=== block 1 ===
==> block_1/util_map.png <==
Scale: 3 px per um. The die is cut into 12 by 12 equal tiles; white is low, dark blue is high, 0 to 100% covered.
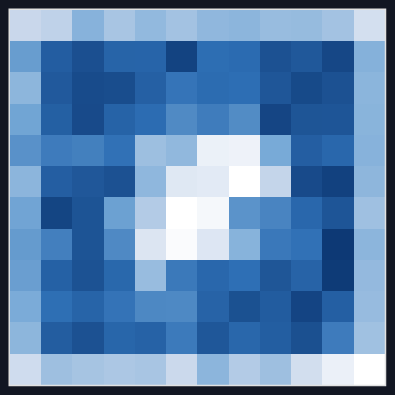

**src/rtl/dmem_arbiter_pkg.sv**
```systemverilog
// rtl/dmem_arbiter_pkg.sv - shared types and constants for the data-memory arbiter
package dmem_arbiter_pkg;

   typedef enum logic [1:0] {
      ST_IDLE  = 2'd0,
      ST_PEND  = 2'd1,
      ST_STALL = 2'd2,
      ST_ACK   = 2'd3
   } arb_state_e;

   localparam int STEAL_W = 16;

endpackage

```
**src/rtl/dmem_arbiter_if.sv**
```systemverilog
// rtl/dmem_arbiter_if.sv - pipeline, debug and memory signal bundle for the arbiter
interface dmem_arbiter_if #(
   parameter int DATA_W = 32,
   parameter int ADDR_W = 32
);
   import dmem_arbiter_pkg::*;

   logic [ADDR_W-1:0]  pipe_addr;
   logic [DATA_W-1:0]  pipe_wdata;
   logic               pipe_mem_read;
   logic               pipe_mem_write;
   logic [DATA_W-1:0]  pipe_rdata;
   logic               pipe_stall;

   logic               dbg_req;
   logic               dbg_we;
   logic [ADDR_W-1:0]  dbg_addr;
   logic [DATA_W-1:0]  dbg_wdata;
   logic               dbg_ack;
   logic [DATA_W-1:0]  dbg_rdata;

   logic [ADDR_W-1:0]  mem_addr;
   logic [DATA_W-1:0]  mem_wdata;
   logic               mem_write_en;
   logic               mem_read_en;
   logic [DATA_W-1:0]  mem_rdata;

   logic [STEAL_W-1:0] steal_count;

   modport master (
      output pipe_addr, pipe_wdata, pipe_mem_read, pipe_mem_write,
      output dbg_req, dbg_we, dbg_addr, dbg_wdata,
      output mem_rdata,
      input  pipe_rdata, pipe_stall, dbg_ack, dbg_rdata,
      input  mem_addr, mem_wdata, mem_write_en, mem_read_en, steal_count
   );

   modport slave (
      input  pipe_addr, pipe_wdata, pipe_mem_read, pipe_mem_write,
      input  dbg_req, dbg_we, dbg_addr, dbg_wdata,
      input  mem_rdata,
      output pipe_rdata, pipe_stall, dbg_ack, dbg_rdata,
      output mem_addr, mem_wdata, mem_write_en, mem_read_en, steal_count
   );

endinterface

```
**src/rtl/dmem_arbiter_sat_counter.sv**
```systemverilog
// rtl/dmem_arbiter_sat_counter.sv - incrementing counter that sticks at all-ones
module sat_counter #(
   parameter int W = 16
) (
   input  logic         clk,
   input  logic         rst_n,
   input  logic         i_inc,
   output logic [W-1:0] o_count
);

   logic [W-1:0] r_count;

   always_ff @(posedge clk or negedge rst_n) begin
      if (!rst_n) begin
         r_count <= '0;
      end else if (i_inc && (r_count != {W{1'b1}})) begin
         r_count <= r_count + W'(1);
      end
   end

   assign o_count = r_count;

endmodule

```
**src/rtl/dmem_arbiter.sv**
```systemverilog
// rtl/dmem_arbiter.sv - shares data memory between MEM stage (priority) and a debug requester,
// stealing one frozen pipeline cycle when the debug side has waited MAX_WAIT busy cycles
module dmem_arbiter
   import dmem_arbiter_pkg::*;
#(
   parameter int DATA_W   = 32,
   parameter int ADDR_W   = 32,
   parameter int MAX_WAIT = 8
) (
   input  logic           clk,
   input  logic           reset,
   dmem_arbiter_if.slave  bus
);

   localparam int                WAIT_W    = (MAX_WAIT > 1) ? $clog2(MAX_WAIT) : 1;
   localparam logic [WAIT_W-1:0] WAIT_LAST = WAIT_W'(MAX_WAIT - 1);

   arb_state_e         r_state;
   arb_state_e         w_next;
   logic [WAIT_W-1:0]  r_wait_cnt;
   logic               r_cap_we;
   logic [ADDR_W-1:0]  r_cap_addr;
   logic [DATA_W-1:0]  r_cap_wdata;
   logic [DATA_W-1:0]  r_dbg_rdata;
   logic               w_pipe_busy;
   logic               w_wait_done;
   logic               w_dbg_owns;

   assign w_pipe_busy = bus.pipe_mem_read | bus.pipe_mem_write;
   assign w_wait_done = (r_wait_cnt == WAIT_LAST);

   always_ff @(posedge clk or negedge reset) begin
      if (!reset) begin
         r_state <= ST_IDLE;
      end else begin
         r_state <= w_next;
      end
   end

   always_comb begin
      w_next = r_state;
      case (r_state)
         ST_IDLE:  if (bus.dbg_req) w_next = ST_PEND;
         ST_PEND: begin
            if (!w_pipe_busy)     w_next = ST_ACK;
            else if (w_wait_done) w_next = ST_STALL;
         end
         ST_STALL: w_next = ST_ACK;
         ST_ACK:   if (!bus.dbg_req) w_next = ST_IDLE;
         default:  w_next = ST_IDLE;
      endcase
   end

   // Debug owns memory only in a free PEND cycle or the stolen cycle; the pipeline owns it otherwise.
   always_comb begin
      w_dbg_owns       = (r_state == ST_STALL) || ((r_state == ST_PEND) && !w_pipe_busy);
      bus.pipe_stall   = (r_state == ST_STALL);
      bus.dbg_ack      = (r_state == ST_ACK);
      bus.mem_addr     = bus.pipe_addr;
      bus.mem_wdata    = bus.pipe_wdata;
      bus.mem_write_en = bus.pipe_mem_write;
      bus.mem_read_en  = bus.pipe_mem_read;
      if (w_dbg_owns) begin
         bus.mem_addr     = r_cap_addr;
         bus.mem_wdata    = r_cap_wdata;
         bus.mem_write_en = r_cap_we;
         bus.mem_read_en  = !r_cap_we;
      end
   end

   always_ff @(posedge clk or negedge reset) begin
      if (!reset) begin
         r_wait_cnt  <= '0;
         r_cap_we    <= 1'b0;
         r_cap_addr  <= '0;
         r_cap_wdata <= '0;
         r_dbg_rdata <= '0;
      end else begin
         if ((r_state == ST_IDLE) && bus.dbg_req) begin
            r_cap_we    <= bus.dbg_we;
            r_cap_addr  <= bus.dbg_addr;
            r_cap_wdata <= bus.dbg_wdata;
            r_wait_cnt  <= '0;
         end else if ((r_state == ST_PEND) && w_pipe_busy && !w_wait_done) begin
            r_wait_cnt <= r_wait_cnt + WAIT_W'(1);
         end
         if (w_dbg_owns && !r_cap_we) begin
            r_dbg_rdata <= bus.mem_rdata;
         end
      end
   end

   sat_counter #(.W(STEAL_W)) u_steal_cnt (
      .clk     (clk),
      .rst_n   (reset),
      .i_inc   (r_state == ST_STALL),
      .o_count (bus.steal_count)
   );

   assign bus.pipe_rdata = bus.mem_rdata;
   assign bus.dbg_rdata  = r_dbg_rdata;

endmodule
```
**src/flat_wrapper.sv**
```systemverilog
// flat-port wrapper written by rule: the top's interface ports become plain ports
module dmem_arbiter_flat import dmem_arbiter_pkg::*;
#(
   parameter int DATA_W   = 32,
   parameter int ADDR_W   = 32,
   parameter int MAX_WAIT = 8
)
  (clk, reset, bus_pipe_addr, bus_pipe_wdata, bus_pipe_mem_read, bus_pipe_mem_write, bus_dbg_req, bus_dbg_we, bus_dbg_addr, bus_dbg_wdata, bus_mem_rdata, bus_pipe_rdata, bus_pipe_stall, bus_dbg_ack, bus_dbg_rdata, bus_mem_addr, bus_mem_wdata, bus_mem_write_en, bus_mem_read_en, bus_steal_count);
  dmem_arbiter_if #(.DATA_W(DATA_W), .ADDR_W(ADDR_W)) bus_i ();
  input  logic clk;
  input  logic reset;
  input wire logic [$bits(bus_i.pipe_addr)-1:0] bus_pipe_addr;
  input wire logic [$bits(bus_i.pipe_wdata)-1:0] bus_pipe_wdata;
  input wire logic [$bits(bus_i.pipe_mem_read)-1:0] bus_pipe_mem_read;
  input wire logic [$bits(bus_i.pipe_mem_write)-1:0] bus_pipe_mem_write;
  input wire logic [$bits(bus_i.dbg_req)-1:0] bus_dbg_req;
  input wire logic [$bits(bus_i.dbg_we)-1:0] bus_dbg_we;
  input wire logic [$bits(bus_i.dbg_addr)-1:0] bus_dbg_addr;
  input wire logic [$bits(bus_i.dbg_wdata)-1:0] bus_dbg_wdata;
  input wire logic [$bits(bus_i.mem_rdata)-1:0] bus_mem_rdata;
  output wire logic [$bits(bus_i.pipe_rdata)-1:0] bus_pipe_rdata;
  output wire logic [$bits(bus_i.pipe_stall)-1:0] bus_pipe_stall;
  output wire logic [$bits(bus_i.dbg_ack)-1:0] bus_dbg_ack;
  output wire logic [$bits(bus_i.dbg_rdata)-1:0] bus_dbg_rdata;
  output wire logic [$bits(bus_i.mem_addr)-1:0] bus_mem_addr;
  output wire logic [$bits(bus_i.mem_wdata)-1:0] bus_mem_wdata;
  output wire logic [$bits(bus_i.mem_write_en)-1:0] bus_mem_write_en;
  output wire logic [$bits(bus_i.mem_read_en)-1:0] bus_mem_read_en;
  output wire logic [$bits(bus_i.steal_count)-1:0] bus_steal_count;
  assign bus_i.pipe_addr = bus_pipe_addr;
  assign bus_i.pipe_wdata = bus_pipe_wdata;
  assign bus_i.pipe_mem_read = bus_pipe_mem_read;
  assign bus_i.pipe_mem_write = bus_pipe_mem_write;
  assign bus_i.dbg_req = bus_dbg_req;
  assign bus_i.dbg_we = bus_dbg_we;
  assign bus_i.dbg_addr = bus_dbg_addr;
  assign bus_i.dbg_wdata = bus_dbg_wdata;
  assign bus_i.mem_rdata = bus_mem_rdata;
  assign bus_pipe_rdata = bus_i.pipe_rdata;
  assign bus_pipe_stall = bus_i.pipe_stall;
  assign bus_dbg_ack = bus_i.dbg_ack;
  assign bus_dbg_rdata = bus_i.dbg_rdata;
  assign bus_mem_addr = bus_i.mem_addr;
  assign bus_mem_wdata = bus_i.mem_wdata;
  assign bus_mem_write_en = bus_i.mem_write_en;
  assign bus_mem_read_en = bus_i.mem_read_en;
  assign bus_steal_count = bus_i.steal_count;
  dmem_arbiter #(.DATA_W(DATA_W), .ADDR_W(ADDR_W), .MAX_WAIT(MAX_WAIT)) u_core (.clk(clk), .reset(reset), .bus(bus_i));
endmodule
```
**config.mk**
```make
export PLATFORM = sky130hd
export DESIGN_NAME = dmem_arbiter_flat
export DESIGN_NICKNAME = d
export VERILOG_FILES = /design/src/rtl/dmem_arbiter_pkg.sv /design/src/rtl/dmem_arbiter_if.sv /design/src/rtl/dmem_arbiter_sat_counter.sv /design/src/rtl/dmem_arbiter.sv /design/src/flat_wrapper.sv
export SDC_FILE = /design/constraint.sdc
export NUM_CORES = 1
export LEC_CHECK = 0
export ABC_AREA = 0
export CORE_MARGIN = 4
export CORE_UTILIZATION = 42
export DETAILED_ROUTE_END_ITERATION = 7
export MAX_ROUTING_LAYER = met4
export PLACE_DENSITY = 0.88
export SLEW_MARGIN = 20
export SYNTH_ARGS = -nofsm -noshare
export SYNTH_HDL_FRONTEND = slang
export SYNTH_SLANG_ARGS = --single-unit
```
**constraint.sdc**
```tcl
create_clock -name clk -period 3.8 [get_ports clk]
set_input_delay 0.57 -clock clk [delete_from_list [all_inputs] [get_ports clk]]
set_output_delay 0.57 -clock clk [all_outputs]
set_load 0.005 [all_outputs]
```
=== block 2 ===
===== src/rtl/verlet_pkg.sv =====
// verlet_pkg: shared FSM state, fixed-point defaults and saturating add for the Verlet node.
package verlet_pkg;
  typedef enum logic [1:0] {IDLE, INTEGRATE, CONSTRAIN, DONE} state_t;
  localparam int FRAC_DEF = 8;
  localparam int GRAVITY_DEF = 51;
  // Clamps a signed sum into the unsigned range [0, 2^w-1]; w must not exceed 32.
  function automatic logic [31:0] sat_add(input logic signed [33:0] s, input int w);
    logic signed [33:0] mx;
    mx = (34'sd1 <<< w) - 34'sd1;
    return s < 0 ? 32'd0 : s > mx ? mx[31:0] : s[31:0];
  endfunction
endpackage


===== src/rtl/verlet_node_if.sv =====
// verlet_node_if: sequencer-to-node step handshake, correction stream and position readout.
interface verlet_node_if #(parameter int WIDTH = 16);
  logic step_start;
  logic pin_en;
  logic corr_valid;
  logic [WIDTH-1:0] corr_dx;
  logic [WIDTH-1:0] corr_dy;
  logic corr_last;
  logic corr_ready;
  logic busy;
  logic step_done;
  logic [WIDTH-1:0] x_pos;
  logic [WIDTH-1:0] y_pos;
  modport master (output step_start, pin_en, corr_valid, corr_dx, corr_dy, corr_last,
                  input corr_ready, busy, step_done, x_pos, y_pos);
  modport slave (input step_start, pin_en, corr_valid, corr_dx, corr_dy, corr_last,
                 output corr_ready, busy, step_done, x_pos, y_pos);
endinterface


===== src/rtl/verlet_axis.sv =====
// verlet_axis: one axis of a Verlet particle (integrate, correct, pin, saturate).
// Optional velocity damping under VERLET_DAMPING_EN.
module verlet_axis import verlet_pkg::*; #(
  parameter int WIDTH = 16,
  parameter int BASE = 0,
  parameter int ACC = 0,
  parameter int DAMP_SHIFT = 2
) (
  input  logic clk,
  input  logic reset,
  input  logic integ,
  input  logic corr_en,
  input  logic pin,
  input  logic signed [WIDTH-1:0] corr,
  output logic [WIDTH-1:0] pos
);
  localparam logic [WIDTH-1:0] BASE_W = WIDTH'(BASE);
  localparam logic signed [WIDTH+1:0] ACC_W = (WIDTH+2)'(ACC);
  logic [WIDTH-1:0] prev;
  logic signed [WIDTH+1:0] v, vd, sum_i, sum_c;
  always_comb begin
    v = $signed({2'b00, pos}) - $signed({2'b00, prev});
`ifdef VERLET_DAMPING_EN
    vd = v - (v >>> DAMP_SHIFT);
`else
    vd = v;
`endif
    sum_i = $signed({2'b00, pos}) + vd + ACC_W;
    sum_c = $signed({2'b00, pos}) + (WIDTH+2)'(corr);
  end
  always_ff @(posedge clk or posedge reset) begin
    if (reset) begin
      pos  <= BASE_W;
      prev <= BASE_W;
    end else if (integ) begin
      prev <= pin ? BASE_W : pos;
      pos  <= pin ? BASE_W : WIDTH'(sat_add(34'(sum_i), WIDTH));
    end else if (corr_en && !pin) begin
      pos <= WIDTH'(sat_add(34'(sum_c), WIDTH));
    end
  end
endmodule


===== src/rtl/verlet_node.sv =====
// verlet_node: one Verlet particle with step FSM and streamed constraint corrections.
// Define VERLET_DAMPING_EN to damp the implicit velocity by v>>>DAMP_SHIFT.
module verlet_node import verlet_pkg::*; #(
  parameter int WIDTH = 16,
  parameter int FRAC = FRAC_DEF,
  parameter int BASE_X = 51200,
  parameter int BASE_Y = 0,
  parameter int GRAVITY = GRAVITY_DEF,
  parameter int DAMP_SHIFT = 2
) (
  input logic clk,
  input logic reset,
  verlet_node_if.slave bus
);
  state_t st;
  logic integ, corr_en;
  assign integ = st == INTEGRATE;
  assign corr_en = bus.corr_ready && bus.corr_valid;
  always_ff @(posedge clk or posedge reset) begin
    if (reset) begin
      st             <= IDLE;
      bus.busy       <= 1'b0;
      bus.corr_ready <= 1'b0;
      bus.step_done  <= 1'b0;
    end else begin
      case (st)
        IDLE: if (bus.step_start) begin
          st       <= INTEGRATE;
          bus.busy <= 1'b1;
        end
        INTEGRATE: begin
          st             <= CONSTRAIN;
          bus.corr_ready <= 1'b1;
        end
        CONSTRAIN: if (bus.corr_valid && bus.corr_last) begin
          st             <= DONE;
          bus.corr_ready <= 1'b0;
          bus.step_done  <= 1'b1;
        end
        default: begin
          st            <= IDLE;
          bus.step_done <= 1'b0;
          bus.busy      <= 1'b0;
        end
      endcase
    end
  end
  verlet_axis #(.WIDTH(WIDTH), .BASE(BASE_X), .ACC(0), .DAMP_SHIFT(DAMP_SHIFT)) u_x (
    .clk(clk), .reset(reset), .integ(integ), .corr_en(corr_en), .pin(bus.pin_en),
    .corr(bus.corr_dx), .pos(bus.x_pos)
  );
  verlet_axis #(.WIDTH(WIDTH), .BASE(BASE_Y), .ACC(GRAVITY), .DAMP_SHIFT(DAMP_SHIFT)) u_y (
    .clk(clk), .reset(reset), .integ(integ), .corr_en(corr_en), .pin(bus.pin_en),
    .corr(bus.corr_dy), .pos(bus.y_pos)
  );
endmodule


===== src/flat_wrapper.sv =====
// flat-port wrapper written by rule: the top's interface ports become plain ports
module verlet_node_flat import verlet_pkg::*;
#(
  parameter int WIDTH = 16,
  parameter int FRAC = FRAC_DEF,
  parameter int BASE_X = 51200,
  parameter int BASE_Y = 0,
  parameter int GRAVITY = GRAVITY_DEF,
  parameter int DAMP_SHIFT = 2
)
  (clk, reset, bus_step_start, bus_pin_en, bus_corr_valid, bus_corr_dx, bus_corr_dy, bus_corr_last, bus_corr_ready, bus_busy, bus_step_done, bus_x_pos, bus_y_pos);
  verlet_node_if #(.WIDTH(WIDTH)) bus_i ();
  input logic clk;
  input logic reset;
  input wire logic [$bits(bus_i.step_start)-1:0] bus_step_start;
  input wire logic [$bits(bus_i.pin_en)-1:0] bus_pin_en;
  input wire logic [$bits(bus_i.corr_valid)-1:0] bus_corr_valid;
  input wire logic [$bits(bus_i.corr_dx)-1:0] bus_corr_dx;
  input wire logic [$bits(bus_i.corr_dy)-1:0] bus_corr_dy;
  input wire logic [$bits(bus_i.corr_last)-1:0] bus_corr_last;
  output wire logic [$bits(bus_i.corr_ready)-1:0] bus_corr_ready;
  output wire logic [$bits(bus_i.busy)-1:0] bus_busy;
  output wire logic [$bits(bus_i.step_done)-1:0] bus_step_done;
  output wire logic [$bits(bus_i.x_pos)-1:0] bus_x_pos;
  output wire logic [$bits(bus_i.y_pos)-1:0] bus_y_pos;
  assign bus_i.step_start = bus_step_start;
  assign bus_i.pin_en = bus_pin_en;
  assign bus_i.corr_valid = bus_corr_valid;
  assign bus_i.corr_dx = bus_corr_dx;
  assign bus_i.corr_dy = bus_corr_dy;
  assign bus_i.corr_last = bus_corr_last;
  assign bus_corr_ready = bus_i.corr_ready;
  assign bus_busy = bus_i.busy;
  assign bus_step_done = bus_i.step_done;
  assign bus_x_pos = bus_i.x_pos;
  assign bus_y_pos = bus_i.y_pos;
  verlet_node #(.WIDTH(WIDTH), .FRAC(FRAC), .BASE_X(BASE_X), .BASE_Y(BASE_Y), .GRAVITY(GRAVITY), .DAMP_SHIFT(DAMP_SHIFT)) u_core (.clk(clk), .reset(reset), .bus(bus_i));
endmodule

===== config.mk =====
export PLATFORM = sky130hd
export DESIGN_NAME = verlet_node_flat
export DESIGN_NICKNAME = d
export VERILOG_FILES = /design/src/rtl/verlet_pkg.sv /design/src/rtl/verlet_node_if.sv /design/src/rtl/verlet_axis.sv /design/src/rtl/verlet_node.sv /design/src/flat_wrapper.sv
export SDC_FILE = /design/constraint.sdc
export NUM_CORES = 1
export LEC_CHECK = 0
export CORE_ASPECT_RATIO = 0.5
export CORE_UTILIZATION = 35
export DETAILED_ROUTE_END_ITERATION = 7
export GPL_ROUTABILITY_DRIVEN = 0
export GPL_TIMING_DRIVEN = 0
export HOLD_SLACK_MARGIN = 0.1
export PLACE_DENSITY = 0.64
export SETUP_SLACK_MARGIN = 0.2
export SYNTH_ARGS = -nofsm -noshare
export SYNTH_HDL_FRONTEND = slang
export SYNTH_SLANG_ARGS = --single-unit

===== constraint.sdc =====
create_clock -name clk -period 7.31 [get_ports clk]
set_clock_uncertainty 0.2 [all_clocks]
set_input_delay 1.462 -clock clk [delete_from_list [all_inputs] [get_ports clk]]
set_output_delay 1.462 -clock clk [all_outputs]
set_load 0.05 [all_outputs]

=== block 3 ===
`src/rtl/mem_pkg.sv`:
```
// Shared encodings and helpers for the memory access stage.
// Used by mem_access_unit and mem_lane_align.
package mem_pkg;

  typedef enum logic [1:0] {
    SZ_BYTE = 2'b00,
    SZ_HALF = 2'b01,
    SZ_WORD = 2'b10,
    SZ_ILL  = 2'b11
  } size_e;

  typedef enum logic {
    ST_IDLE   = 1'b0,
    ST_ACCESS = 1'b1
  } state_e;

  localparam int DEFAULT_TIMEOUT = 16;

  // Size 11 is never legal; half and word accesses must be naturally aligned.
  function automatic logic access_illegal(input logic [1:0] size, input logic [1:0] addr_lo);
    logic bad;
    case (size_e'(size))
      SZ_BYTE: bad = 1'b0;
      SZ_HALF: bad = addr_lo[0];
      SZ_WORD: bad = (addr_lo != 2'b00);
      default: bad = 1'b1;
    endcase
    return bad;
  endfunction

endpackage

```
`src/rtl/mem_lane_align.sv`:
```
// Combinational lane steering: store byte enables and replication,
// plus load lane extraction with zero/sign extension.
module mem_lane_align
  import mem_pkg::*;
(
  input  logic [1:0]  st_size,
  input  logic [1:0]  st_addr_lo,
  input  logic [31:0] st_data,
  output logic [3:0]  st_be,
  output logic [31:0] st_wdata,
  input  logic [1:0]  ld_size,
  input  logic        ld_signed,
  input  logic [1:0]  ld_addr_lo,
  input  logic [31:0] ld_rdata,
  output logic [31:0] ld_data
);

  logic [31:0] ld_shifted;

  always_comb begin
    st_be    = 4'b0000;
    st_wdata = st_data;
    case (size_e'(st_size))
      SZ_BYTE: begin
        st_be    = 4'b0001 << st_addr_lo;
        st_wdata = {4{st_data[7:0]}};
      end
      SZ_HALF: begin
        st_be    = 4'b0011 << st_addr_lo;
        st_wdata = {2{st_data[15:0]}};
      end
      SZ_WORD: begin
        st_be    = 4'b1111;
        st_wdata = st_data;
      end
      default: begin
        st_be    = 4'b0000;
        st_wdata = st_data;
      end
    endcase
  end

  // Shift the addressed lane down to bit 0 before extending.
  always_comb begin
    ld_shifted = ld_rdata >> {ld_addr_lo, 3'b000};
    ld_data    = ld_rdata;
    case (size_e'(ld_size))
      SZ_BYTE: ld_data = {{24{ld_signed & ld_shifted[7]}}, ld_shifted[7:0]};
      SZ_HALF: ld_data = {{16{ld_signed & ld_shifted[15]}}, ld_shifted[15:0]};
      default: ld_data = ld_rdata;
    endcase
  end

endmodule

```
`src/rtl/mem_access_unit.sv`:
```
// Memory stage after the ALU: issues req/ack memory accesses with a
// wait-timeout and produces one registered writeback beat per operation.
module mem_access_unit
  import mem_pkg::*;
#(
  parameter int ADDR_W         = 32,
  parameter int TIMEOUT_CYCLES = DEFAULT_TIMEOUT
) (
  input  logic              clk,
  input  logic              rst,
  input  logic              ex_valid,
  output logic              ex_ready,
  input  logic              ex_mem_read,
  input  logic              ex_mem_write,
  input  logic [1:0]        ex_size,
  input  logic              ex_signed,
  input  logic              ex_rd_we,
  input  logic [31:0]       ex_alu_result,
  input  logic [31:0]       ex_store_data,
  output logic              mem_req,
  output logic              mem_we,
  output logic [ADDR_W-1:0] mem_addr,
  output logic [3:0]        mem_be,
  output logic [31:0]       mem_wdata,
  input  logic              mem_ack,
  input  logic [31:0]       mem_rdata,
  output logic              wb_valid,
  output logic              wb_we,
  output logic [31:0]       wb_data,
  output logic              wb_err
);

  localparam int CNT_W = $clog2(TIMEOUT_CYCLES) + 1;
  localparam logic [CNT_W-1:0] CNT_LIMIT = CNT_W'(TIMEOUT_CYCLES - 1);

  state_e           state;
  logic [CNT_W-1:0] wait_cnt;
  logic             lat_load;
  logic             lat_rd_we;
  logic [1:0]       lat_size;
  logic             lat_signed;
  logic [1:0]       lat_addr_lo;

  logic             is_mem;
  logic             illegal;
  logic [3:0]       st_be;
  logic [31:0]      st_wdata;
  logic [31:0]      ld_data;

  assign ex_ready = (state == ST_IDLE) && !rst;
  assign is_mem   = ex_mem_read | ex_mem_write;
  assign illegal  = access_illegal(ex_size, ex_alu_result[1:0]);

  mem_lane_align u_align (
    .st_size    (ex_size),
    .st_addr_lo (ex_alu_result[1:0]),
    .st_data    (ex_store_data),
    .st_be      (st_be),
    .st_wdata   (st_wdata),
    .ld_size    (lat_size),
    .ld_signed  (lat_signed),
    .ld_addr_lo (lat_addr_lo),
    .ld_rdata   (mem_rdata),
    .ld_data    (ld_data)
  );

  // Ack has priority over the timeout limit; late acks in IDLE fall through unused.
  always_ff @(posedge clk) begin
    if (rst) begin
      state       <= ST_IDLE;
      wait_cnt    <= '0;
      mem_req     <= 1'b0;
      mem_we      <= 1'b0;
      mem_addr    <= '0;
      mem_be      <= 4'b0000;
      mem_wdata   <= '0;
      wb_valid    <= 1'b0;
      wb_we       <= 1'b0;
      wb_data     <= '0;
      wb_err      <= 1'b0;
      lat_load    <= 1'b0;
      lat_rd_we   <= 1'b0;
      lat_size    <= 2'b00;
      lat_signed  <= 1'b0;
      lat_addr_lo <= 2'b00;
    end else begin
      wb_valid <= 1'b0;
      case (state)
        ST_IDLE: begin
          if (ex_valid) begin
            if (!is_mem) begin
              wb_valid <= 1'b1;
              wb_data  <= ex_alu_result;
              wb_we    <= ex_rd_we;
              wb_err   <= 1'b0;
            end else if (illegal) begin
              wb_valid <= 1'b1;
              wb_data  <= '0;
              wb_we    <= 1'b0;
              wb_err   <= 1'b1;
            end else begin
              state       <= ST_ACCESS;
              wait_cnt    <= '0;
              mem_req     <= 1'b1;
              mem_we      <= ex_mem_write & ~ex_mem_read;
              mem_addr    <= {ex_alu_result[ADDR_W-1:2], 2'b00};
              mem_be      <= st_be;
              mem_wdata   <= st_wdata;
              lat_load    <= ex_mem_read;
              lat_rd_we   <= ex_rd_we;
              lat_size    <= ex_size;
              lat_signed  <= ex_signed;
              lat_addr_lo <= ex_alu_result[1:0];
            end
          end
        end
        ST_ACCESS: begin
          if (mem_ack) begin
            state    <= ST_IDLE;
            mem_req  <= 1'b0;
            mem_we   <= 1'b0;
            wb_valid <= 1'b1;
            wb_err   <= 1'b0;
            wb_data  <= lat_load ? ld_data : 32'h0;
            wb_we    <= lat_load ? lat_rd_we : 1'b0;
          end else if (wait_cnt == CNT_LIMIT) begin
            state    <= ST_IDLE;
            mem_req  <= 1'b0;
            mem_we   <= 1'b0;
            wb_valid <= 1'b1;
            wb_err   <= 1'b1;
            wb_we    <= 1'b0;
            wb_data  <= '0;
          end else begin
            wait_cnt <= wait_cnt + 1'b1;
          end
        end
        default: state <= ST_IDLE;
      endcase
    end
  end

endmodule

```
`config.mk`:
```
export PLATFORM = sky130hd
export DESIGN_NAME = mem_access_unit
export DESIGN_NICKNAME = d
export VERILOG_FILES = /design/src/rtl/mem_pkg.sv /design/src/rtl/mem_lane_align.sv /design/src/rtl/mem_access_unit.sv
export SDC_FILE = /design/constraint.sdc
export NUM_CORES = 1
export LEC_CHECK = 0
export ABC_AREA = 1
export ABC_CLOCK_PERIOD_IN_PS = 1600
export CAP_MARGIN = 20
export CORE_UTILIZATION = 42
export CTS_CLUSTER_DIAMETER = 50
export DETAILED_ROUTE_END_ITERATION = 10
export PLACE_DENSITY = 0.77
export SKIP_LAST_GASP = 1
export SLEW_MARGIN = 20
export SYNTH_ARGS = -nofsm -noshare
export SYNTH_HDL_FRONTEND = slang
export SYNTH_HIERARCHICAL = 1
export SYNTH_SLANG_ARGS = --single-unit
```
`constraint.sdc`:
```
create_clock -name clk -period 1.6 [get_ports clk]
set_input_delay 0.16 -clock clk [delete_from_list [all_inputs] [get_ports clk]]
set_output_delay 0.16 -clock clk [all_outputs]
set_load 0.05 [all_outputs]
```
==> block_1/m3.png <==
Scale: 4 px per um. Cells faint in the background.
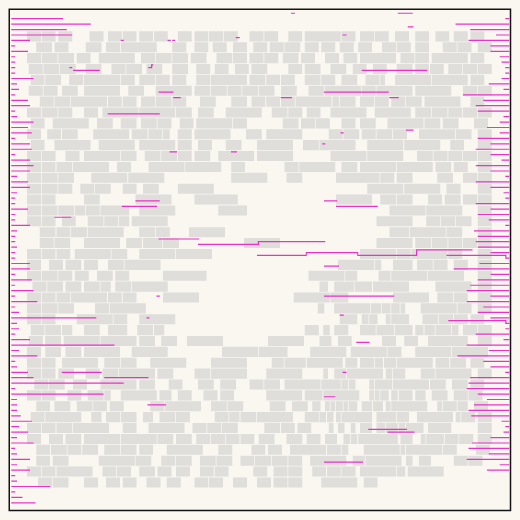
share of all routed wire	6.7%
wire length on this layer	1,150 um
longest straight run	27.8 um
main direction	horizontal
nets with wire on the layer	191
GRT met3 Usage: 0.06775
final WL: 17,170 um
Vias: 4,438

Notes on block_1/util_map.png above:
tiles over 75% full	41%
emptiest ninth of the die	centre
fullest tile	97%
mean over tiles	60%
final core utilization: 0.7193
FP Util: 0.4318

==> results_dict.tcl, block 1 <==
# metrics dict for downstream scripts
set metrics [dict create \
    outcome "finished, final reports clean" \
    clk_pin_slew_ns 0.05 \
    wl_met2_um 9130 \
    dpl.cell_count 866 \
    grt_pass1_vias 5119 \
    clock_latency_ns 0.41 \
    drtAntennaViolNets 0 \
    combGateArea_um2 2446 \
    die_w_um 124.9 \
    pre_cts_ws_ns 0.4854 \
    edf_count 0 \
    crit_arrival_ns 2.88 \
    synth_top_cell_by_area "dfrtp_1" \
    diodes 0 \
    period_needed_ns 3.452 \
    seq_area_um2 2953 \
    io_buffers 313 \
    routed.top_layer "met4" \
    grt_overflow 0 \
    place_congestion 0.8678 \
    grt_max_degree 54 \
    wl_met1_um 6409 \
    final_cell_mix "312 x clkdlybuf4s50_1, 163 x mux2_2, 118 x dfrtp_1" \
    dpl.hpwl_um 13560 \
    yosys-top-cells-area "dfrtp_1 51%, mux2_2 32%, buf_4 4.2%" \
    ys_warn_count 0 \
    async_flop_share 1.000 \
    root_buffer "clkbuf_16" \
    worst_slack_ns 0.3477 \
    first_pass_iters 4 \
    drive_gt1_frac 0.3006 \
    cp_num_buf_inv 3 \
    start_kind "flop" \
    use_met1 0.2398 \
    cpMaxStageDelayCell "a21oi_4" \
    log.warning_count 29 \
    antenna_found_initial 0 \
]
==> block 1: Yosys cell counts, types with 3 or more instances <==
cell      number
mux2_2       163
buf_4         32
clkbuf_1       3
nor2_1         8
xnor2_1        3
ha_1           7
nor3_1         6
buf_2         16
nand3_1        7
inv_1          5
dfrtp_1      118
nand2_1        5
mux2i_1        3
xor2_1        11
a21oi_1        5
nor4_1         3
==> block 1: state kept, by name, indices dropped and copies added, names as in the netlist <==
name                        flops
u_core.bus.dbg_rdata           32
u_core.r_cap_addr              32
u_core.r_cap_wdata             32
u_core.u_steal_cnt.o_count     16
u_core.r_wait_cnt               3
u_core.r_state                  2
u_core.r_cap_we                 1
==> block 1: cell families after synthesis <==
kind of cell / count (synthesis) / synth area share
adders and majority gates: 7 / 0.01526
xor gates and xnor gates: 14 / 0.02136
DFF: 118 / 0.5144
muxes: 167 / 0.3276
buffers and inverters: 57 / 0.06190
AOI/OAI and AO/OA: 11 / 0.01547
and+or+nand+nor: 42 / 0.04403
==> block 1: area by class of cell <==
class,count,share of cell area
repair buffers,326,0.3436
flip-flops and latches,118,0.3088
multi-input cells,241,0.2558
clock buffers,25,0.05495
well taps,176,0.02303
clock inverters,7,0.01191
inverters,5,0.001963
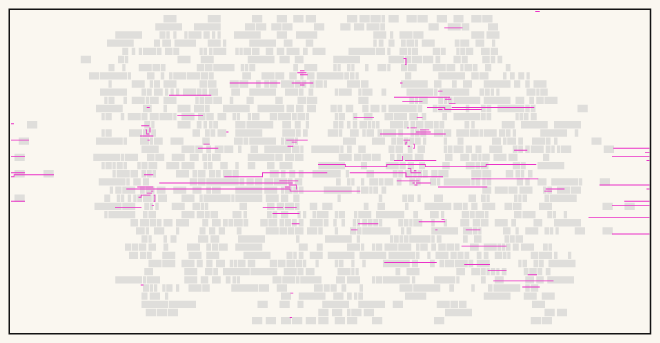
(block_2/m3.png)
Scale: 3 px per um. Cells faint in the background.
nets with wire on the layer	85
main direction	horizontal
final WL: 21,850 um
Vias: 7,279
GRT met3 Usage: 0.02567

==> results_dict.tcl, block 2 <==
# metrics dict for downstream scripts
set metrics [dict create \
    outcome "finished, final reports clean" \
    finalClockPeriodUsage 0.7977 \
    crit_end "u_core.u_x.pos[4]$_DFFE_PP0P_" \
    postCtsSetupBuffers 0 \
    cp_num_buf_inv 3 \
    endpoint_kind "flop" \
    io_buffers 72 \
    ys.flops 69 \
    comb_share 0.6199 \
    final.clkbuf_count 14 \
    fillers 2204 \
    ys_cells 949 \
    cp.required_ns 7.39 \
    grt_pass1_wl_um 35450 \
    rsz0062_at_grt "no" \
    cpMaxStageDelayCell "a211oi_1" \
    nNonClkInverters 73 \
    seq_area_um2 1734 \
    grt_pass1_vias 7099 \
    cts.sinks 69 \
    viasPerCell 5.440 \
    wl_met2_um 10370 \
    drtAntennaViolNets 0 \
    hp-class "reg -> reg" \
    wl_met1_um 10240 \
    grt_max_degree 39 \
    drv_cap 0 \
    cts_tree "done" \
    die_w_um 213.3 \
    netlist_area_um2 7810 \
    r2r_slack_ns 1.48 \
    busiest_layer "met2" \
    diodes 0 \
    slew_headroom 0.5173 \
    tightest_slew_ns 0.7040 \
    crit_cells 21 \
    area_growth_pct 17.89 \
    final_cell_mix "117 x ha_1, 76 x o21ai_0, 72 x inv_1, 72 x clkdlybuf4s50_1, 71 x a21oi_1" \
    xor_area_frac 0.07738 \
    antenna_found_initial 0 \
    max-clock-path-buffers 2 \
]
block 2: metrics by stage:
stage / cell area (um^2) / cells / hold WS (ns) / setup WS, ns
6_report: 9208 / 1338 / 0.2856 / 1.479
5_1_grt: 9208 / 1338 / 0.3187 / 1.023
4_1_cts: 9208 / 1338 / 0.2882 / 1.599
3_5_place_dp: 8929 / 1322 / 0.2804 / 1.663
3_3_place_gp: 8906 / 1321 / 0.2791 / 1.758
2_1_floorplan: 7810 / 949 / 0.2589 / 2.296
block 2: flip-flops by register name, indices dropped and copies added, names as in the netlist:
register / cells
u_core.u_y.pos: 16
u_core.bus.step_done: 1
u_core.bus.corr_ready: 1
u_core.u_y.prev: 16
u_core.u_x.pos: 16
u_core.st: 2
u_core.bus.busy: 1
u_core.u_x.prev: 16
==> block_3/clock_nets.png <==
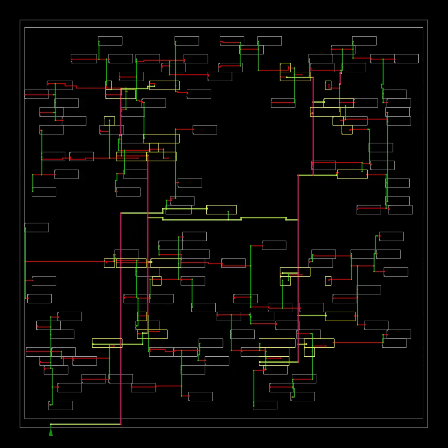
seq_cells: 116
worst skew pair latency: 0.42 ns
clk_buf instances: 17
Num Clock Sinks: 116

==> results_dict.tcl, block 3 <==
# metrics dict for downstream scripts
set metrics [dict create \
    failed_checks "setup timing" \
    final-hold-violation-count 0 \
    htree_levels 4 \
    area_growth_pct 54.41 \
    grt_util_met2 0.4371 \
    outcome "finished with violations" \
    taps 184 \
    area_share_clock_buf_inv 0.05984 \
    cts_tree "done" \
    setup_viol 35 \
    worst_slack_ns -0.1115 \
    yosys-stat-area_um2 6324 \
    worst_r2r_path_depth 12 \
    synth_seq_share 0.3672 \
    finalClockPeriodUsage 1.070 \
    rr_startpoint "wait_cnt[0]$_SDFFE_PP0P_" \
    wl_met2_um 10380 \
    drc_errors 0 \
    crit_cells 12 \
]
block 3: flip-flops by register name, indices dropped and copies added, names as in the netlist, 2 cells and up:
| signal | count |
|---|---|
| lat_addr_lo | 2 |
| mem_wdata | 32 |
| wait_cnt | 5 |
| lat_size | 2 |
| mem_addr | 30 |
| wb_data | 32 |
| mem_be | 4 |
block 3: cell families after synthesis:
group | count (synthesis) | synth area share
flip-flops | 116 | 0.3672
AND/OR/NAND/NOR | 558 | 0.3742
adder cells (fa/ha/maj) | 2 | 0.003957
AND-OR/OR-AND | 169 | 0.1373
other | 1 | 0.0005930
buffers and inverters | 139 | 0.1167
block 3: Yosys cell counts, types with 4 or more instances:
master / n
inv_1: 60
clkbuf_1: 27
buf_2: 14
o21ai_1: 8
o211ai_1: 8
nand3_2: 12
nand2_2: 4
buf_6: 18
nand3_1: 63
a21oi_1: 10
buf_4: 14
dfxtp_1: 116
nor2_1: 239
o21ai_0: 142
nand2_1: 224

=== block 4 ===
==> block_4/clock_nets.png <==
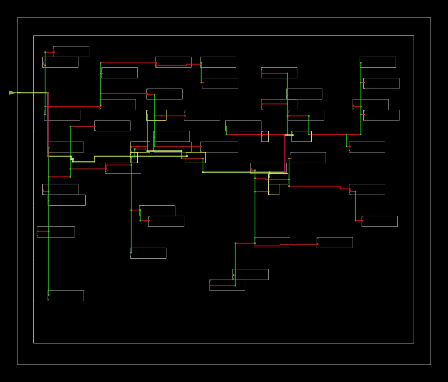

==> src/rtl/mem_read_sequencer_pkg.sv <==
// Shared definitions for the AGC memory read path: FSM encoding, word/address
// geometry and the value a pulled-up, undriven buffer bus reads back as.
package mem_pkg;

  localparam int WORD_W   = 16;
  localparam int PAR_BIT  = 15;
  localparam int ADDR_W   = 12;
  localparam int BYTE_W   = 8;
  localparam int CNT_W    = 4;

  localparam logic [BYTE_W-1:0] IDLE_BUS = 8'hFF;

  typedef enum logic [2:0] {
    ST_IDLE,
    ST_ACCESS,
    ST_LO,
    ST_GAP,
    ST_HI,
    ST_DONE
  } state_e;

  // Counter reload value for a phase lasting `cycles` clocks after entry.
  function automatic logic [CNT_W-1:0] cnt_load(input int cycles);
    return CNT_W'(cycles - 1);
  endfunction

endpackage

==> src/rtl/mem_read_sequencer_if.sv <==
// Request/bus/handshake bundle between the read sequencer, the buffer pair
// and the CPU-side consumer.
interface mem_read_sequencer_if;
  import mem_pkg::*;

  logic                REQ;
  logic [ADDR_W-1:0]   ADDR;
  logic                ACK;
  logic [BYTE_W-1:0]   BUS_IN;
  logic                RD_;
  logic [ADDR_W-1:0]   MEM_ADDR;
  logic                OE_LO_;
  logic                OE_HI_;
  logic                READY;
  logic                VALID;
  logic [WORD_W-1:0]   WORD;
  logic                PAR_ERR;

  // The sequencer drives the memory strobes and the CPU-facing word.
  modport master (
    input  REQ, ADDR, ACK, BUS_IN,
    output RD_, MEM_ADDR, OE_LO_, OE_HI_, READY, VALID, WORD, PAR_ERR
  );

  modport slave (
    output REQ, ADDR, ACK, BUS_IN,
    input  RD_, MEM_ADDR, OE_LO_, OE_HI_, READY, VALID, WORD, PAR_ERR
  );

endinterface

==> src/rtl/mem_read_sequencer_parity.sv <==
// Combinational odd-parity checker for a 16-bit AGC word (bit 15 is parity).
// Shared between the read path and the write path.
module agc_parity_check
  import mem_pkg::*;
(
  input  logic [WORD_W-1:0] word,
  output logic              err
);

  // A valid AGC word has an odd number of ones.
  assign err = ~^word;

endmodule

==> src/rtl/mem_read_sequencer.sv <==
// Memory read sequencer: strobes RD_, enables the low then high byte buffer
// onto the shared bus with a turnaround gap, assembles and parity-checks the word.
module mem_read_sequencer
  import mem_pkg::*;
#(
  parameter int ACCESS_CYCLES = 2,
  parameter int SETTLE_CYCLES = 1
) (
  input  logic                  CLK,
  input  logic                  RST_,
  mem_read_sequencer_if.master  bus
);

  localparam logic [CNT_W-1:0] ACC_LOAD = cnt_load(ACCESS_CYCLES);
  localparam logic [CNT_W-1:0] SET_LOAD = cnt_load(SETTLE_CYCLES + 1);

  state_e              state_q, state_d;
  logic [CNT_W-1:0]    cnt_q, cnt_d;
  logic [ADDR_W-1:0]   addr_q, addr_d;
  logic                rd_n_q, rd_n_d;
  logic                oe_lo_n_q, oe_lo_n_d;
  logic                oe_hi_n_q, oe_hi_n_d;
  logic                ready_q, ready_d;
  logic                valid_q, valid_d;
  logic [WORD_W-1:0]   word_q, word_d;
  logic                par_err_q, par_err_d;
  logic                par_err_w;

  // Parity is evaluated on the word as it will look once the high byte lands.
  agc_parity_check u_parity (
    .word ({bus.BUS_IN, word_q[BYTE_W-1:0]}),
    .err  (par_err_w)
  );

  always_comb begin
    state_d   = state_q;
    cnt_d     = cnt_q;
    addr_d    = addr_q;
    rd_n_d    = rd_n_q;
    oe_lo_n_d = oe_lo_n_q;
    oe_hi_n_d = oe_hi_n_q;
    ready_d   = ready_q;
    valid_d   = valid_q;
    word_d    = word_q;
    par_err_d = par_err_q;

    unique case (state_q)
      ST_IDLE: begin
        if (bus.REQ) begin
          state_d = ST_ACCESS;
          cnt_d   = ACC_LOAD;
          addr_d  = bus.ADDR;
          rd_n_d  = 1'b0;
          ready_d = 1'b0;
        end
      end
      ST_ACCESS: begin
        if (cnt_q == '0) begin
          state_d   = ST_LO;
          cnt_d     = SET_LOAD;
          oe_lo_n_d = 1'b0;
        end else begin
          cnt_d = cnt_q - 1'b1;
        end
      end
      ST_LO: begin
        if (cnt_q == '0) begin
          state_d              = ST_GAP;
          cnt_d                = '0;
          oe_lo_n_d            = 1'b1;
          word_d[BYTE_W-1:0]   = bus.BUS_IN;
        end else begin
          cnt_d = cnt_q - 1'b1;
        end
      end
      // Single clock with both buffers released so they never fight on the bus.
      ST_GAP: begin
        state_d   = ST_HI;
        cnt_d     = SET_LOAD;
        oe_hi_n_d = 1'b0;
      end
      ST_HI: begin
        if (cnt_q == '0) begin
          state_d                 = ST_DONE;
          cnt_d                   = '0;
          oe_hi_n_d               = 1'b1;
          rd_n_d                  = 1'b1;
          valid_d                 = 1'b1;
          word_d[WORD_W-1:BYTE_W] = bus.BUS_IN;
          par_err_d               = par_err_w;
        end else begin
          cnt_d = cnt_q - 1'b1;
        end
      end
      // A simultaneous REQ is dropped here; it must be re-presented once READY is seen.
      ST_DONE: begin
        if (bus.ACK) begin
          state_d = ST_IDLE;
          cnt_d   = '0;
          valid_d = 1'b0;
          ready_d = 1'b1;
        end
      end
      default: begin
        state_d   = ST_IDLE;
        cnt_d     = '0;
        rd_n_d    = 1'b1;
        oe_lo_n_d = 1'b1;
        oe_hi_n_d = 1'b1;
        ready_d   = 1'b1;
        valid_d   = 1'b0;
      end
    endcase
  end

  always_ff @(posedge CLK or negedge RST_) begin
    if (!RST_) begin
      state_q   <= ST_IDLE;
      cnt_q     <= '0;
      addr_q    <= '0;
      rd_n_q    <= 1'b1;
      oe_lo_n_q <= 1'b1;
      oe_hi_n_q <= 1'b1;
      ready_q   <= 1'b1;
      valid_q   <= 1'b0;
      word_q    <= '0;
      par_err_q <= 1'b0;
    end else begin
      state_q   <= state_d;
      cnt_q     <= cnt_d;
      addr_q    <= addr_d;
      rd_n_q    <= rd_n_d;
      oe_lo_n_q <= oe_lo_n_d;
      oe_hi_n_q <= oe_hi_n_d;
      ready_q   <= ready_d;
      valid_q   <= valid_d;
      word_q    <= word_d;
      par_err_q <= par_err_d;
    end
  end

  assign bus.RD_      = rd_n_q;
  assign bus.MEM_ADDR = addr_q;
  assign bus.OE_LO_   = oe_lo_n_q;
  assign bus.OE_HI_   = oe_hi_n_q;
  assign bus.READY    = ready_q;
  assign bus.VALID    = valid_q;
  assign bus.WORD     = word_q;
  assign bus.PAR_ERR  = par_err_q;

endmodule
==> src/flat_wrapper.sv <==
// flat-port wrapper written by rule: the top's interface ports become plain ports
module mem_read_sequencer_flat import mem_pkg::*;
#(
  parameter int ACCESS_CYCLES = 2,
  parameter int SETTLE_CYCLES = 1
)
  (CLK, RST_, bus_REQ, bus_ADDR, bus_ACK, bus_BUS_IN, bus_RD_, bus_MEM_ADDR, bus_OE_LO_, bus_OE_HI_, bus_READY, bus_VALID, bus_WORD, bus_PAR_ERR);
  mem_read_sequencer_if bus_i ();
  input  logic CLK;
  input  logic RST_;
  input wire logic [$bits(bus_i.REQ)-1:0] bus_REQ;
  input wire logic [$bits(bus_i.ADDR)-1:0] bus_ADDR;
  input wire logic [$bits(bus_i.ACK)-1:0] bus_ACK;
  input wire logic [$bits(bus_i.BUS_IN)-1:0] bus_BUS_IN;
  output wire logic [$bits(bus_i.RD_)-1:0] bus_RD_;
  output wire logic [$bits(bus_i.MEM_ADDR)-1:0] bus_MEM_ADDR;
  output wire logic [$bits(bus_i.OE_LO_)-1:0] bus_OE_LO_;
  output wire logic [$bits(bus_i.OE_HI_)-1:0] bus_OE_HI_;
  output wire logic [$bits(bus_i.READY)-1:0] bus_READY;
  output wire logic [$bits(bus_i.VALID)-1:0] bus_VALID;
  output wire logic [$bits(bus_i.WORD)-1:0] bus_WORD;
  output wire logic [$bits(bus_i.PAR_ERR)-1:0] bus_PAR_ERR;
  assign bus_i.REQ = bus_REQ;
  assign bus_i.ADDR = bus_ADDR;
  assign bus_i.ACK = bus_ACK;
  assign bus_i.BUS_IN = bus_BUS_IN;
  assign bus_RD_ = bus_i.RD_;
  assign bus_MEM_ADDR = bus_i.MEM_ADDR;
  assign bus_OE_LO_ = bus_i.OE_LO_;
  assign bus_OE_HI_ = bus_i.OE_HI_;
  assign bus_READY = bus_i.READY;
  assign bus_VALID = bus_i.VALID;
  assign bus_WORD = bus_i.WORD;
  assign bus_PAR_ERR = bus_i.PAR_ERR;
  mem_read_sequencer #(.ACCESS_CYCLES(ACCESS_CYCLES), .SETTLE_CYCLES(SETTLE_CYCLES)) u_core (.CLK(CLK), .RST_(RST_), .bus(bus_i));
endmodule
==> config.mk <==
export PLATFORM = sky130hd
export DESIGN_NAME = mem_read_sequencer_flat
export DESIGN_NICKNAME = d
export VERILOG_FILES = /design/src/rtl/mem_read_sequencer_pkg.sv /design/src/rtl/mem_read_sequencer_if.sv /design/src/rtl/mem_read_sequencer_parity.sv /design/src/rtl/mem_read_sequencer.sv /design/src/flat_wrapper.sv
export SDC_FILE = /design/constraint.sdc
export NUM_CORES = 1
export LEC_CHECK = 0
export CELL_PAD_IN_SITES_DETAIL_PLACEMENT = 1
export CELL_PAD_IN_SITES_GLOBAL_PLACEMENT = 2
export CORE_AREA = 4 4 102 85
export CTS_BUF_LIST = sky130_fd_sc_hd__clkbuf_4 sky130_fd_sc_hd__clkbuf_8 sky130_fd_sc_hd__clkbuf_16
export CTS_CLUSTER_DIAMETER = 60
export DETAILED_ROUTE_END_ITERATION = 6
export DIE_AREA = 0 0 106 89
export PLACE_DENSITY = 0.73
export SYNTH_ARGS = -nofsm -noshare
export SYNTH_HDL_FRONTEND = slang
export SYNTH_SLANG_ARGS = --single-unit
==> constraint.sdc <==
create_clock -name CLK -period 1.6 [get_ports CLK]
set_input_delay 0.32 -clock CLK [delete_from_list [all_inputs] [get_ports CLK]]
set_output_delay 0.32 -clock CLK [all_outputs]
set_load 0.02 [all_outputs]
=== block 5 ===
File: config.mk
export PLATFORM = sky130hd
export DESIGN_NAME = wb_arbiter
export DESIGN_NICKNAME = d
export VERILOG_FILES = /design/src/rtl/wb_arb_pkg.sv /design/src/rtl/wb_arbiter.sv
export SDC_FILE = /design/constraint.sdc
export NUM_CORES = 1
export LEC_CHECK = 0
export CAP_MARGIN = 15
export CORE_AREA = 3 3 122 124
export DETAILED_ROUTE_END_ITERATION = 6
export DIE_AREA = 0 0 125 127
export PLACE_DENSITY = 0.62
export SLEW_MARGIN = 0
export SYNTH_ARGS = -nofsm -noshare
export SYNTH_HDL_FRONTEND = slang
export SYNTH_SLANG_ARGS = --single-unit
File: constraint.sdc
create_clock -name clk -period 2.45 [get_ports clk]
set_input_delay 0.6125 -clock clk [delete_from_list [all_inputs] [get_ports clk]]
set_output_delay 0.6125 -clock clk [all_outputs]
set_load 0.1 [all_outputs]
File: src/rtl/wb_arb_pkg.sv
// ---------------------------------------------------------------------------
// wb_arb_pkg
// Shared definitions for the two-master Wishbone arbiter.
//   arb_state_t     : arbiter state encoding (IDLE, GNT0, GNT1)
//   DEFAULT_TIMEOUT : default number of unacknowledged strobe cycles allowed
//                     before the granted master is given an error
// ---------------------------------------------------------------------------
package wb_arb_pkg;

  typedef enum logic [1:0] {
    IDLE = 2'd0,
    GNT0 = 2'd1,
    GNT1 = 2'd2
  } arb_state_t;

  localparam int DEFAULT_TIMEOUT = 255;

endpackage

File: src/rtl/wb_arbiter.sv
// ---------------------------------------------------------------------------
// wb_arbiter
// Two-master, one-slave Wishbone B4 arbiter. Master 0 is the instruction
// fetch port, master 1 the data port. Grants alternate when both request,
// an owner keeps the bus for as long as it holds cyc, and a watchdog
// counter turns a strobe that is never acknowledged into a one-cycle error.
//
// Ports
//   clk, rst           : clock, asynchronous active-low reset
//   m0_* / m1_*        : master request (cyc, stb, we, adr, dat_o, sel) in,
//                        master response (ack, err, dat_i) out
//   s_*                : shared slave request out (cyc, stb, we, adr, dat_o,
//                        sel), slave response in (ack, dat_i)
// ---------------------------------------------------------------------------
module wb_arbiter
  import wb_arb_pkg::*;
#(
  parameter int ADDR_W  = 32,
  parameter int DATA_W  = 32,
  parameter int TIMEOUT = DEFAULT_TIMEOUT
) (
  input  logic                clk,
  input  logic                rst,

  input  logic                m0_cyc,
  input  logic                m0_stb,
  input  logic                m0_we,
  input  logic [ADDR_W-1:0]   m0_adr,
  input  logic [DATA_W-1:0]   m0_dat_o,
  input  logic [DATA_W/8-1:0] m0_sel,
  output logic                m0_ack,
  output logic                m0_err,
  output logic [DATA_W-1:0]   m0_dat_i,

  input  logic                m1_cyc,
  input  logic                m1_stb,
  input  logic                m1_we,
  input  logic [ADDR_W-1:0]   m1_adr,
  input  logic [DATA_W-1:0]   m1_dat_o,
  input  logic [DATA_W/8-1:0] m1_sel,
  output logic                m1_ack,
  output logic                m1_err,
  output logic [DATA_W-1:0]   m1_dat_i,

  output logic                s_cyc,
  output logic                s_stb,
  output logic                s_we,
  output logic [ADDR_W-1:0]   s_adr,
  output logic [DATA_W-1:0]   s_dat_o,
  output logic [DATA_W/8-1:0] s_sel,
  input  logic                s_ack,
  input  logic [DATA_W-1:0]   s_dat_i
);

  // A TIMEOUT of 0 would give a zero-width counter; keep at least one bit.
  localparam int CNT_W = (TIMEOUT < 1) ? 1 : $clog2(TIMEOUT + 1);
  localparam logic [CNT_W-1:0] CNT_LIMIT = CNT_W'(TIMEOUT);

  arb_state_t       r_state;
  logic             r_last_owner;
  logic [CNT_W-1:0] r_tmo_cnt;

  logic w_timeout;
  logic w_owner_id;
  logic w_own_cyc;
  logic w_other_cyc;

  // Read data is broadcast; only the ack/err qualifiers are steered.
  assign m0_dat_i = s_dat_i;
  assign m1_dat_i = s_dat_i;

  assign w_timeout   = (r_state != IDLE) && (r_tmo_cnt == CNT_LIMIT);
  assign w_owner_id  = (r_state == GNT1);
  assign w_own_cyc   = w_owner_id ? m1_cyc : m0_cyc;
  assign w_other_cyc = w_owner_id ? m0_cyc : m1_cyc;

  // Slave-side mux and response steering. In the timeout cycle the slave
  // request is withdrawn; an ack arriving in that same cycle still wins,
  // which is why err is qualified by ~s_ack rather than the other way round.
  always_comb begin
    s_cyc   = 1'b0;
    s_stb   = 1'b0;
    s_we    = 1'b0;
    s_adr   = '0;
    s_dat_o = '0;
    s_sel   = '0;
    m0_ack  = 1'b0;
    m0_err  = 1'b0;
    m1_ack  = 1'b0;
    m1_err  = 1'b0;
    case (r_state)
      GNT0: begin
        s_cyc   = m0_cyc & ~w_timeout;
        s_stb   = m0_stb & ~w_timeout;
        s_we    = m0_we;
        s_adr   = m0_adr;
        s_dat_o = m0_dat_o;
        s_sel   = m0_sel;
        m0_ack  = s_ack;
        m0_err  = w_timeout & ~s_ack;
      end
      GNT1: begin
        s_cyc   = m1_cyc & ~w_timeout;
        s_stb   = m1_stb & ~w_timeout;
        s_we    = m1_we;
        s_adr   = m1_adr;
        s_dat_o = m1_dat_o;
        s_sel   = m1_sel;
        m1_ack  = s_ack;
        m1_err  = w_timeout & ~s_ack;
      end
      default: begin
      end
    endcase
  end

  // Arbitration FSM with the watchdog counter. last_owner resets to 1 so
  // that the first contested grant after reset goes to master 0.
  always_ff @(posedge clk or negedge rst) begin
    if (!rst) begin
      r_state      <= IDLE;
      r_last_owner <= 1'b1;
      r_tmo_cnt    <= '0;
    end else begin
      case (r_state)
        IDLE: begin
          r_tmo_cnt <= '0;
          if (m0_cyc && (!m1_cyc || r_last_owner)) begin
            r_state <= GNT0;
          end else if (m1_cyc) begin
            r_state <= GNT1;
          end
        end
        GNT0, GNT1: begin
          if (w_timeout && !s_ack) begin
            r_state      <= IDLE;
            r_last_owner <= w_owner_id;
            r_tmo_cnt    <= '0;
          end else if (w_own_cyc) begin
            if (s_ack) begin
              r_tmo_cnt <= '0;
            end else if (s_stb && (r_tmo_cnt < CNT_LIMIT)) begin
              r_tmo_cnt <= r_tmo_cnt + 1'b1;
            end
          end else begin
            // Owner released the bus: hand over directly if the other
            // master is waiting, so no idle cycle is inserted.
            r_last_owner <= w_owner_id;
            r_tmo_cnt    <= '0;
            if (w_other_cyc) begin
              r_state <= w_owner_id ? GNT0 : GNT1;
            end else begin
              r_state <= IDLE;
            end
          end
        end
        default: begin
          r_state   <= IDLE;
          r_tmo_cnt <= '0;
        end
      endcase
    end
  end

endmodule
==> block_4/m1.png <==
Scale: 2 px per um. Supply wires on this layer in grey.
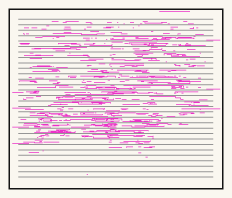
share of all routed wire	45%
nets with wire on the layer	244
wire length on this layer	2,280 um
longest straight run	29.9 um
main direction	horizontal
GR Layer Usage met1: 0.1415
Vias: 1,566

## Picture notes: block_4/clock_nets.png
P_clk: 0.671 mW
CTS Buf Count: 5
clk_buf instances: 5

==> results_dict.tcl, block 4 <==
# metrics dict for downstream scripts
set metrics [dict create \
    simple_gate_share 0.1116 \
    ys_cells 165 \
    worst_r2r_path_depth 6 \
    power_frac_comb 0.578 \
    crit_arrival_ns 1.88 \
    outcome "finished with violations" \
    setup_viol 13 \
    hold_start "u_core.bus.PAR_ERR$_DFFE_PN0P_" \
    finalInstanceArea_um2 3082 \
    clk_pin_slew_ns 0.08 \
    xor_area_frac 0.07419 \
    failed_checks "setup timing" \
    synth_nets 191 \
    final-hold-violation-count 0 \
    netlist_area_um2 2007 \
    drv_cap 0 \
    critical_path.max_fanout 5 \
    pre_cts_ws_ns -0.2743 \
    combGateArea_um2 967.2 \
    comb.multi_input.count 114 \
    cts_tree "done" \
    intPower_mw 3.636 \
    final_cell_mix "37 x dfrtp_1, 29 x buf_4, 23 x clkdlybuf4s50_1" \
    dpl.hpwl_um 3631 \
    compound_area_frac 0.08479 \
    slew_headroom 0.8094 \
    first_pass_iters 4 \
    grt_pass1_vias 1719 \
    worst_slack_ns -0.1038 \
    hold_ws_ns 0.4756 \
    seq_area_um2 1031 \
]
[block 4: synthesized netlist by cell type (all sizes together)]
cell type / n / area, um^2
nand3b: 2 / 15.01
nand2b: 3 / 18.77
a21oi: 8 / 43.79
nor2: 9 / 50.05
nor3: 5 / 30.03
o22ai: 2 / 12.51
inv: 3 / 11.26
ha: 2 / 25.02
nand3: 1 / 10.01
o21ai: 12 / 60.06
xnor2: 15 / 131.4
clkbuf: 2 / 7.510
xor2: 2 / 17.52
a31oi: 2 / 12.51
mux2i: 1 / 10.01
nor2b: 1 / 6.260
o211ai: 2 / 15.01
mux2: 28 / 345.3
or3: 1 / 6.260
buf: 6 / 33.78
o22a: 3 / 26.28
dfrtp: 37 / 925.9
nand2: 11 / 57.56
and2b: 1 / 8.760
or3b: 1 / 8.760
nor3b: 1 / 12.51
dfstp: 4 / 105.1
[block 4: layer usage]
layer / part of all wire / wire, um / up-vias / global-route usage
li1: - / - / 750 / -
met2: 0.49 / 2473 / 38 / 0.1858
met3: 0.061 / 313 / 4 / 0.04116
met1: 0.45 / 2277 / 774 / 0.1415
met4: 0.0049 / 25 / 0 / 0.02471
met5: 0 / 0 / - / 0
==> block_5/clock_nets.png <==
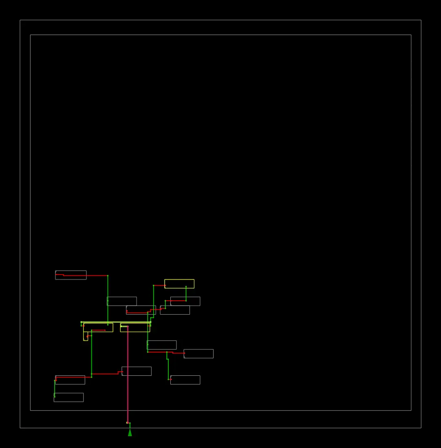
CTS Buf Count: 3
seq_cells: 11
Final Skew: 0.003114 ns
P_clk: 0.307 mW

==> results_dict.tcl, block 5 <==
# metrics dict for downstream scripts
set metrics [dict create \
    outcome "finished with violations" \
    failed_checks "setup timing" \
    wl_met2_um 6400 \
    pre_cts_ws_ns -0.01186 \
    drive_gt1_frac 0.4745 \
    place_congestion 0.9007 \
    reg2reg_to "r_tmo_cnt[6]$_DFFE_PN0P_" \
    p_leak_nw 2.358 \
    cp.required_ns 1.84 \
    rr_startpoint "r_state[1]$_DFFE_PN0P_" \
    routed_wl_um 14210 \
    r2r_slack_ns 0.35 \
    initial_core_util 0.1430 \
    grt_overflow 0 \
    synth-adder-area-share 0.03153 \
    simple_gate_share 0.1299 \
    worst_r2r_path_depth 8 \
    area_growth_pct 185.7 \
    fillers 1284 \
    worst_slack_ns -0.006391 \
    xor_area_frac 0 \
    final_util 0.4084 \
    setup_viol 8 \
    io_buffers 219 \
    crit_end "s_adr[24]" \
    met3_length_um 1296 \
    routed.top_layer "met4" \
    seq_area_um2 276.5 \
    p_sw_frac 0.5792 \
    finalInstanceArea_um2 5669 \
    drtAntennaViolNets 0 \
    viasPerCell 4.509 \
    hold_start "r_last_owner$_DFFE_PN1P_" \
    wl_met1_um 6170 \
    netlist_area_um2 1984 \
    endpoint_kind "output pin" \
]
==> block 5: worst max-delay path: stages (launching register included) <==
cell     delay, ns
dfrtp_1       0.38
inv_2         0.12
ha_4          0.23
and2_4        0.23
buf_12        0.17
a22o_2        0.28
buf_12        0.17
==> block 5: cells in the mapped netlist (2+ instances only) <==
cell,count,area share
a21oi_1,8,0.020
a22o_1,69,0.30
and2_1,6,0.019
buf_2,5,0.013
buf_4,64,0.24
clkbuf_1,14,0.026
dfrtp_1,10,0.13
ha_1,5,0.032
inv_1,8,0.015
mux2_1,2,0.011
mux2i_1,3,0.015
nand2_1,6,0.011
nand2b_1,3,0.0095
nand3_1,2,0.0050
nor2_1,4,0.0076
o21a_1,2,0.0076
o21ai_0,2,0.0050
o31ai_1,4,0.015
or3_1,4,0.013
or4_1,3,0.011
==> block 5: flip-flops by register name, summed over array words and instances, names as in the netlist <==
name          cells
r_last_owner      1
r_tmo_cnt         8
r_state           2
==> block 5: cell type report <==
cell class | instances | share of cell area
sequential | 11 | 0.04878
inverter | 8 | 0.005297
tap | 180 | 0.03973
timing repair buffer | 246 | 0.5882
multi-input combinational | 142 | 0.3041
clock buffer | 4 | 0.01390

=== block 6 ===
==> block_6/clock_nets.png <==
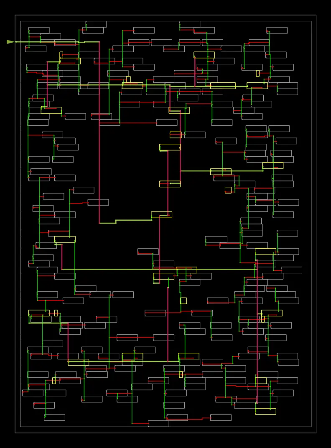

`src/rtl/control_output_limit_pkg.sv`:
```
// rtl/control_output_limit_pkg.sv - shared float constants, sat encoding, FSM states and ordering helpers
// Purpose: single-precision width/constants, 2-bit saturation code, sequencing states,
//          and the sign-magnitude-to-unsigned ordering key used by the clamp datapath.
package control_output_limit_pkg;

  localparam int SINGLE_W = 32;
  typedef logic [SINGLE_W-1:0] single_t;

  localparam single_t    FP_POS_ZERO = 32'h0000_0000;
  localparam single_t    FP_NEG_ZERO = 32'h8000_0000;
  localparam logic [7:0] FP_EXP_MAX  = 8'hFF;

  typedef enum logic [1:0] {
    SAT_NONE = 2'b00,
    SAT_LOW  = 2'b01,
    SAT_HIGH = 2'b10,
    SAT_NAN  = 2'b11
  } sat_e;

  typedef enum logic [1:0] {
    ST_IDLE,
    ST_CMP1,
    ST_CMP2,
    ST_UPDATE
  } state_e;

  // Negative values invert fully so larger magnitudes sort lower; positive values
  // get the top bit set so they sort above every negative value.
  function automatic single_t fp_key(input single_t x);
    return x[31] ? ~x : {1'b1, x[30:0]};
  endfunction

  function automatic logic fp_is_nan(input single_t x);
    return (x[30:23] == FP_EXP_MAX) && (x[22:0] != 23'd0);
  endfunction

endpackage

```
`src/rtl/control_output_limit_float_clamp.sv`:
```
// rtl/control_output_limit_float_clamp.sv - combinational single-precision clamp with sat code
// Purpose: normalise -0, order by unsigned key, clamp against [i_min, i_max].
// Ports:
//   i_x    value to limit
//   i_max  upper limit (trusted i_min <= i_max)
//   i_min  lower limit
//   o_y    limited value
//   o_sat  saturation status (none / low / high / NaN)
module control_output_limit_float_clamp
  import control_output_limit_pkg::*;
(
  input  single_t i_x,
  input  single_t i_max,
  input  single_t i_min,
  output single_t o_y,
  output sat_e    o_sat
);

  single_t w_x_norm;
  single_t w_key_x;
  single_t w_key_max;
  single_t w_key_min;

  assign w_x_norm  = (i_x == FP_NEG_ZERO) ? FP_POS_ZERO : i_x;
  assign w_key_x   = fp_key(w_x_norm);
  assign w_key_max = fp_key(i_max);
  assign w_key_min = fp_key(i_min);

  always_comb begin
    o_y   = w_x_norm;
    o_sat = SAT_NONE;
    if (fp_is_nan(i_x)) begin
      o_y   = i_min;
      o_sat = SAT_NAN;
    end else if (w_key_x > w_key_max) begin
      o_y   = i_max;
      o_sat = SAT_HIGH;
    end else if (w_key_x < w_key_min) begin
      o_y   = i_min;
      o_sat = SAT_LOW;
    end
  end

endmodule

```
`src/rtl/control_output_limit.sv`:
```
// rtl/control_output_limit.sv - two-channel float output limiter with atomic update
// Purpose: capture two PI outputs on i_sta, clamp each through one shared clamp
//          (channel 1 in CMP1, channel 2 in CMP2), publish both in UPDATE with a done pulse.
// Ports:
//   i_clk, i_rst (async active-low), i_rst_user (sync active-high clear)
//   i_sta, i_input_1, i_input_2     start pulse and the two unlimited values
//   o_output_1, o_output_2          limited values, held between updates
//   o_sat_1, o_sat_2                2-bit saturation status per channel
//   o_done_sig, o_busy, o_overrun   completion pulse, in-flight flag, sticky overrun
module control_output_limit
  import control_output_limit_pkg::*;
#(
  parameter single_t LIM1_MAX = 32'h3F80_0000,
  parameter single_t LIM1_MIN = 32'h0000_0000,
  parameter single_t LIM2_MAX = 32'h3F80_0000,
  parameter single_t LIM2_MIN = 32'h0000_0000
) (
  input  logic          i_clk,
  input  logic          i_rst,
  input  logic          i_rst_user,
  input  logic          i_sta,
  input  logic [31:0]   i_input_1,
  input  logic [31:0]   i_input_2,
  output logic [31:0]   o_output_1,
  output logic [31:0]   o_output_2,
  output logic [1:0]    o_sat_1,
  output logic [1:0]    o_sat_2,
  output logic          o_done_sig,
  output logic          o_busy,
  output logic          o_overrun
);

  state_e  r_state;
  single_t r_in_1, r_in_2;
  single_t r_res_1, r_res_2;
  sat_e    r_st_sat_1, r_st_sat_2;
  single_t r_out_1, r_out_2;
  sat_e    r_sat_1, r_sat_2;
  logic    r_done, r_busy, r_overrun;

  single_t w_x, w_max, w_min, w_y;
  sat_e    w_sat;

  // Clamp is time-shared: channel 2 operands only while in CMP2.
  assign w_x   = (r_state == ST_CMP2) ? r_in_2   : r_in_1;
  assign w_max = (r_state == ST_CMP2) ? LIM2_MAX : LIM1_MAX;
  assign w_min = (r_state == ST_CMP2) ? LIM2_MIN : LIM1_MIN;

  control_output_limit_float_clamp u_clamp (
    .i_x   (w_x),
    .i_max (w_max),
    .i_min (w_min),
    .o_y   (w_y),
    .o_sat (w_sat)
  );

  always_ff @(posedge i_clk or negedge i_rst) begin
    if (!i_rst) begin
      r_state    <= ST_IDLE;
      r_in_1     <= FP_POS_ZERO;
      r_in_2     <= FP_POS_ZERO;
      r_res_1    <= FP_POS_ZERO;
      r_res_2    <= FP_POS_ZERO;
      r_st_sat_1 <= SAT_NONE;
      r_st_sat_2 <= SAT_NONE;
      r_out_1    <= FP_POS_ZERO;
      r_out_2    <= FP_POS_ZERO;
      r_sat_1    <= SAT_NONE;
      r_sat_2    <= SAT_NONE;
      r_done     <= 1'b0;
      r_busy     <= 1'b0;
      r_overrun  <= 1'b0;
    end else if (i_rst_user) begin
      // Aborts any conversion; a coincident sta is dropped.
      r_state   <= ST_IDLE;
      r_out_1   <= FP_POS_ZERO;
      r_out_2   <= FP_POS_ZERO;
      r_sat_1   <= SAT_NONE;
      r_sat_2   <= SAT_NONE;
      r_done    <= 1'b0;
      r_busy    <= 1'b0;
      r_overrun <= 1'b0;
    end else begin
      r_done <= 1'b0;
      if (i_sta && (r_state != ST_IDLE)) begin
        r_overrun <= 1'b1;
      end
      case (r_state)
        ST_IDLE: begin
          if (i_sta) begin
            r_in_1  <= i_input_1;
            r_in_2  <= i_input_2;
            r_busy  <= 1'b1;
            r_state <= ST_CMP1;
          end
        end
        ST_CMP1: begin
          r_res_1    <= w_y;
          r_st_sat_1 <= w_sat;
          r_state    <= ST_CMP2;
        end
        ST_CMP2: begin
          r_res_2    <= w_y;
          r_st_sat_2 <= w_sat;
          r_state    <= ST_UPDATE;
        end
        ST_UPDATE: begin
          r_out_1 <= r_res_1;
          r_out_2 <= r_res_2;
          r_sat_1 <= r_st_sat_1;
          r_sat_2 <= r_st_sat_2;
          r_done  <= 1'b1;
          r_busy  <= 1'b0;
          r_state <= ST_IDLE;
        end
        default: r_state <= ST_IDLE;
      endcase
    end
  end

  assign o_output_1 = r_out_1;
  assign o_output_2 = r_out_2;
  assign o_sat_1    = r_sat_1;
  assign o_sat_2    = r_sat_2;
  assign o_done_sig = r_done;
  assign o_busy     = r_busy;
  assign o_overrun  = r_overrun;

endmodule

```
`config.mk`:
```
export PLATFORM = sky130hd
export DESIGN_NAME = control_output_limit
export DESIGN_NICKNAME = d
export VERILOG_FILES = /design/src/rtl/control_output_limit_pkg.sv /design/src/rtl/control_output_limit_float_clamp.sv /design/src/rtl/control_output_limit.sv
export SDC_FILE = /design/constraint.sdc
export NUM_CORES = 1
export LEC_CHECK = 0
export ABC_CLOCK_PERIOD_IN_PS = 4600
export CAP_MARGIN = 20
export CELL_PAD_IN_SITES_DETAIL_PLACEMENT = 1
export CELL_PAD_IN_SITES_GLOBAL_PLACEMENT = 1
export CORE_ASPECT_RATIO = 1.4
export CORE_MARGIN = 2
export CORE_UTILIZATION = 39
export DETAILED_ROUTE_END_ITERATION = 10
export PLACE_DENSITY_LB_ADDON = 0.2
export SETUP_SLACK_MARGIN = 0.2
export SLEW_MARGIN = 20
export SYNTH_ARGS = -nofsm -noshare
export SYNTH_HDL_FRONTEND = slang
export SYNTH_SLANG_ARGS = --single-unit
```
`constraint.sdc`:
```
create_clock -name i_clk -period 4.6 [get_ports i_clk]
set_clock_uncertainty 0.2 [all_clocks]
set_input_delay 0.69 -clock i_clk [delete_from_list [all_inputs] [get_ports i_clk]]
set_output_delay 0.69 -clock i_clk [all_outputs]
set_load 0.05 [all_outputs]
```
=== block 7 ===
$ cat config.mk
export PLATFORM = sky130hd
export DESIGN_NAME = pixel_byte_serializer
export DESIGN_NICKNAME = d
export VERILOG_FILES = /design/src/rtl/pixel_byte_serializer.sv
export SDC_FILE = /design/constraint.sdc
export NUM_CORES = 1
export LEC_CHECK = 0
export ABC_AREA = 1
export ABC_CLOCK_PERIOD_IN_PS = 1500
export CAP_MARGIN = 10
export CELL_PAD_IN_SITES_DETAIL_PLACEMENT = 0
export CELL_PAD_IN_SITES_GLOBAL_PLACEMENT = 2
export CORE_MARGIN = 8
export CORE_UTILIZATION = 24
export DETAILED_ROUTE_END_ITERATION = 8
export PLACE_DENSITY = 0.88
export SETUP_SLACK_MARGIN = 0.4
export SLEW_MARGIN = 10
export SYNTH_ARGS = -nofsm -noshare
export SYNTH_HDL_FRONTEND = slang
export SYNTH_SLANG_ARGS = --single-unit
$ cat constraint.sdc
create_clock -name clk -period 1.5 [get_ports clk]
set_clock_uncertainty 0.2 [all_clocks]
set_input_delay 0.225 -clock clk [delete_from_list [all_inputs] [get_ports clk]]
set_output_delay 0.225 -clock clk [all_outputs]
set_load 0.01 [all_outputs]
$ cat src/rtl/pixel_byte_serializer.sv
// Pixel word to byte stream serializer with valid/ready on both sides.
// Ports: clk, rst (sync, active-high); in_data/in_valid/in_ready upstream word;
//   out_data/out_valid/out_ready/out_first/out_last downstream byte; busy = word held.
module pixel_byte_serializer #(
    parameter int NUM_BYTES = 3,
    parameter int BYTE_W    = 8,
    parameter bit MSB_FIRST = 1'b1
) (
    input  logic                        clk,
    input  logic                        rst,
    input  logic [NUM_BYTES*BYTE_W-1:0] in_data,
    input  logic                        in_valid,
    output logic                        in_ready,
    output logic [BYTE_W-1:0]           out_data,
    output logic                        out_valid,
    input  logic                        out_ready,
    output logic                        out_first,
    output logic                        out_last,
    output logic                        busy
);

    localparam int W  = NUM_BYTES * BYTE_W;
    localparam int IW = (NUM_BYTES > 1) ? $clog2(NUM_BYTES) : 1;
    localparam logic [IW-1:0] LAST = IW'(NUM_BYTES - 1);

    typedef enum logic {IDLE, SEND} state_t;

    state_t          state;
    state_t          state_n;
    logic [W-1:0]    hold;
    logic [IW-1:0]   idx;
    logic [IW-1:0]   idx_n;
    logic [IW-1:0]   sel;
    logic            load;
    logic            at_last;

    assign at_last = (idx == LAST);

    always_comb begin
        state_n   = state;
        idx_n     = idx;
        load      = 1'b0;
        in_ready  = 1'b0;
        out_valid = 1'b0;
        unique case (state)
            IDLE: begin
                in_ready = !rst;
                if (in_valid) begin
                    load    = 1'b1;
                    idx_n   = '0;
                    state_n = SEND;
                end
            end
            SEND: begin
                out_valid = 1'b1;
                if (out_ready) begin
                    if (at_last) begin
                        // Last byte leaving: reload in the same
                        // cycle so words stream with no bubble.
                        in_ready = !rst;
                        idx_n    = '0;
                        if (in_valid) begin
                            load = 1'b1;
                        end else begin
                            state_n = IDLE;
                        end
                    end else begin
                        idx_n = idx + 1'b1;
                    end
                end
            end
            default: state_n = IDLE;
        endcase
    end

    assign out_first = out_valid && (idx == '0);
    assign out_last  = out_valid && at_last;
    assign busy      = out_valid;

    // Byte position inside the held word for the current index.
    assign sel = MSB_FIRST ? (LAST - idx) : idx;

    always_comb begin
        out_data = '0;
        for (int i = 0; i < NUM_BYTES; i++) begin
            if (sel == IW'(i)) begin
                out_data = hold[i*BYTE_W +: BYTE_W];
            end
        end
    end

    always_ff @(posedge clk) begin
        if (rst) begin
            state <= IDLE;
            idx   <= '0;
            hold  <= '0;
        end else begin
            state <= state_n;
            idx   <= idx_n;
            if (load) begin
                hold <= in_data;
            end
        end
    end

endmodule
=== block 8 ===
### src/rtl/mod_updown_counter.sv
// mod_updown_counter: parametrised modulo-N up/down counter with load, saturate/wrap mode and cascade outputs
module mod_updown_counter #(
    parameter int              WIDTH    = 3,
    parameter longint unsigned MODULUS  = 8,
    parameter bit              SATURATE = 1'b0
) (
    input  logic             clk,
    input  logic             rst,
    input  logic             en,
    input  logic             up_dn,
    input  logic             load,
    input  logic [WIDTH-1:0] load_val,
    input  logic             clr_flag,
    output logic [WIDTH-1:0] count,
    output logic             tc,
    output logic             wrap,
    output logic             wrapped_flag
);
    localparam logic [WIDTH-1:0] MAX = WIDTH'(MODULUS - 64'd1);
    if (WIDTH < 1 || WIDTH > 32 || MODULUS < 2 || MODULUS > (64'd1 << WIDTH)) begin : g_bad_params
        $error("mod_updown_counter: illegal WIDTH/MODULUS combination");
    end
    logic             at_bnd;
    logic             step_wrap;
    logic [WIDTH-1:0] nxt;
    always_comb begin
        at_bnd    = up_dn ? count == MAX : count == '0;
        tc        = en & ~load & at_bnd;
        step_wrap = tc & ~SATURATE;
        nxt       = load   ? (load_val > MAX ? MAX : load_val)
                  : ~en    ? count
                  : at_bnd ? (SATURATE ? count : (up_dn ? '0 : MAX))
                  : up_dn  ? count + WIDTH'(1) : count - WIDTH'(1);
    end
    always_ff @(posedge clk) begin
        if (rst) begin
            count        <= '0;
            wrap         <= 1'b0;
            wrapped_flag <= 1'b0;
        end else begin
            count        <= nxt;
            wrap         <= step_wrap;
            wrapped_flag <= step_wrap | (wrapped_flag & ~clr_flag);
        end
    end
endmodule

### config.mk
export PLATFORM = sky130hd
export DESIGN_NAME = mod_updown_counter
export DESIGN_NICKNAME = d
export VERILOG_FILES = /design/src/rtl/mod_updown_counter.sv
export SDC_FILE = /design/constraint.sdc
export NUM_CORES = 1
export LEC_CHECK = 0
export ABC_AREA = 1
export CAP_MARGIN = 0
export CELL_PAD_IN_SITES_DETAIL_PLACEMENT = 0
export CELL_PAD_IN_SITES_GLOBAL_PLACEMENT = 1
export CORE_AREA = 3 3 40 42
export CTS_CLUSTER_DIAMETER = 80
export DETAILED_ROUTE_END_ITERATION = 10
export DIE_AREA = 0 0 43 45
export PLACE_DENSITY = 0.73
export SLEW_MARGIN = 10
export SYNTH_ARGS = -nofsm -noshare
export SYNTH_HDL_FRONTEND = slang
export SYNTH_SLANG_ARGS = --single-unit
### constraint.sdc
create_clock -name clk -period 2.26 [get_ports clk]
set_clock_uncertainty 0.1 [all_clocks]
set_input_delay 0.339 -clock clk [delete_from_list [all_inputs] [get_ports clk]]
set_output_delay 0.339 -clock clk [all_outputs]
set_load 0.05 [all_outputs]
=== block 9 ===
==> src/rtl/spwtcr_link_fsm.sv <==
`default_nettype none
// ============================================================================
//  Module   : spwtcr_link_fsm
//  Brief    : SpaceWire exchange-level link controller. Sequences the link
//             through ErrorReset, ErrorWait, Ready, Started, Connecting and
//             Run, and tracks transmit and receive flow-control credit.
//  Revision : 1.0 - initial release
// ============================================================================
module spwtcr_link_fsm #(
  parameter int unsigned CYCLES_6U4  = 640,
  parameter int unsigned CYCLES_12U8 = 1280
) (
  input  logic       clk_i,
  input  logic       rst_i,
  input  logic       link_start_i,
  input  logic       autostart_i,
  input  logic       link_disable_i,
  input  logic       got_null_i,
  input  logic       got_fct_i,
  input  logic       got_nchar_i,
  input  logic       got_timecode_i,
  input  logic       rx_error_i,
  input  logic       fct_sent_i,
  input  logic       nchar_sent_i,
  output logic       enable_rx_o,
  output logic       enable_tx_o,
  output logic       send_fcts_o,
  output logic       send_nchars_o,
  output logic       send_timecodes_o,
  output logic [2:0] link_state_o,
  output logic [5:0] tx_credit_o,
  output logic [5:0] rx_credit_o,
  output logic       credit_error_o
);

  typedef enum logic [2:0] {
    ST_ERROR_RESET = 3'd0,
    ST_ERROR_WAIT  = 3'd1,
    ST_READY       = 3'd2,
    ST_STARTED     = 3'd3,
    ST_CONNECTING  = 3'd4,
    ST_RUN         = 3'd5
  } state_t;

  localparam logic [15:0] C_T6U4_LAST  = 16'(CYCLES_6U4 - 1);
  localparam logic [15:0] C_T12U8_LAST = 16'(CYCLES_12U8 - 1);
  localparam logic [6:0]  C_MAX_CREDIT = 7'd56;
  localparam logic [5:0]  C_FCT_LIMIT  = 6'd48;

  state_t      state_q, state_d;
  logic [15:0] timer_q, timer_d;
  logic [5:0]  tx_credit_q, tx_credit_d;
  logic [5:0]  rx_credit_q, rx_credit_d;
  logic        credit_error_q;
  logic        enable_rx_q, enable_rx_d;
  logic        enable_tx_q, enable_tx_d;
  logic        send_fcts_q, send_fcts_d;
  logic        send_nchars_q, send_nchars_d;
  logic        send_timecodes_q, send_timecodes_d;

  logic        w_in_credit;
  logic        w_tx_dec;
  logic [6:0]  w_tx_sum;
  logic        w_tx_over;
  logic [6:0]  w_rx_sum;
  logic        w_rx_under;
  logic        w_credit_err;
  logic        w_err;
  logic        w_rx_event;
  logic        w_timeout;

  // Credit arithmetic: both increment and decrement apply in the same cycle.
  always_comb begin
    w_in_credit  = (state_q == ST_CONNECTING) || (state_q == ST_RUN);
    w_tx_dec     = nchar_sent_i && (tx_credit_q != 6'd0);
    w_tx_sum     = {1'b0, tx_credit_q} + (got_fct_i ? 7'd8 : 7'd0) - {6'd0, w_tx_dec};
    w_tx_over    = w_tx_sum > C_MAX_CREDIT;
    w_rx_sum     = {1'b0, rx_credit_q} + (fct_sent_i ? 7'd8 : 7'd0) - {6'd0, got_nchar_i};
    w_rx_under   = got_nchar_i && !fct_sent_i && (rx_credit_q == 6'd0);
    w_credit_err = w_in_credit && (w_tx_over || w_rx_under);
    w_err        = rx_error_i || w_credit_err;
    w_rx_event   = got_fct_i || got_nchar_i || got_timecode_i;
    w_timeout    = (timer_q == C_T12U8_LAST);

    tx_credit_d = tx_credit_q;
    rx_credit_d = rx_credit_q;
    if (state_q == ST_ERROR_RESET) begin
      tx_credit_d = 6'd0;
      rx_credit_d = 6'd0;
    end else if (w_in_credit) begin
      // An overflowing FCT leaves the credit untouched; the link drops anyway.
      if (!w_tx_over) tx_credit_d = w_tx_sum[5:0];
      if (!w_rx_under) begin
        rx_credit_d = (w_rx_sum > C_MAX_CREDIT) ? C_MAX_CREDIT[5:0] : w_rx_sum[5:0];
      end
    end
  end

  // Next-state selection; within each state errors win over disable, then timeout, then advance.
  always_comb begin
    state_d = state_q;
    case (state_q)
      ST_ERROR_RESET: begin
        if (timer_q == C_T6U4_LAST) state_d = ST_ERROR_WAIT;
      end
      ST_ERROR_WAIT: begin
        if (w_err || w_rx_event)          state_d = ST_ERROR_RESET;
        else if (timer_q == C_T12U8_LAST) state_d = ST_READY;
      end
      ST_READY: begin
        if (w_err || w_rx_event || link_disable_i)          state_d = ST_ERROR_RESET;
        else if (link_start_i || (autostart_i && got_null_i)) state_d = ST_STARTED;
      end
      ST_STARTED: begin
        if (w_err || w_rx_event || link_disable_i || w_timeout) state_d = ST_ERROR_RESET;
        else if (got_null_i)                                    state_d = ST_CONNECTING;
      end
      ST_CONNECTING: begin
        if (w_err || got_nchar_i || got_timecode_i || link_disable_i || w_timeout)
          state_d = ST_ERROR_RESET;
        else if (got_fct_i)
          state_d = ST_RUN;
      end
      ST_RUN: begin
        if (w_err || link_disable_i) state_d = ST_ERROR_RESET;
      end
      default: state_d = ST_ERROR_RESET;
    endcase

    // The dwell timer restarts on every state change and saturates otherwise.
    if (state_d != state_q)        timer_d = 16'd0;
    else if (timer_q == 16'hFFFF)  timer_d = timer_q;
    else                           timer_d = timer_q + 16'd1;
  end

  // Output values are derived from the next state so they register alongside it.
  always_comb begin
    enable_rx_d      = (state_d != ST_ERROR_RESET);
    enable_tx_d      = (state_d == ST_STARTED) || (state_d == ST_CONNECTING) || (state_d == ST_RUN);
    send_fcts_d      = ((state_d == ST_CONNECTING) || (state_d == ST_RUN)) &&
                       (rx_credit_d <= C_FCT_LIMIT);
    send_nchars_d    = (state_d == ST_RUN) && (tx_credit_d != 6'd0);
    send_timecodes_d = (state_d == ST_RUN);
  end

  // State, timer, credit and output registers.
  always_ff @(posedge clk_i or posedge rst_i) begin
    if (rst_i) begin
      state_q          <= ST_ERROR_RESET;
      timer_q          <= 16'd0;
      tx_credit_q      <= 6'd0;
      rx_credit_q      <= 6'd0;
      credit_error_q   <= 1'b0;
      enable_rx_q      <= 1'b0;
      enable_tx_q      <= 1'b0;
      send_fcts_q      <= 1'b0;
      send_nchars_q    <= 1'b0;
      send_timecodes_q <= 1'b0;
    end else begin
      state_q          <= state_d;
      timer_q          <= timer_d;
      tx_credit_q      <= tx_credit_d;
      rx_credit_q      <= rx_credit_d;
      credit_error_q   <= w_credit_err;
      enable_rx_q      <= enable_rx_d;
      enable_tx_q      <= enable_tx_d;
      send_fcts_q      <= send_fcts_d;
      send_nchars_q    <= send_nchars_d;
      send_timecodes_q <= send_timecodes_d;
    end
  end

  assign link_state_o     = state_q;
  assign tx_credit_o      = tx_credit_q;
  assign rx_credit_o      = rx_credit_q;
  assign credit_error_o   = credit_error_q;
  assign enable_rx_o      = enable_rx_q;
  assign enable_tx_o      = enable_tx_q;
  assign send_fcts_o      = send_fcts_q;
  assign send_nchars_o    = send_nchars_q;
  assign send_timecodes_o = send_timecodes_q;

endmodule
`default_nettype wire

==> config.mk <==
export PLATFORM = sky130hd
export DESIGN_NAME = spwtcr_link_fsm
export DESIGN_NICKNAME = d
export VERILOG_FILES = /design/src/rtl/spwtcr_link_fsm.sv
export SDC_FILE = /design/constraint.sdc
export NUM_CORES = 1
export LEC_CHECK = 0
export ABC_AREA = 0
export CAP_MARGIN = 20
export CORE_MARGIN = 10
export CORE_UTILIZATION = 41
export CTS_CLUSTER_DIAMETER = 30
export DETAILED_ROUTE_END_ITERATION = 10
export GPL_ROUTABILITY_DRIVEN = 0
export PLACE_DENSITY_LB_ADDON = 0.2
export SLEW_MARGIN = 20
export SYNTH_ARGS = -nofsm -noshare
export SYNTH_HDL_FRONTEND = slang
export SYNTH_SLANG_ARGS = --single-unit
==> constraint.sdc <==
create_clock -name clk_i -period 7.8 [get_ports clk_i]
set_clock_uncertainty 0.15 [all_clocks]
set_input_delay 1.56 -clock clk_i [delete_from_list [all_inputs] [get_ports clk_i]]
set_output_delay 1.56 -clock clk_i [all_outputs]
set_load 0.1 [all_outputs]
==> block_6/m3.png <==
Scale: 2 px per um. Cells faint in the background.
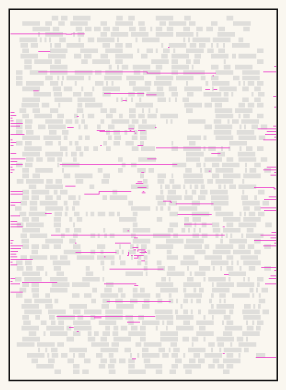
share of all routed wire	3.5%
wire length on this layer	977 um
main direction	horizontal
nets with wire on the layer	98
longest straight run	86.5 um
GRT met3 Usage: 0.02655
Vias: 6,640
final WL: 28,320 um

==> block_6/clock_wires.png <==
Scale: 2 px per um.
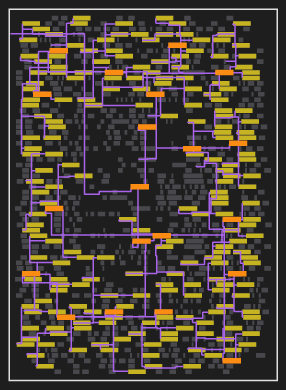
[flip-flops] yellow | count: 202
[clock wires] purple | length: 2,610 um
[clock-net drivers] orange | count: 20
routed clock nets	21
flops lie	spread over the die
P_clk: 1.59 mW
proportion of power drawn by the clock network: 0.208

Notes on block_6/clock_nets.png above:
Num Clock Sinks: 202
CTS Buf Count: 20
seq_cells: 202
clk_buf instances: 29

==> results_dict.tcl, block 6 <==
# metrics dict for downstream scripts
set metrics [dict create \
    finalClockPeriodUsage 0.9267 \
    grt_pass1_vias 7373 \
    grt_overflow 0 \
    fillers 2402 \
    ys.flops 202 \
    p_switching_mw 2.962 \
    die_y_um 184.9 \
    mostFrequentLayoutCell "dfrtp_1" \
    rr_startpoint "r_state[0]$_DFFE_PN0P_" \
    synth_top_cell_by_area "dfrtp_1" \
    rsz0062_at_grt "no" \
    syn_inst 741 \
    crit_end "r_res_2[17]$_DFFE_PN0P_" \
    die_w_um 133.2 \
    dpl_cell_area_um2 11050 \
    topCombFamilyByArea "multiplexers" \
    critPathKind "reg -> reg" \
    drive_gt1_frac 0.2186 \
    met3_length_um 976 \
    crit_arrival_ns 4.44 \
    ys_types 58 \
    drt_first_iter_violations 287 \
    drtAntennaViolNets 0 \
    cts_tree "done" \
    yosys-top-cells-area "dfrtp_1 55%, mux2i_1 10%, mux2_2 8.8%" \
    finalInstanceArea_um2 11860 \
    busiest_layer "met2" \
    setup_viol 0 \
    dieArea_um2 24640 \
    dpl.hpwl_um 21460 \
    common_cells "202 x dfrtp_1, 91 x mux2i_1, 91 x nor2_1" \
    grt_util_met2 0.4155 \
    outcome "finished, final reports clean" \
    vdd_drop_max_v 0.0003241 \
    tightest_slew_ns 0.9542 \
    io-pin-count 139 \
    cp.required_ns 4.77 \
    grt_max_degree 119 \
    core_area_um2 23120 \
    area_growth_pct 29.99 \
    comb-power_mw 3.17 \
]
-- block 6: through the flow --
stage | hold WS, ns | util | cells | total power, mW
floorplan | 0.1944 | - | 741 | 4.616
global placement | 0.2675 | 0.4781 | 1181 | 5.859
detailed placement | 0.2788 | 0.4781 | 1181 | 5.963
CTS | 0.1699 | 0.5061 | 1214 | 7.620
global route | 0.1886 | 0.5127 | 1221 | 8.090
finish | 0.1103 | 0.5127 | 1221 | 7.681
-- block 6: critical path: stages (launching register included) --
cell	delay (ns)
dfrtp_1	0.38
inv_1	0.13
ha_4	0.25
nand2b_2	0.14
or4_4	0.46
a2111o_1	0.46
o21a_2	0.25
clkinv_4	0.09
ha_1	0.26
nor4_4	0.33
nand3_1	0.13
o21ai_0	0.14
buf_4	0.20
nor2_1	0.07
a41oi_4	0.31
buf_2	0.22
o21ai_0	0.11
-- block 6: final cells by class --
class | instances | share of cell area
tap | 306 | 0.03230
inverter | 17 | 0.005805
sequential | 202 | 0.4265
clock buffer | 29 | 0.04855
timing repair buffer | 188 | 0.1563
multi-input combinational | 475 | 0.3263
clock inverter | 4 | 0.004222
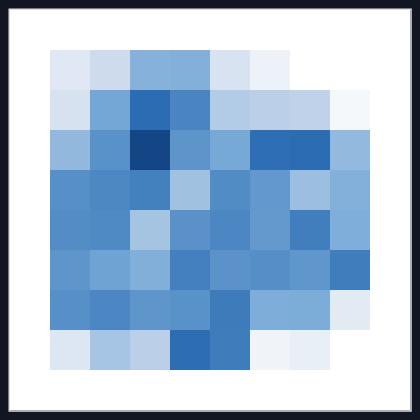
(block_9/util_map.png)
Scale: 4 px per um. The die is cut into 10 by 10 equal tiles; white is low, dark blue is high, 0 to 100% covered.
nearly empty tiles	39%
emptiest ninth of the die	north-east
densest ninth of the die	centre
final core utilization: 0.4921
FP Util: 0.4184

==> block_9/m3.png <==
Scale: 4 px per um. Cells faint in the background.
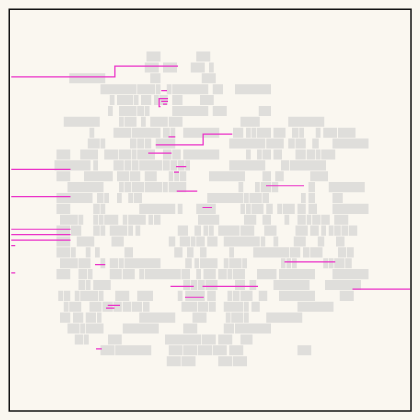
main direction	horizontal
share of all routed wire	3.9%
final WL: 5867 um
Vias: 2,252
GRT met3 Usage: 0.03228

==> results_dict.tcl, block 9 <==
# metrics dict for downstream scripts
set metrics [dict create \
    grt_pass1_wl_um 10540 \
    compound_area_frac 0.1644 \
    cts_tree "done" \
    edf_count 0 \
    area_growth_pct 17.63 \
    topCombFamilyByArea "simple AND/OR/NAND/NOR gates" \
    p_leak_nw 1.379 \
    p_switching_mw 0.1077 \
    io_buffers 32 \
    nNonClkInverters 27 \
    xor_area_frac 0.04335 \
    slew_headroom 0.3366 \
    cts_resized 0 \
    outcome "finished, final reports clean" \
    io-pin-count 33 \
    hold_ws_ns 0.4439 \
    netlist_area_um2 2626 \
    area_share_clock_buf_inv 0.02390 \
    yosysMostFrequentCell "nor2_1" \
    vdd_drop_max_v 0.00007982 \
    holdPathStages 3 \
    endpoint_kind "flop" \
    ys_warn_count 0 \
    diodes 0 \
    clkPwrFrac 0.310 \
    flop_cell "dfrtp_1" \
    htree_levels 2 \
]
[block 9: placed cells by master (no fill, tap or decap), types with 4 or more instances in the layout]
cell,instances
nor2_1,40
clkbuf_8,5
nand3_1,15
inv_1,27
xnor2_1,8
clkdlybuf4s50_1,32
o21ai_0,8
nor3_1,4
nand4_1,5
xor2_1,5
nor3b_1,8
and2_1,4
and3_1,6
mux2i_1,4
dfrtp_1,37
nand2b_1,4
nor4_1,5
a21oi_1,16
nand2_1,20
o211ai_1,4
a31oi_1,4
ha_1,17
[block 9: registers in the layout, indices dropped and copies added, names as in the netlist]
| register | count |
|---|---|
| credit_error_o | 1 |
| enable_rx_o | 1 |
| enable_tx_o | 1 |
| link_state_o | 3 |
| rx_credit_o | 6 |
| send_fcts_o | 1 |
| send_nchars_o | 1 |
| send_timecodes_o | 1 |
| timer_q | 16 |
| tx_credit_o | 6 |
[block 9: routing by layer]
layer	wire length (um)	part of all wire	GRT usage	vias to the layer above
li1	-	-	-	1132
met1	2606	0.44	0.1456	1069
met2	2936	0.50	0.2125	41
met3	230	0.039	0.03228	10
met4	93	0.016	0.04674	0
met5	0	0	0	-
==> block_7/clock_nets.png <==
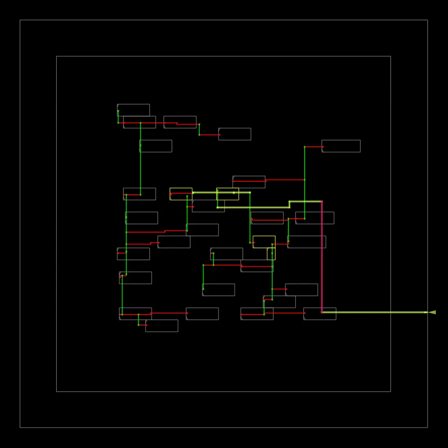
Num Clock Sinks: 27
clk_buf instances: 3
CTS Buf Count: 3
P_clk: 0.412 mW
seq_cells: 27

==> results_dict.tcl, block 7 <==
# metrics dict for downstream scripts
set metrics [dict create \
    outcome "finished with violations" \
    failed_checks "setup timing" \
    place_congestion 0.7367 \
    first_pass_iters 4 \
    synth_top_cell_by_area "dfxtp_1" \
    clock_latency_ns 0.27 \
    syn_area_per_cell_um2 6.541 \
    met3_length_um 204 \
    grt_max_degree 33 \
    final-hold-violation-count 0 \
    hold_start "in_valid" \
    ys_cells 215 \
    dieArea_um2 8566 \
    worst_slack_ns -0.2319 \
    async_flop_share 0 \
    setup_viol 35 \
    max_freq_mhz 577.4 \
]
[block 7: worst max-delay path: stages (launching register included)]
cell and delay (ns):
dfxtp_4 0.37, buf_6 0.12, nor2_4 0.10, buf_6 0.11
buf_12 0.11, nand2_2 0.05, nand3_2 0.07, buf_6 0.10
[block 7: layout make-up]
cell class / instances / area, um^2 / share of cell area
Clock buffer: 3 / 41.29 / 0.01493
Clock inverter: 1 / 5.005 / 0.001809
Inverter: 29 / 113.9 / 0.04116
Multi-Input combinational cell: 145 / 940.9 / 0.3401
Sequential cell: 27 / 551.8 / 0.1995
Tap cell: 75 / 93.84 / 0.03392
Timing Repair Buffer: 86 / 1020 / 0.3686
[block 7: cell families after synthesis]
group,share of synthesized area
compound gates,0.1272
simple gates,0.3496
buf+inv,0.1388
flops,0.3843
[block 7: power by group]
group	switching, mW	internal [mW]
Clock	0.226	0.186
Sequential	0.0526	0.772
Combinational	0.306	0.419
[block 7: what timing repair did]
item	CTS	global route
setup endpoints to repair	40	40
pin swaps	11	15
buffers inserted	13	7
gates resized	115	32
gates cloned	6	1
[block 7: flip-flops by register name, indices dropped and copies added, names as in the netlist]
name and count:
state 1, hold 24, idx 2
==> block_8/m1.png <==
Scale: 6 px per um. Supply wires on this layer in grey.
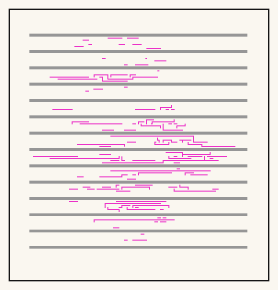
share of all routed wire	47%
main direction	horizontal
GR Layer Usage met1: 0.1046
final WL: 706 um
Vias: 314

==> results_dict.tcl, block 8 <==
# metrics dict for downstream scripts
set metrics [dict create \
    outcome "finished, final reports clean" \
    die_w_um 43 \
    comb.multi_input.count 30 \
    hold_ws_ns 0.3627 \
    ys_sh_mux 0 \
    combGateArea_um2 173.9 \
    nNonClkInverters 8 \
    crit_end "count[0]" \
    max-clock-path-buffers 2 \
    flop_cell "dfxtp_1" \
    powerDensity_nw_per_um2 583.9 \
    wl_met2_um 327 \
    cts_resized 0 \
    p_seq_mw 0.102 \
    drv_cap 0 \
    syn_inst 43 \
]
block 8: kinds of logic after synthesis:
group	Yosys count
compound gates	7
buf+inv	8
flops	5
fa+ha+maj	1
simple gates	22
block 8: worst register-to-register path: stages (launching register included):
cell     delay, ns
dfxtp_1       0.47
fa_1          0.46
nand2_1       0.07
nand2_1       0.05
nand2_1       0.05
a21oi_1       0.06
block 8: cells in the final DEF (no fill, tap or decap):
cell	count
clkdlybuf4s50_1	13
nand2_1	12
inv_1	5
dfxtp_1	5
inv_2	3
a21oi_1	3
clkbuf_4	3
nor2_2	2
nand3_2	2
nor2_1	2
a22oi_1	2
nand4_1	1
nand2_2	1
nand3_1	1
a21oi_2	1
nor3_1	1
a21o_1	1
fa_1	1
clkbuf_1	1
buf_12	1
block 8: flip-flops by register name, summed over array words and instances, names as in the netlist:
register	count
count	3
wrap	1
wrapped_flag	1
block 8: through the flow:
step | setup WS, ns | instance area [um^2]
after detailed placement | 0.3331 | 473.0
after floorplan | 0.3829 | 304.0
after global routing | 0.2371 | 499.2
after CTS | 0.2468 | 499.2
after global placement | 0.3334 | 473.0
final | 0.2512 | 499.2

=== block 10 ===
==> block_10/m3.png <==
Scale: 4 px per um. Cells faint in the background.
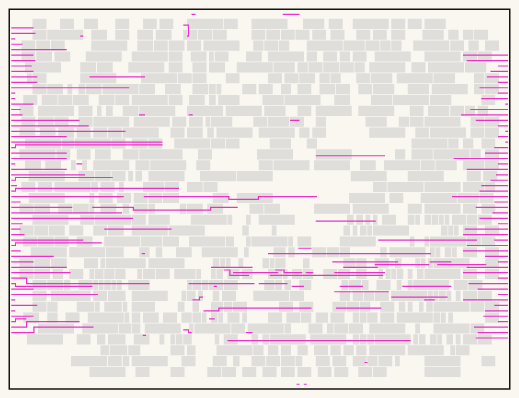

--- src/rtl/memory_bus_interface.sv ---
// memory_bus_interface: CPU byte/half/word load-store sequencer for a big-endian word RAM.
// Define MEMORY_BUS_ERROR_EN to trap misaligned, reserved-width and read+write requests.
module memory_bus_interface #(
  parameter int WAIT_STATES = 0
) (
  input  logic        clock,
  input  logic        reset_n,
  input  logic [31:0] cpu_address,
  input  logic [1:0]  cpu_width,
  input  logic        cpu_signed,
  input  logic        cpu_read,
  input  logic        cpu_write,
  input  logic [31:0] cpu_data_in,
  output logic [31:0] cpu_data_out,
  output logic        cpu_busy,
  output logic        cpu_done,
`ifdef MEMORY_BUS_ERROR_EN
  output logic        cpu_bus_error,
`endif
  output logic [29:0] mem_address,
  output logic [31:0] mem_data_out,
  input  logic [31:0] mem_data_in,
  output logic [3:0]  mem_data_strobes,
  output logic        mem_read,
  output logic        mem_write
);
  typedef enum logic [2:0] {
    IDLE, READ, WRITE, DONE
`ifdef MEMORY_BUS_ERROR_EN
    , ERROR
`endif
  } state_t;
  state_t state, next;
  logic [31:0] addr_q, wdata_q, steered, loaded;
  logic [1:0]  width_q;
  logic        sgn_q, accept, last;
  logic [3:0]  cnt, wstrb;
  logic [7:0]  rd_byte;
  logic [15:0] rd_half;
`ifdef MEMORY_BUS_ERROR_EN
  logic        bad;
  assign bad = (cpu_read & cpu_write) | (cpu_width == 2'b11) |
               ((cpu_width == 2'b01) & cpu_address[0]) |
               ((cpu_width == 2'b10) & |cpu_address[1:0]);
  assign cpu_bus_error = state == ERROR;
`endif
  always_comb begin
    next = state;
    case (state)
`ifdef MEMORY_BUS_ERROR_EN
      IDLE:    next = !(cpu_read | cpu_write) ? IDLE : bad ? ERROR : cpu_write ? WRITE : READ;
`else
      IDLE:    next = cpu_write ? WRITE : cpu_read ? READ : IDLE;
`endif
      READ:    next = last ? DONE : READ;
      WRITE:   next = DONE;
      default: next = IDLE;
    endcase
  end
  assign accept  = (state == IDLE) && (next == READ || next == WRITE);
  assign last    = cnt == 4'(WAIT_STATES);
  assign steered = cpu_width == 2'b00 ? {4{cpu_data_in[7:0]}} :
                   cpu_width == 2'b01 ? {2{cpu_data_in[15:0]}} : cpu_data_in;
  // Halfwords use only address bit 1 so an unaligned request is forced aligned.
  assign wstrb   = width_q == 2'b00 ? 4'b1000 >> addr_q[1:0] :
                   width_q == 2'b01 ? (addr_q[1] ? 4'b0011 : 4'b1100) : 4'b1111;
  assign rd_byte = mem_data_in[{~addr_q[1:0], 3'b000} +: 8];
  assign rd_half = mem_data_in[{~addr_q[1], 4'b0000} +: 16];
  assign loaded  = width_q == 2'b00 ? {{24{sgn_q & rd_byte[7]}}, rd_byte} :
                   width_q == 2'b01 ? {{16{sgn_q & rd_half[15]}}, rd_half} : mem_data_in;
  always_ff @(posedge clock or negedge reset_n) begin
    if (!reset_n) begin
      state        <= IDLE;
      addr_q       <= '0;
      width_q      <= '0;
      sgn_q        <= 1'b0;
      wdata_q      <= '0;
      cnt          <= '0;
      cpu_data_out <= '0;
    end else begin
      state <= next;
      cnt   <= (state == READ) ? cnt + 4'd1 : 4'd0;
      if (accept) begin
        addr_q  <= cpu_address;
        width_q <= cpu_width;
        sgn_q   <= cpu_signed;
        wdata_q <= steered;
      end
      if (state == READ && last) cpu_data_out <= loaded;
    end
  end
  assign cpu_busy         = state != IDLE;
  assign cpu_done         = state == DONE;
  assign mem_read         = state == READ;
  assign mem_write        = state == WRITE;
  assign mem_address      = addr_q[31:2];
  assign mem_data_out     = wdata_q;
  assign mem_data_strobes = state == WRITE ? wstrb : state == READ ? 4'b1111 : 4'b0000;
endmodule

--- config.mk ---
export PLATFORM = sky130hd
export DESIGN_NAME = memory_bus_interface
export DESIGN_NICKNAME = d
export VERILOG_FILES = /design/src/rtl/memory_bus_interface.sv
export SDC_FILE = /design/constraint.sdc
export NUM_CORES = 1
export LEC_CHECK = 0
export CORE_ASPECT_RATIO = 0.75
export CORE_MARGIN = 2
export CORE_UTILIZATION = 48
export DETAILED_ROUTE_END_ITERATION = 8
export GPL_TIMING_DRIVEN = 0
export PLACE_DENSITY = 0.85
export SLEW_MARGIN = 20
export SYNTH_ARGS = -nofsm -noshare
export SYNTH_HDL_FRONTEND = slang
export SYNTH_SLANG_ARGS = --single-unit
--- constraint.sdc ---
create_clock -name clock -period 6.3 [get_ports clock]
set_clock_uncertainty 0.1 [all_clocks]
set_input_delay 1.575 -clock clock [delete_from_list [all_inputs] [get_ports clock]]
set_output_delay 1.575 -clock clock [all_outputs]
set_load 0.02 [all_outputs]
=== block 11 ===
File: config.mk
export PLATFORM = sky130hd
export DESIGN_NAME = pattern_tx
export DESIGN_NICKNAME = d
export VERILOG_FILES = /design/src/rtl/pattern_tx.sv
export SDC_FILE = /design/constraint.sdc
export NUM_CORES = 1
export LEC_CHECK = 0
export CELL_PAD_IN_SITES_DETAIL_PLACEMENT = 2
export CELL_PAD_IN_SITES_GLOBAL_PLACEMENT = 2
export CORE_ASPECT_RATIO = 0.7
export CORE_MARGIN = 5
export CORE_UTILIZATION = 33
export CTS_BUF_LIST = sky130_fd_sc_hd__clkbuf_8 sky130_fd_sc_hd__clkbuf_16
export DETAILED_ROUTE_END_ITERATION = 6
export PLACE_DENSITY = 0.86
export SYNTH_ARGS = -nofsm -noshare
export SYNTH_HDL_FRONTEND = slang
export SYNTH_SLANG_ARGS = --single-unit
File: constraint.sdc
create_clock -name clk -period 3.96 [get_ports clk]
set_input_delay 0.99 -clock clk [delete_from_list [all_inputs] [get_ports clk]]
set_output_delay 0.99 -clock clk [all_outputs]
set_load 0.01 [all_outputs]
File: src/rtl/pattern_tx.sv
// pattern_tx: serialises a captured pattern MSB-first, repeated rep+1 times, with a done pulse.
module pattern_tx #(
    parameter int PW = 8,
    parameter int LW = 3
) (
    input  logic          clk,
    input  logic          rst,
    input  logic          start,
    input  logic [PW-1:0] pattern,
    input  logic [LW-1:0] len,
    input  logic [3:0]    rep,
    output logic          dout,
    output logic          dout_valid,
    output logic          busy,
    output logic          done
);
    typedef enum logic [1:0] {IDLE, SHIFT, DONE} state_t;
    state_t        r_state, w_next;
    logic [PW-1:0] r_pat;
    logic [LW-1:0] r_len, r_idx, w_nidx;
    logic [3:0]    r_rep, r_cnt;
    logic          r_dout, w_last;
    assign w_nidx = r_idx - 1'b1;
    assign w_last = (r_idx == '0) && (r_cnt == r_rep);
    always_comb begin
        w_next = r_state;
        if (r_state == IDLE && start) w_next = SHIFT;
        else if (r_state == SHIFT && w_last) w_next = DONE;
        else if (r_state == DONE) w_next = IDLE;
    end
    always_ff @(posedge clk) begin
        if (rst) r_state <= IDLE;
        else r_state <= w_next;
    end
    always_ff @(posedge clk) begin
        if (rst) begin
            r_pat  <= '0;
            r_len  <= '0;
            r_rep  <= '0;
            r_idx  <= '0;
            r_cnt  <= '0;
            r_dout <= 1'b0;
        end else if (r_state == IDLE && start) begin
            r_pat  <= pattern;
            r_len  <= len;
            r_rep  <= rep;
            r_idx  <= len;
            r_cnt  <= '0;
            r_dout <= pattern[len];
        end else if (r_state == SHIFT) begin
            // Index wrap restarts the captured pattern with no gap cycle.
            if (w_last) begin
                r_dout <= 1'b0;
            end else if (r_idx == '0) begin
                r_idx  <= r_len;
                r_cnt  <= r_cnt + 1'b1;
                r_dout <= r_pat[r_len];
            end else begin
                r_idx  <= w_nidx;
                r_dout <= r_pat[w_nidx];
            end
        end else begin
            r_dout <= 1'b0;
        end
    end
    assign dout       = r_dout;
    assign dout_valid = (r_state == SHIFT);
    assign busy       = (r_state != IDLE);
    assign done       = (r_state == DONE);
endmodule


==> notes/layouts.md <==
Pictures saved along the way, in no particular order.

Clock routing.
image #1
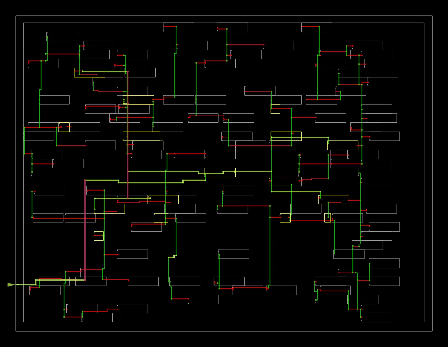
image #2
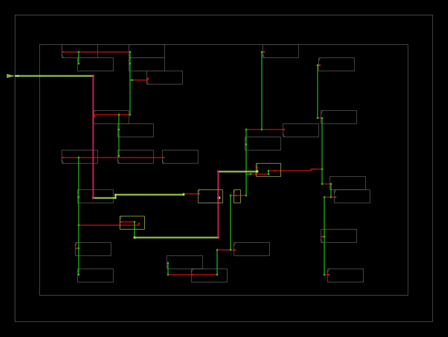
image #1 -> block 10
image #2 -> block 11

==> block_11/util_map.png <==
Scale: 4 px per um. The die is cut into 9 by 6 equal tiles; white is low, dark blue is high, 0 to 100% covered.
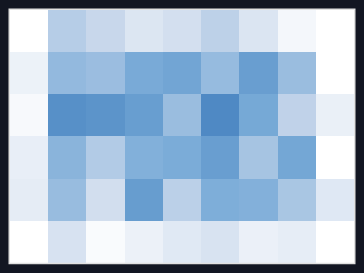
nearly empty tiles	11%
densest ninth of the die	centre
mean over tiles	29%
emptiest ninth of the die	south-west
fullest tile	64%
FP Util: 0.3404
final core utilization: 0.4131

==> block_11/m1.png <==
Scale: 3 px per um. Supply wires on this layer in grey.
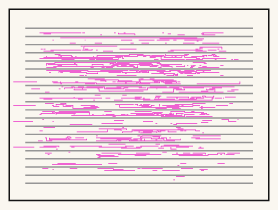
longest straight run	45.5 um
nets with wire on the layer	180
main direction	horizontal
wire length on this layer	1,920 um
share of all routed wire	48%
final WL: 4040 um
GR Layer Usage met1: 0.2181

==> results_dict.tcl, block 11 <==
# metrics dict for downstream scripts
set metrics [dict create \
    outcome "finished, final reports clean" \
    log.warning_count 26 \
    grt_max_degree 24 \
    yosysTopAreaCellShare 0.3749 \
    avgRoutedWirePerCell_um 18.12 \
    slew_violations 0 \
    finClkSkew_ns 0.01044 \
    yosys-stat-area_um2 1335 \
    topCombFamilyByArea "simple AND/OR/NAND/NOR gates" \
    drc_errors 0 \
    ys.flops 25 \
    io-pin-count 22 \
    grt_pass1_vias 1335 \
    max_freq_mhz 388.5 \
    io_buffers 21 \
    comb-power_mw 0.222 \
    grt_pass1_wl_um 6727 \
    largest_reg_flops 8 \
    ys_sh_mux 0.1200 \
    clk_pin_slew_ns 0.09 \
    combGateArea_um2 769.5 \
    first_pass_iters 4 \
    mostFrequentLayoutCell "nand2_1" \
    synth_top_cell_by_area "dfxtp_1" \
    netlist_area_um2 1335 \
    pwr-share-seq 0.445 \
    postCtsSetupBuffers 0 \
    xor_area_frac 0.03280 \
    rsz0062_at_grt "no" \
    cts_resized 0 \
    nNonClkInverters 4 \
    hold_ws_ns 0.4777 \
    ys_cells 154 \
]
block 11: stage by stage:
stage | utilization | instance area [um^2] | setup WS, ns
2_1_floorplan | - | 1335 | 2.018
3_3_place_gp | 0.4016 | 1575 | 1.304
3_5_place_dp | 0.4016 | 1575 | 1.271
4_1_cts | 0.4131 | 1620 | 1.368
5_1_grt | 0.4131 | 1620 | 1.285
6_report | 0.4131 | 1620 | 1.386
block 11: worst min-delay path by stage:
stage	end	slack [ns]
after floorplan	r_idx[2]$_SDFFE_PP0P_	0.44
final	r_idx[2]$_SDFFE_PP0P_	0.48
after global placement	r_idx[2]$_SDFFE_PP0P_	0.45
after global routing	r_idx[1]$_SDFFE_PP0P_	0.50
after CTS	r_idx[1]$_SDFFE_PP0P_	0.49
after detailed placement	r_idx[1]$_SDFFE_PP0P_	0.47
block 11: critical path: stages, from the launching register on:
cell and delay, ns:
dfxtp_1 0.50, and2b_1 0.24, clkdlybuf4s50_1 0.56
block 11: per-layer routing:
layer	global-route usage	part of all wire	vias up
met5	0	0	-
met4	0.03557	0.0094	0
met2	0.2490	0.47	28
met3	0.03906	0.043	5
li1	-	-	579
met1	0.2181	0.48	632
==> block_10/m1.png <==
Scale: 2 px per um. Supply wires on this layer in grey.
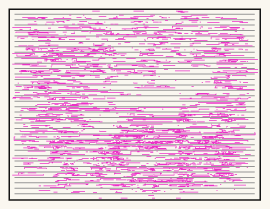
longest straight run	43.7 um
main direction	horizontal
GR Layer Usage met1: 0.2986
final WL: 14,670 um
Vias: 4,288

Notes on block_10/m3.png above:
wire length on this layer	1,570 um
longest straight run	45.5 um
main direction	horizontal
GRT met3 Usage: 0.1025

==> results_dict.tcl, block 10 <==
# metrics dict for downstream scripts
set metrics [dict create \
    reg2reg_to "addr_q[16]$_DFFE_PN0P_" \
    hold_ws_ns 0.4020 \
    outcome "finished, final reports clean" \
    buf_share 0.3097 \
    io-pin-count 205 \
    async_flop_share 1.000 \
    syn_inst 442 \
    dpl.hpwl_um 11130 \
    combGateArea_um2 2242 \
    crit_end "mem_data_strobes[1]" \
    cpMaxStageDelayCell "clkdlybuf4s50_1" \
    grt_overflow 0 \
    grt_max_degree 56 \
    p_seq_mw 1.23 \
    intPower_mw 2.787 \
    yosys-stat-area_um2 5251 \
    comb-power_mw 2.76 \
    postCtsSetupBuffers 0 \
    signal_buffers 257 \
]
## block 10: cells by family (layout without fill, tap and decap cells)
family | Yosys count | after routing | synth area share
and+or+nand+nor | 82 | 82 | 0.06910
AOI/OAI and AO/OA | 86 | 86 | 0.1065
xor gates and xnor gates | 2 | 2 | 0.003336
adders and majority gates | 6 | 6 | 0.01430
buffers and inverters | 60 | 279 | 0.07267
muxes | 101 | 101 | 0.2337
DFF | 105 | 105 | 0.5004
## block 10: layer usage
metal  GRT usage  up-vias  part of all wire
met5           0        -                 0
met4     0.06180        0             0.017
met1      0.2986     2110              0.39
met3      0.1025       22              0.11
li1            -     1957                 -
met2      0.4066      199              0.48
## block 10: cell usage in the layout (no fill, tap or decap), types with 2 or more instances in the layout
cell             count
o21a_1               8
nand2b_1             2
ha_1                 6
and2_1               3
o21ai_0             16
clkdlybuf4s50_1    201
a22o_1               9
mux2_4              30
clkinvlp_4           2
inv_1                6
mux2i_1             18
a22oi_1             15
clkbuf_16            9
nor2_1              35
buf_6                6
dfrtp_1            105
mux2_2              53
a21oi_1             31
a211oi_1             2
buf_2                5
nand2_1             27
buf_4               30
nor2b_1              4
nand3_1              8
clkbuf_1            13

=== block 12 ===
==> block_12/clock_nets.png <==
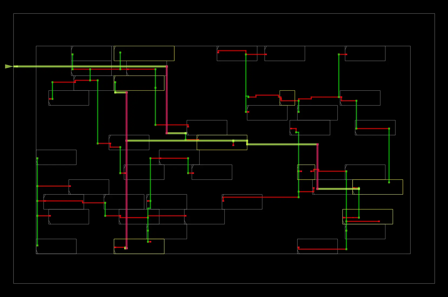
===== src/rtl/evm_ballot_ctrl.sv =====
// EVM ballot front-end: debounces the voter button, arms one ballot per officer issue,
// validates a one-hot party selection and emits a single-cycle vote strobe with running totals.
module evm_ballot_ctrl #(
   parameter int unsigned DEB_CYCLES = 16,
   parameter int unsigned INV_W      = 5
) (
   input  logic             clk,
   input  logic             reset,
   input  logic             voting_en,
   input  logic             ballot_issue,
   input  logic [3:0]       voter_switch,
   input  logic             Push_Button,
   output logic             vote_pulse,
   output logic [3:0]       vote_party,
   output logic             ready,
   output logic [6:0]       votes_cast,
   output logic [INV_W-1:0] invalid_cnt
);

   localparam int unsigned CNT_W     = (DEB_CYCLES > 2) ? $clog2(DEB_CYCLES) : 1;
   localparam int unsigned VOTES_W   = 7;
   localparam logic [VOTES_W-1:0] VOTES_MAX = '1;

   typedef enum logic [2:0] {
      ST_IDLE,
      ST_ARMED,
      ST_CHECK,
      ST_WAIT_REL_A,
      ST_CAST,
      ST_DONE
   } state_t;

   state_t             r_state;
   state_t             w_state_n;
   logic               r_sync1;
   logic               r_sync2;
   logic               r_btn_state;
   logic               r_btn_prev;
   logic [CNT_W-1:0]   r_deb_cnt;
   logic [3:0]         r_sel_q;
   logic               r_vote_pulse;
   logic [3:0]         r_vote_party;
   logic               r_ready;
   logic [VOTES_W-1:0] r_votes_cast;
   logic [INV_W-1:0]   r_invalid_cnt;
   logic               w_press;
   logic               w_rel;
   logic               w_sel_onehot;
   logic               w_sel_load;
   logic               w_inv_inc;

   // Button synchronizer and debouncer: a level change must hold for DEB_CYCLES samples.
   always_ff @(posedge clk) begin
      if (reset) begin
         r_sync1     <= 1'b0;
         r_sync2     <= 1'b0;
         r_btn_state <= 1'b0;
         r_btn_prev  <= 1'b0;
         r_deb_cnt   <= '0;
      end else begin
         r_sync1    <= Push_Button;
         r_sync2    <= r_sync1;
         r_btn_prev <= r_btn_state;
         if (r_sync2 != r_btn_state) begin
            if (r_deb_cnt == CNT_W'(DEB_CYCLES - 1)) begin
               r_btn_state <= ~r_btn_state;
               r_deb_cnt   <= '0;
            end else begin
               r_deb_cnt <= r_deb_cnt + CNT_W'(1);
            end
         end else begin
            r_deb_cnt <= '0;
         end
      end
   end

   assign w_press      = r_btn_state & ~r_btn_prev;
   assign w_rel        = ~r_btn_state;
   assign w_sel_onehot = (r_sel_q != 4'd0) && ((r_sel_q & (r_sel_q - 4'd1)) == 4'd0);

   // Ballot sequencing; losing voting_en abandons an uncast ballot but never a pulse in flight.
   always_comb begin
      w_state_n  = r_state;
      w_sel_load = 1'b0;
      w_inv_inc  = 1'b0;
      case (r_state)
         ST_IDLE: begin
            if (ballot_issue && voting_en) w_state_n = ST_ARMED;
         end
         ST_ARMED: begin
            if (!voting_en) begin
               w_state_n = ST_IDLE;
            end else if (w_press) begin
               w_state_n  = ST_CHECK;
               w_sel_load = 1'b1;
            end
         end
         ST_CHECK: begin
            if (!voting_en) begin
               w_state_n = ST_IDLE;
            end else if (w_sel_onehot) begin
               w_state_n = ST_CAST;
            end else begin
               w_state_n = ST_WAIT_REL_A;
               w_inv_inc = 1'b1;
            end
         end
         ST_WAIT_REL_A: begin
            if (!voting_en)  w_state_n = ST_IDLE;
            else if (w_rel)  w_state_n = ST_ARMED;
         end
         ST_CAST: begin
            w_state_n = ST_DONE;
         end
         ST_DONE: begin
            if (w_rel) w_state_n = ST_IDLE;
         end
         default: begin
            w_state_n = ST_IDLE;
         end
      endcase
   end

   // State register; outputs are registered from the next state so they align with it.
   always_ff @(posedge clk) begin
      if (reset) begin
         r_state       <= ST_IDLE;
         r_sel_q       <= 4'd0;
         r_vote_pulse  <= 1'b0;
         r_vote_party  <= 4'd0;
         r_ready       <= 1'b0;
         r_votes_cast  <= '0;
         r_invalid_cnt <= '0;
      end else begin
         r_state      <= w_state_n;
         r_vote_pulse <= (w_state_n == ST_CAST);
         r_ready      <= (w_state_n == ST_ARMED) || (w_state_n == ST_CHECK);
         if (w_sel_load) r_sel_q <= voter_switch;
         if (w_state_n == ST_CAST) begin
            r_vote_party <= r_sel_q;
            if (r_votes_cast != VOTES_MAX) r_votes_cast <= r_votes_cast + VOTES_W'(1);
         end
         if (w_inv_inc && (r_invalid_cnt != {INV_W{1'b1}}))
            r_invalid_cnt <= r_invalid_cnt + INV_W'(1);
      end
   end

   assign vote_pulse  = r_vote_pulse;
   assign vote_party  = r_vote_party;
   assign ready       = r_ready;
   assign votes_cast  = r_votes_cast;
   assign invalid_cnt = r_invalid_cnt;

endmodule

===== config.mk =====
export PLATFORM = sky130hd
export DESIGN_NAME = evm_ballot_ctrl
export DESIGN_NICKNAME = d
export VERILOG_FILES = /design/src/rtl/evm_ballot_ctrl.sv
export SDC_FILE = /design/constraint.sdc
export NUM_CORES = 1
export LEC_CHECK = 0
export CAP_MARGIN = 20
export CORE_ASPECT_RATIO = 0.6
export CORE_MARGIN = 4
export CORE_UTILIZATION = 51
export CTS_BUF_LIST = sky130_fd_sc_hd__clkbuf_16
export CTS_CLUSTER_SIZE = 25
export DETAILED_ROUTE_END_ITERATION = 16
export GPL_ROUTABILITY_DRIVEN = 0
export PLACE_DENSITY = 0.78
export SLEW_MARGIN = 25
export SYNTH_ARGS = -nofsm -noshare
export SYNTH_HDL_FRONTEND = slang
export SYNTH_SLANG_ARGS = --single-unit
export TNS_END_PERCENT = 5

===== constraint.sdc =====
create_clock -name clk -period 2.25 [get_ports clk]
set_clock_uncertainty 0.1 [all_clocks]
set_input_delay 0.45 -clock clk [delete_from_list [all_inputs] [get_ports clk]]
set_output_delay 0.45 -clock clk [all_outputs]
set_load 0.005 [all_outputs]

==> results_dict.tcl <==
# metrics dict for downstream scripts
set metrics [dict create \
    outcome "finished, final reports clean" \
    mostFrequentLayoutCell "dfxtp_1" \
    area_growth_pct 35.50 \
    dominant-cell-class "logic gates" \
    ys_sh_mux 0.07100 \
    final-hold-violation-count 0 \
    grt_pass1_wl_um 5520 \
    slew_headroom 0.5366 \
    comb-power_mw 0.0436 \
    synth_top_cell_by_area "dfxtp_1" \
    ys_warn_count 0 \
    worst_slack_ns 0.2192 \
    viasPerCell 5.796 \
    fillers 188 \
    p_seq_mw 0.591 \
    cts_tree "done" \
    buf_share 0.1654 \
    yosysTopAreaCellShare 0.4517 \
    first_pass_iters 4 \
    dpl_cell_area_um2 1810 \
    max_freq_mhz 492.4 \
    reg2reg_to "votes_cast[4]$_SDFFE_PP0P_" \
    r2r_slack_ns 0.22 \
    rr_startpoint "r_sel_q[0]$_SDFFE_PP0P_" \
    slew_violations 0 \
    common_cells "33 x dfxtp_1, 17 x nor2_1, 13 x a21oi_1" \
    vdd_drop_max_v 0.0005057 \
    clk_pin_slew_ns 0.05 \
    sh_seq_area 0.3333 \
    diodes 0 \
    cts.sinks 33 \
    die_w_um 77.14 \
    finalNetCount 206 \
    instances_no_fill 226 \
    setup_viol 0 \
    critPathKind "reg -> reg" \
    cp-startpoint "r_sel_q[0]$_SDFFE_PP0P_" \
    postCtsSetupBuffers 0 \
    signal_buffers 35 \
    root_buffer "clkbuf_16" \
    largest_reg_flops 7 \
    crit_arrival_ns 2.14 \
    p_leak_nw 0.7401 \
    die_y_um 49.48 \
    io-pin-count 27 \
    topCombFamilyByArea "simple AND/OR/NAND/NOR gates" \
    final_util 0.7593 \
    avgRoutedWirePerCell_um 14.94 \
    seq_area_um2 660.6 \
    routed_wl_um 3377 \
    flop_cell "dfxtp_1" \
    simple_gate_share 0.2609 \
    hold_ws_ns 0.3393 \
    num_rows 14 \
    dpl.hpwl_um 2452 \
]
Notes on block_12/clock_nets.png above:
seq_cells: 33
CTS Buf Count: 5
P_clk: 0.783 mW
worst skew pair latency: 0.28 ns

-- worst min path at each step --
stage / depth (start not counted) / end / startpoint / slack, ns
floorplan: 1 / r_sync2$_SDFF_PP0_ / r_sync1$_SDFF_PP0_ / 0.31
global placement: 1 / r_deb_cnt[0]$_SDFF_PP0_ / r_deb_cnt[0]$_SDFF_PP0_ / 0.33
detailed placement: 1 / r_sync2$_SDFF_PP0_ / r_sync1$_SDFF_PP0_ / 0.33
CTS: 1 / r_sync2$_SDFF_PP0_ / r_sync1$_SDFF_PP0_ / 0.34
global route: 1 / r_deb_cnt[0]$_SDFF_PP0_ / r_deb_cnt[0]$_SDFF_PP0_ / 0.37
finish: 1 / r_sync2$_SDFF_PP0_ / r_sync1$_SDFF_PP0_ / 0.34
-- metal layers --
layer,part of all wire,vias to the layer above,track usage
met2,0.45,39,0.2923
met4,0.014,0,0.08580
met5,0,-,0
li1,-,641,-
met1,0.46,623,0.2268
met3,0.069,7,0.06545
-- worst max-delay path: stages (launching register included) --
cell and delay (ns):
dfxtp_1 0.36, or4b_4 0.56, o311a_2 0.25, or4_1 0.54, a21oi_1 0.15


==> layout pictures side by side <==
Metal 1.
panel A
Scale: 3 px per um. Supply wires on this layer in grey.
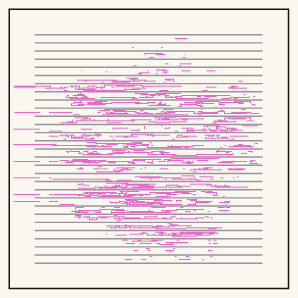
panel B
Scale: 3 px per um. Supply wires on this layer in grey.
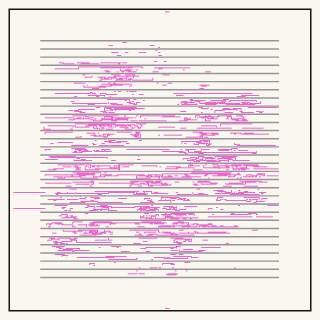
panel C
Scale: 2 px per um. Supply wires on this layer in grey.
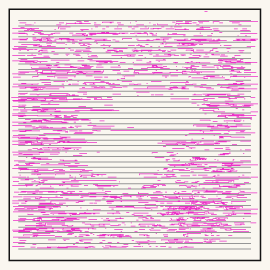
panel D
Scale: 2 px per um. Supply wires on this layer in grey.
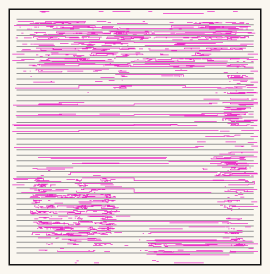
panel E
Scale: 1.5 px per um. Supply wires on this layer in grey.
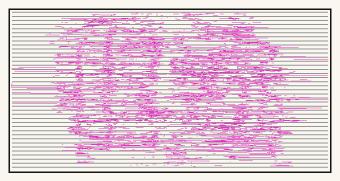
panel F
Scale: 2 px per um. Supply wires on this layer in grey.
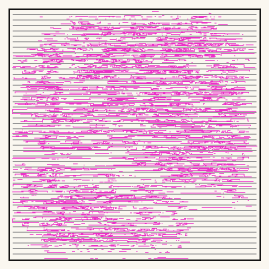
- largest die: panel E
block 9: panel B
block 3: panel F
block 7: panel A
block 5: panel D
block 2: panel E
block 1: panel C

Key to panel D:
nets with wire on the layer	490
share of all routed wire	43%
longest straight run	92.0 um


==> notes/layouts.md <==
Pictures saved along the way, in no particular order.

Placement density heat map.
picture 1
Scale: 2 px per um. The die is cut into 13 by 18 equal tiles; white is low, dark blue is high, 0 to 100% covered.
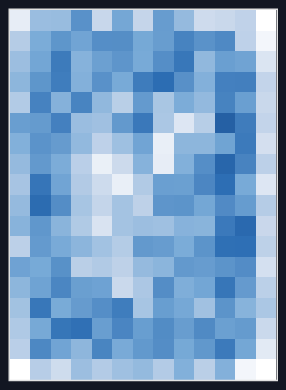
picture 2
Scale: 4 px per um. The die is cut into 11 by 9 equal tiles; white is low, dark blue is high, 0 to 100% covered.
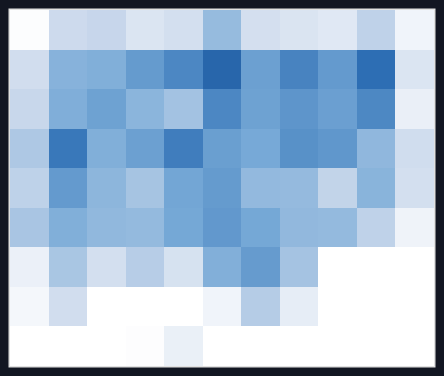
picture 3
Scale: 3 px per um. The die is cut into 12 by 9 equal tiles; white is low, dark blue is high, 0 to 100% covered.
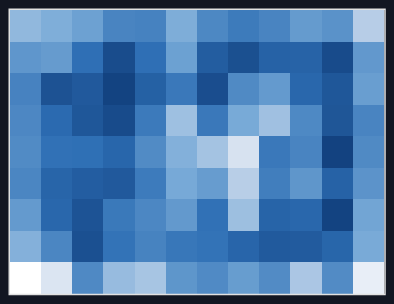
picture 4
Scale: 4 px per um. The die is cut into 8 by 5 equal tiles; white is low, dark blue is high, 0 to 100% covered.
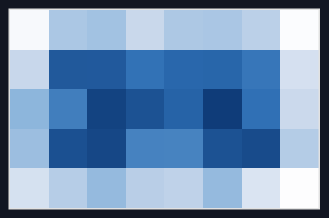
picture 5
Scale: 4 px per um. The die is cut into 9 by 9 equal tiles; white is low, dark blue is high, 0 to 100% covered.
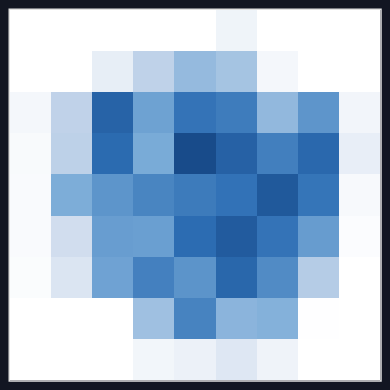
picture 6
Scale: 8 px per um. The die is cut into 9 by 9 equal tiles; white is low, dark blue is high, 0 to 100% covered.
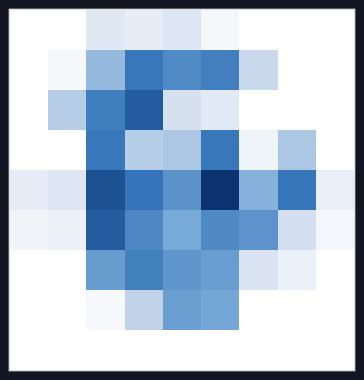
- picture 2 = block 4
- picture 3 = block 10
- picture 4 = block 12
- picture 5 = block 7
- picture 6 = block 8
- picture 1 = block 6
- largest die: picture 1
- smallest die: picture 6

Power is estimated from default activity; no workload was simulated.
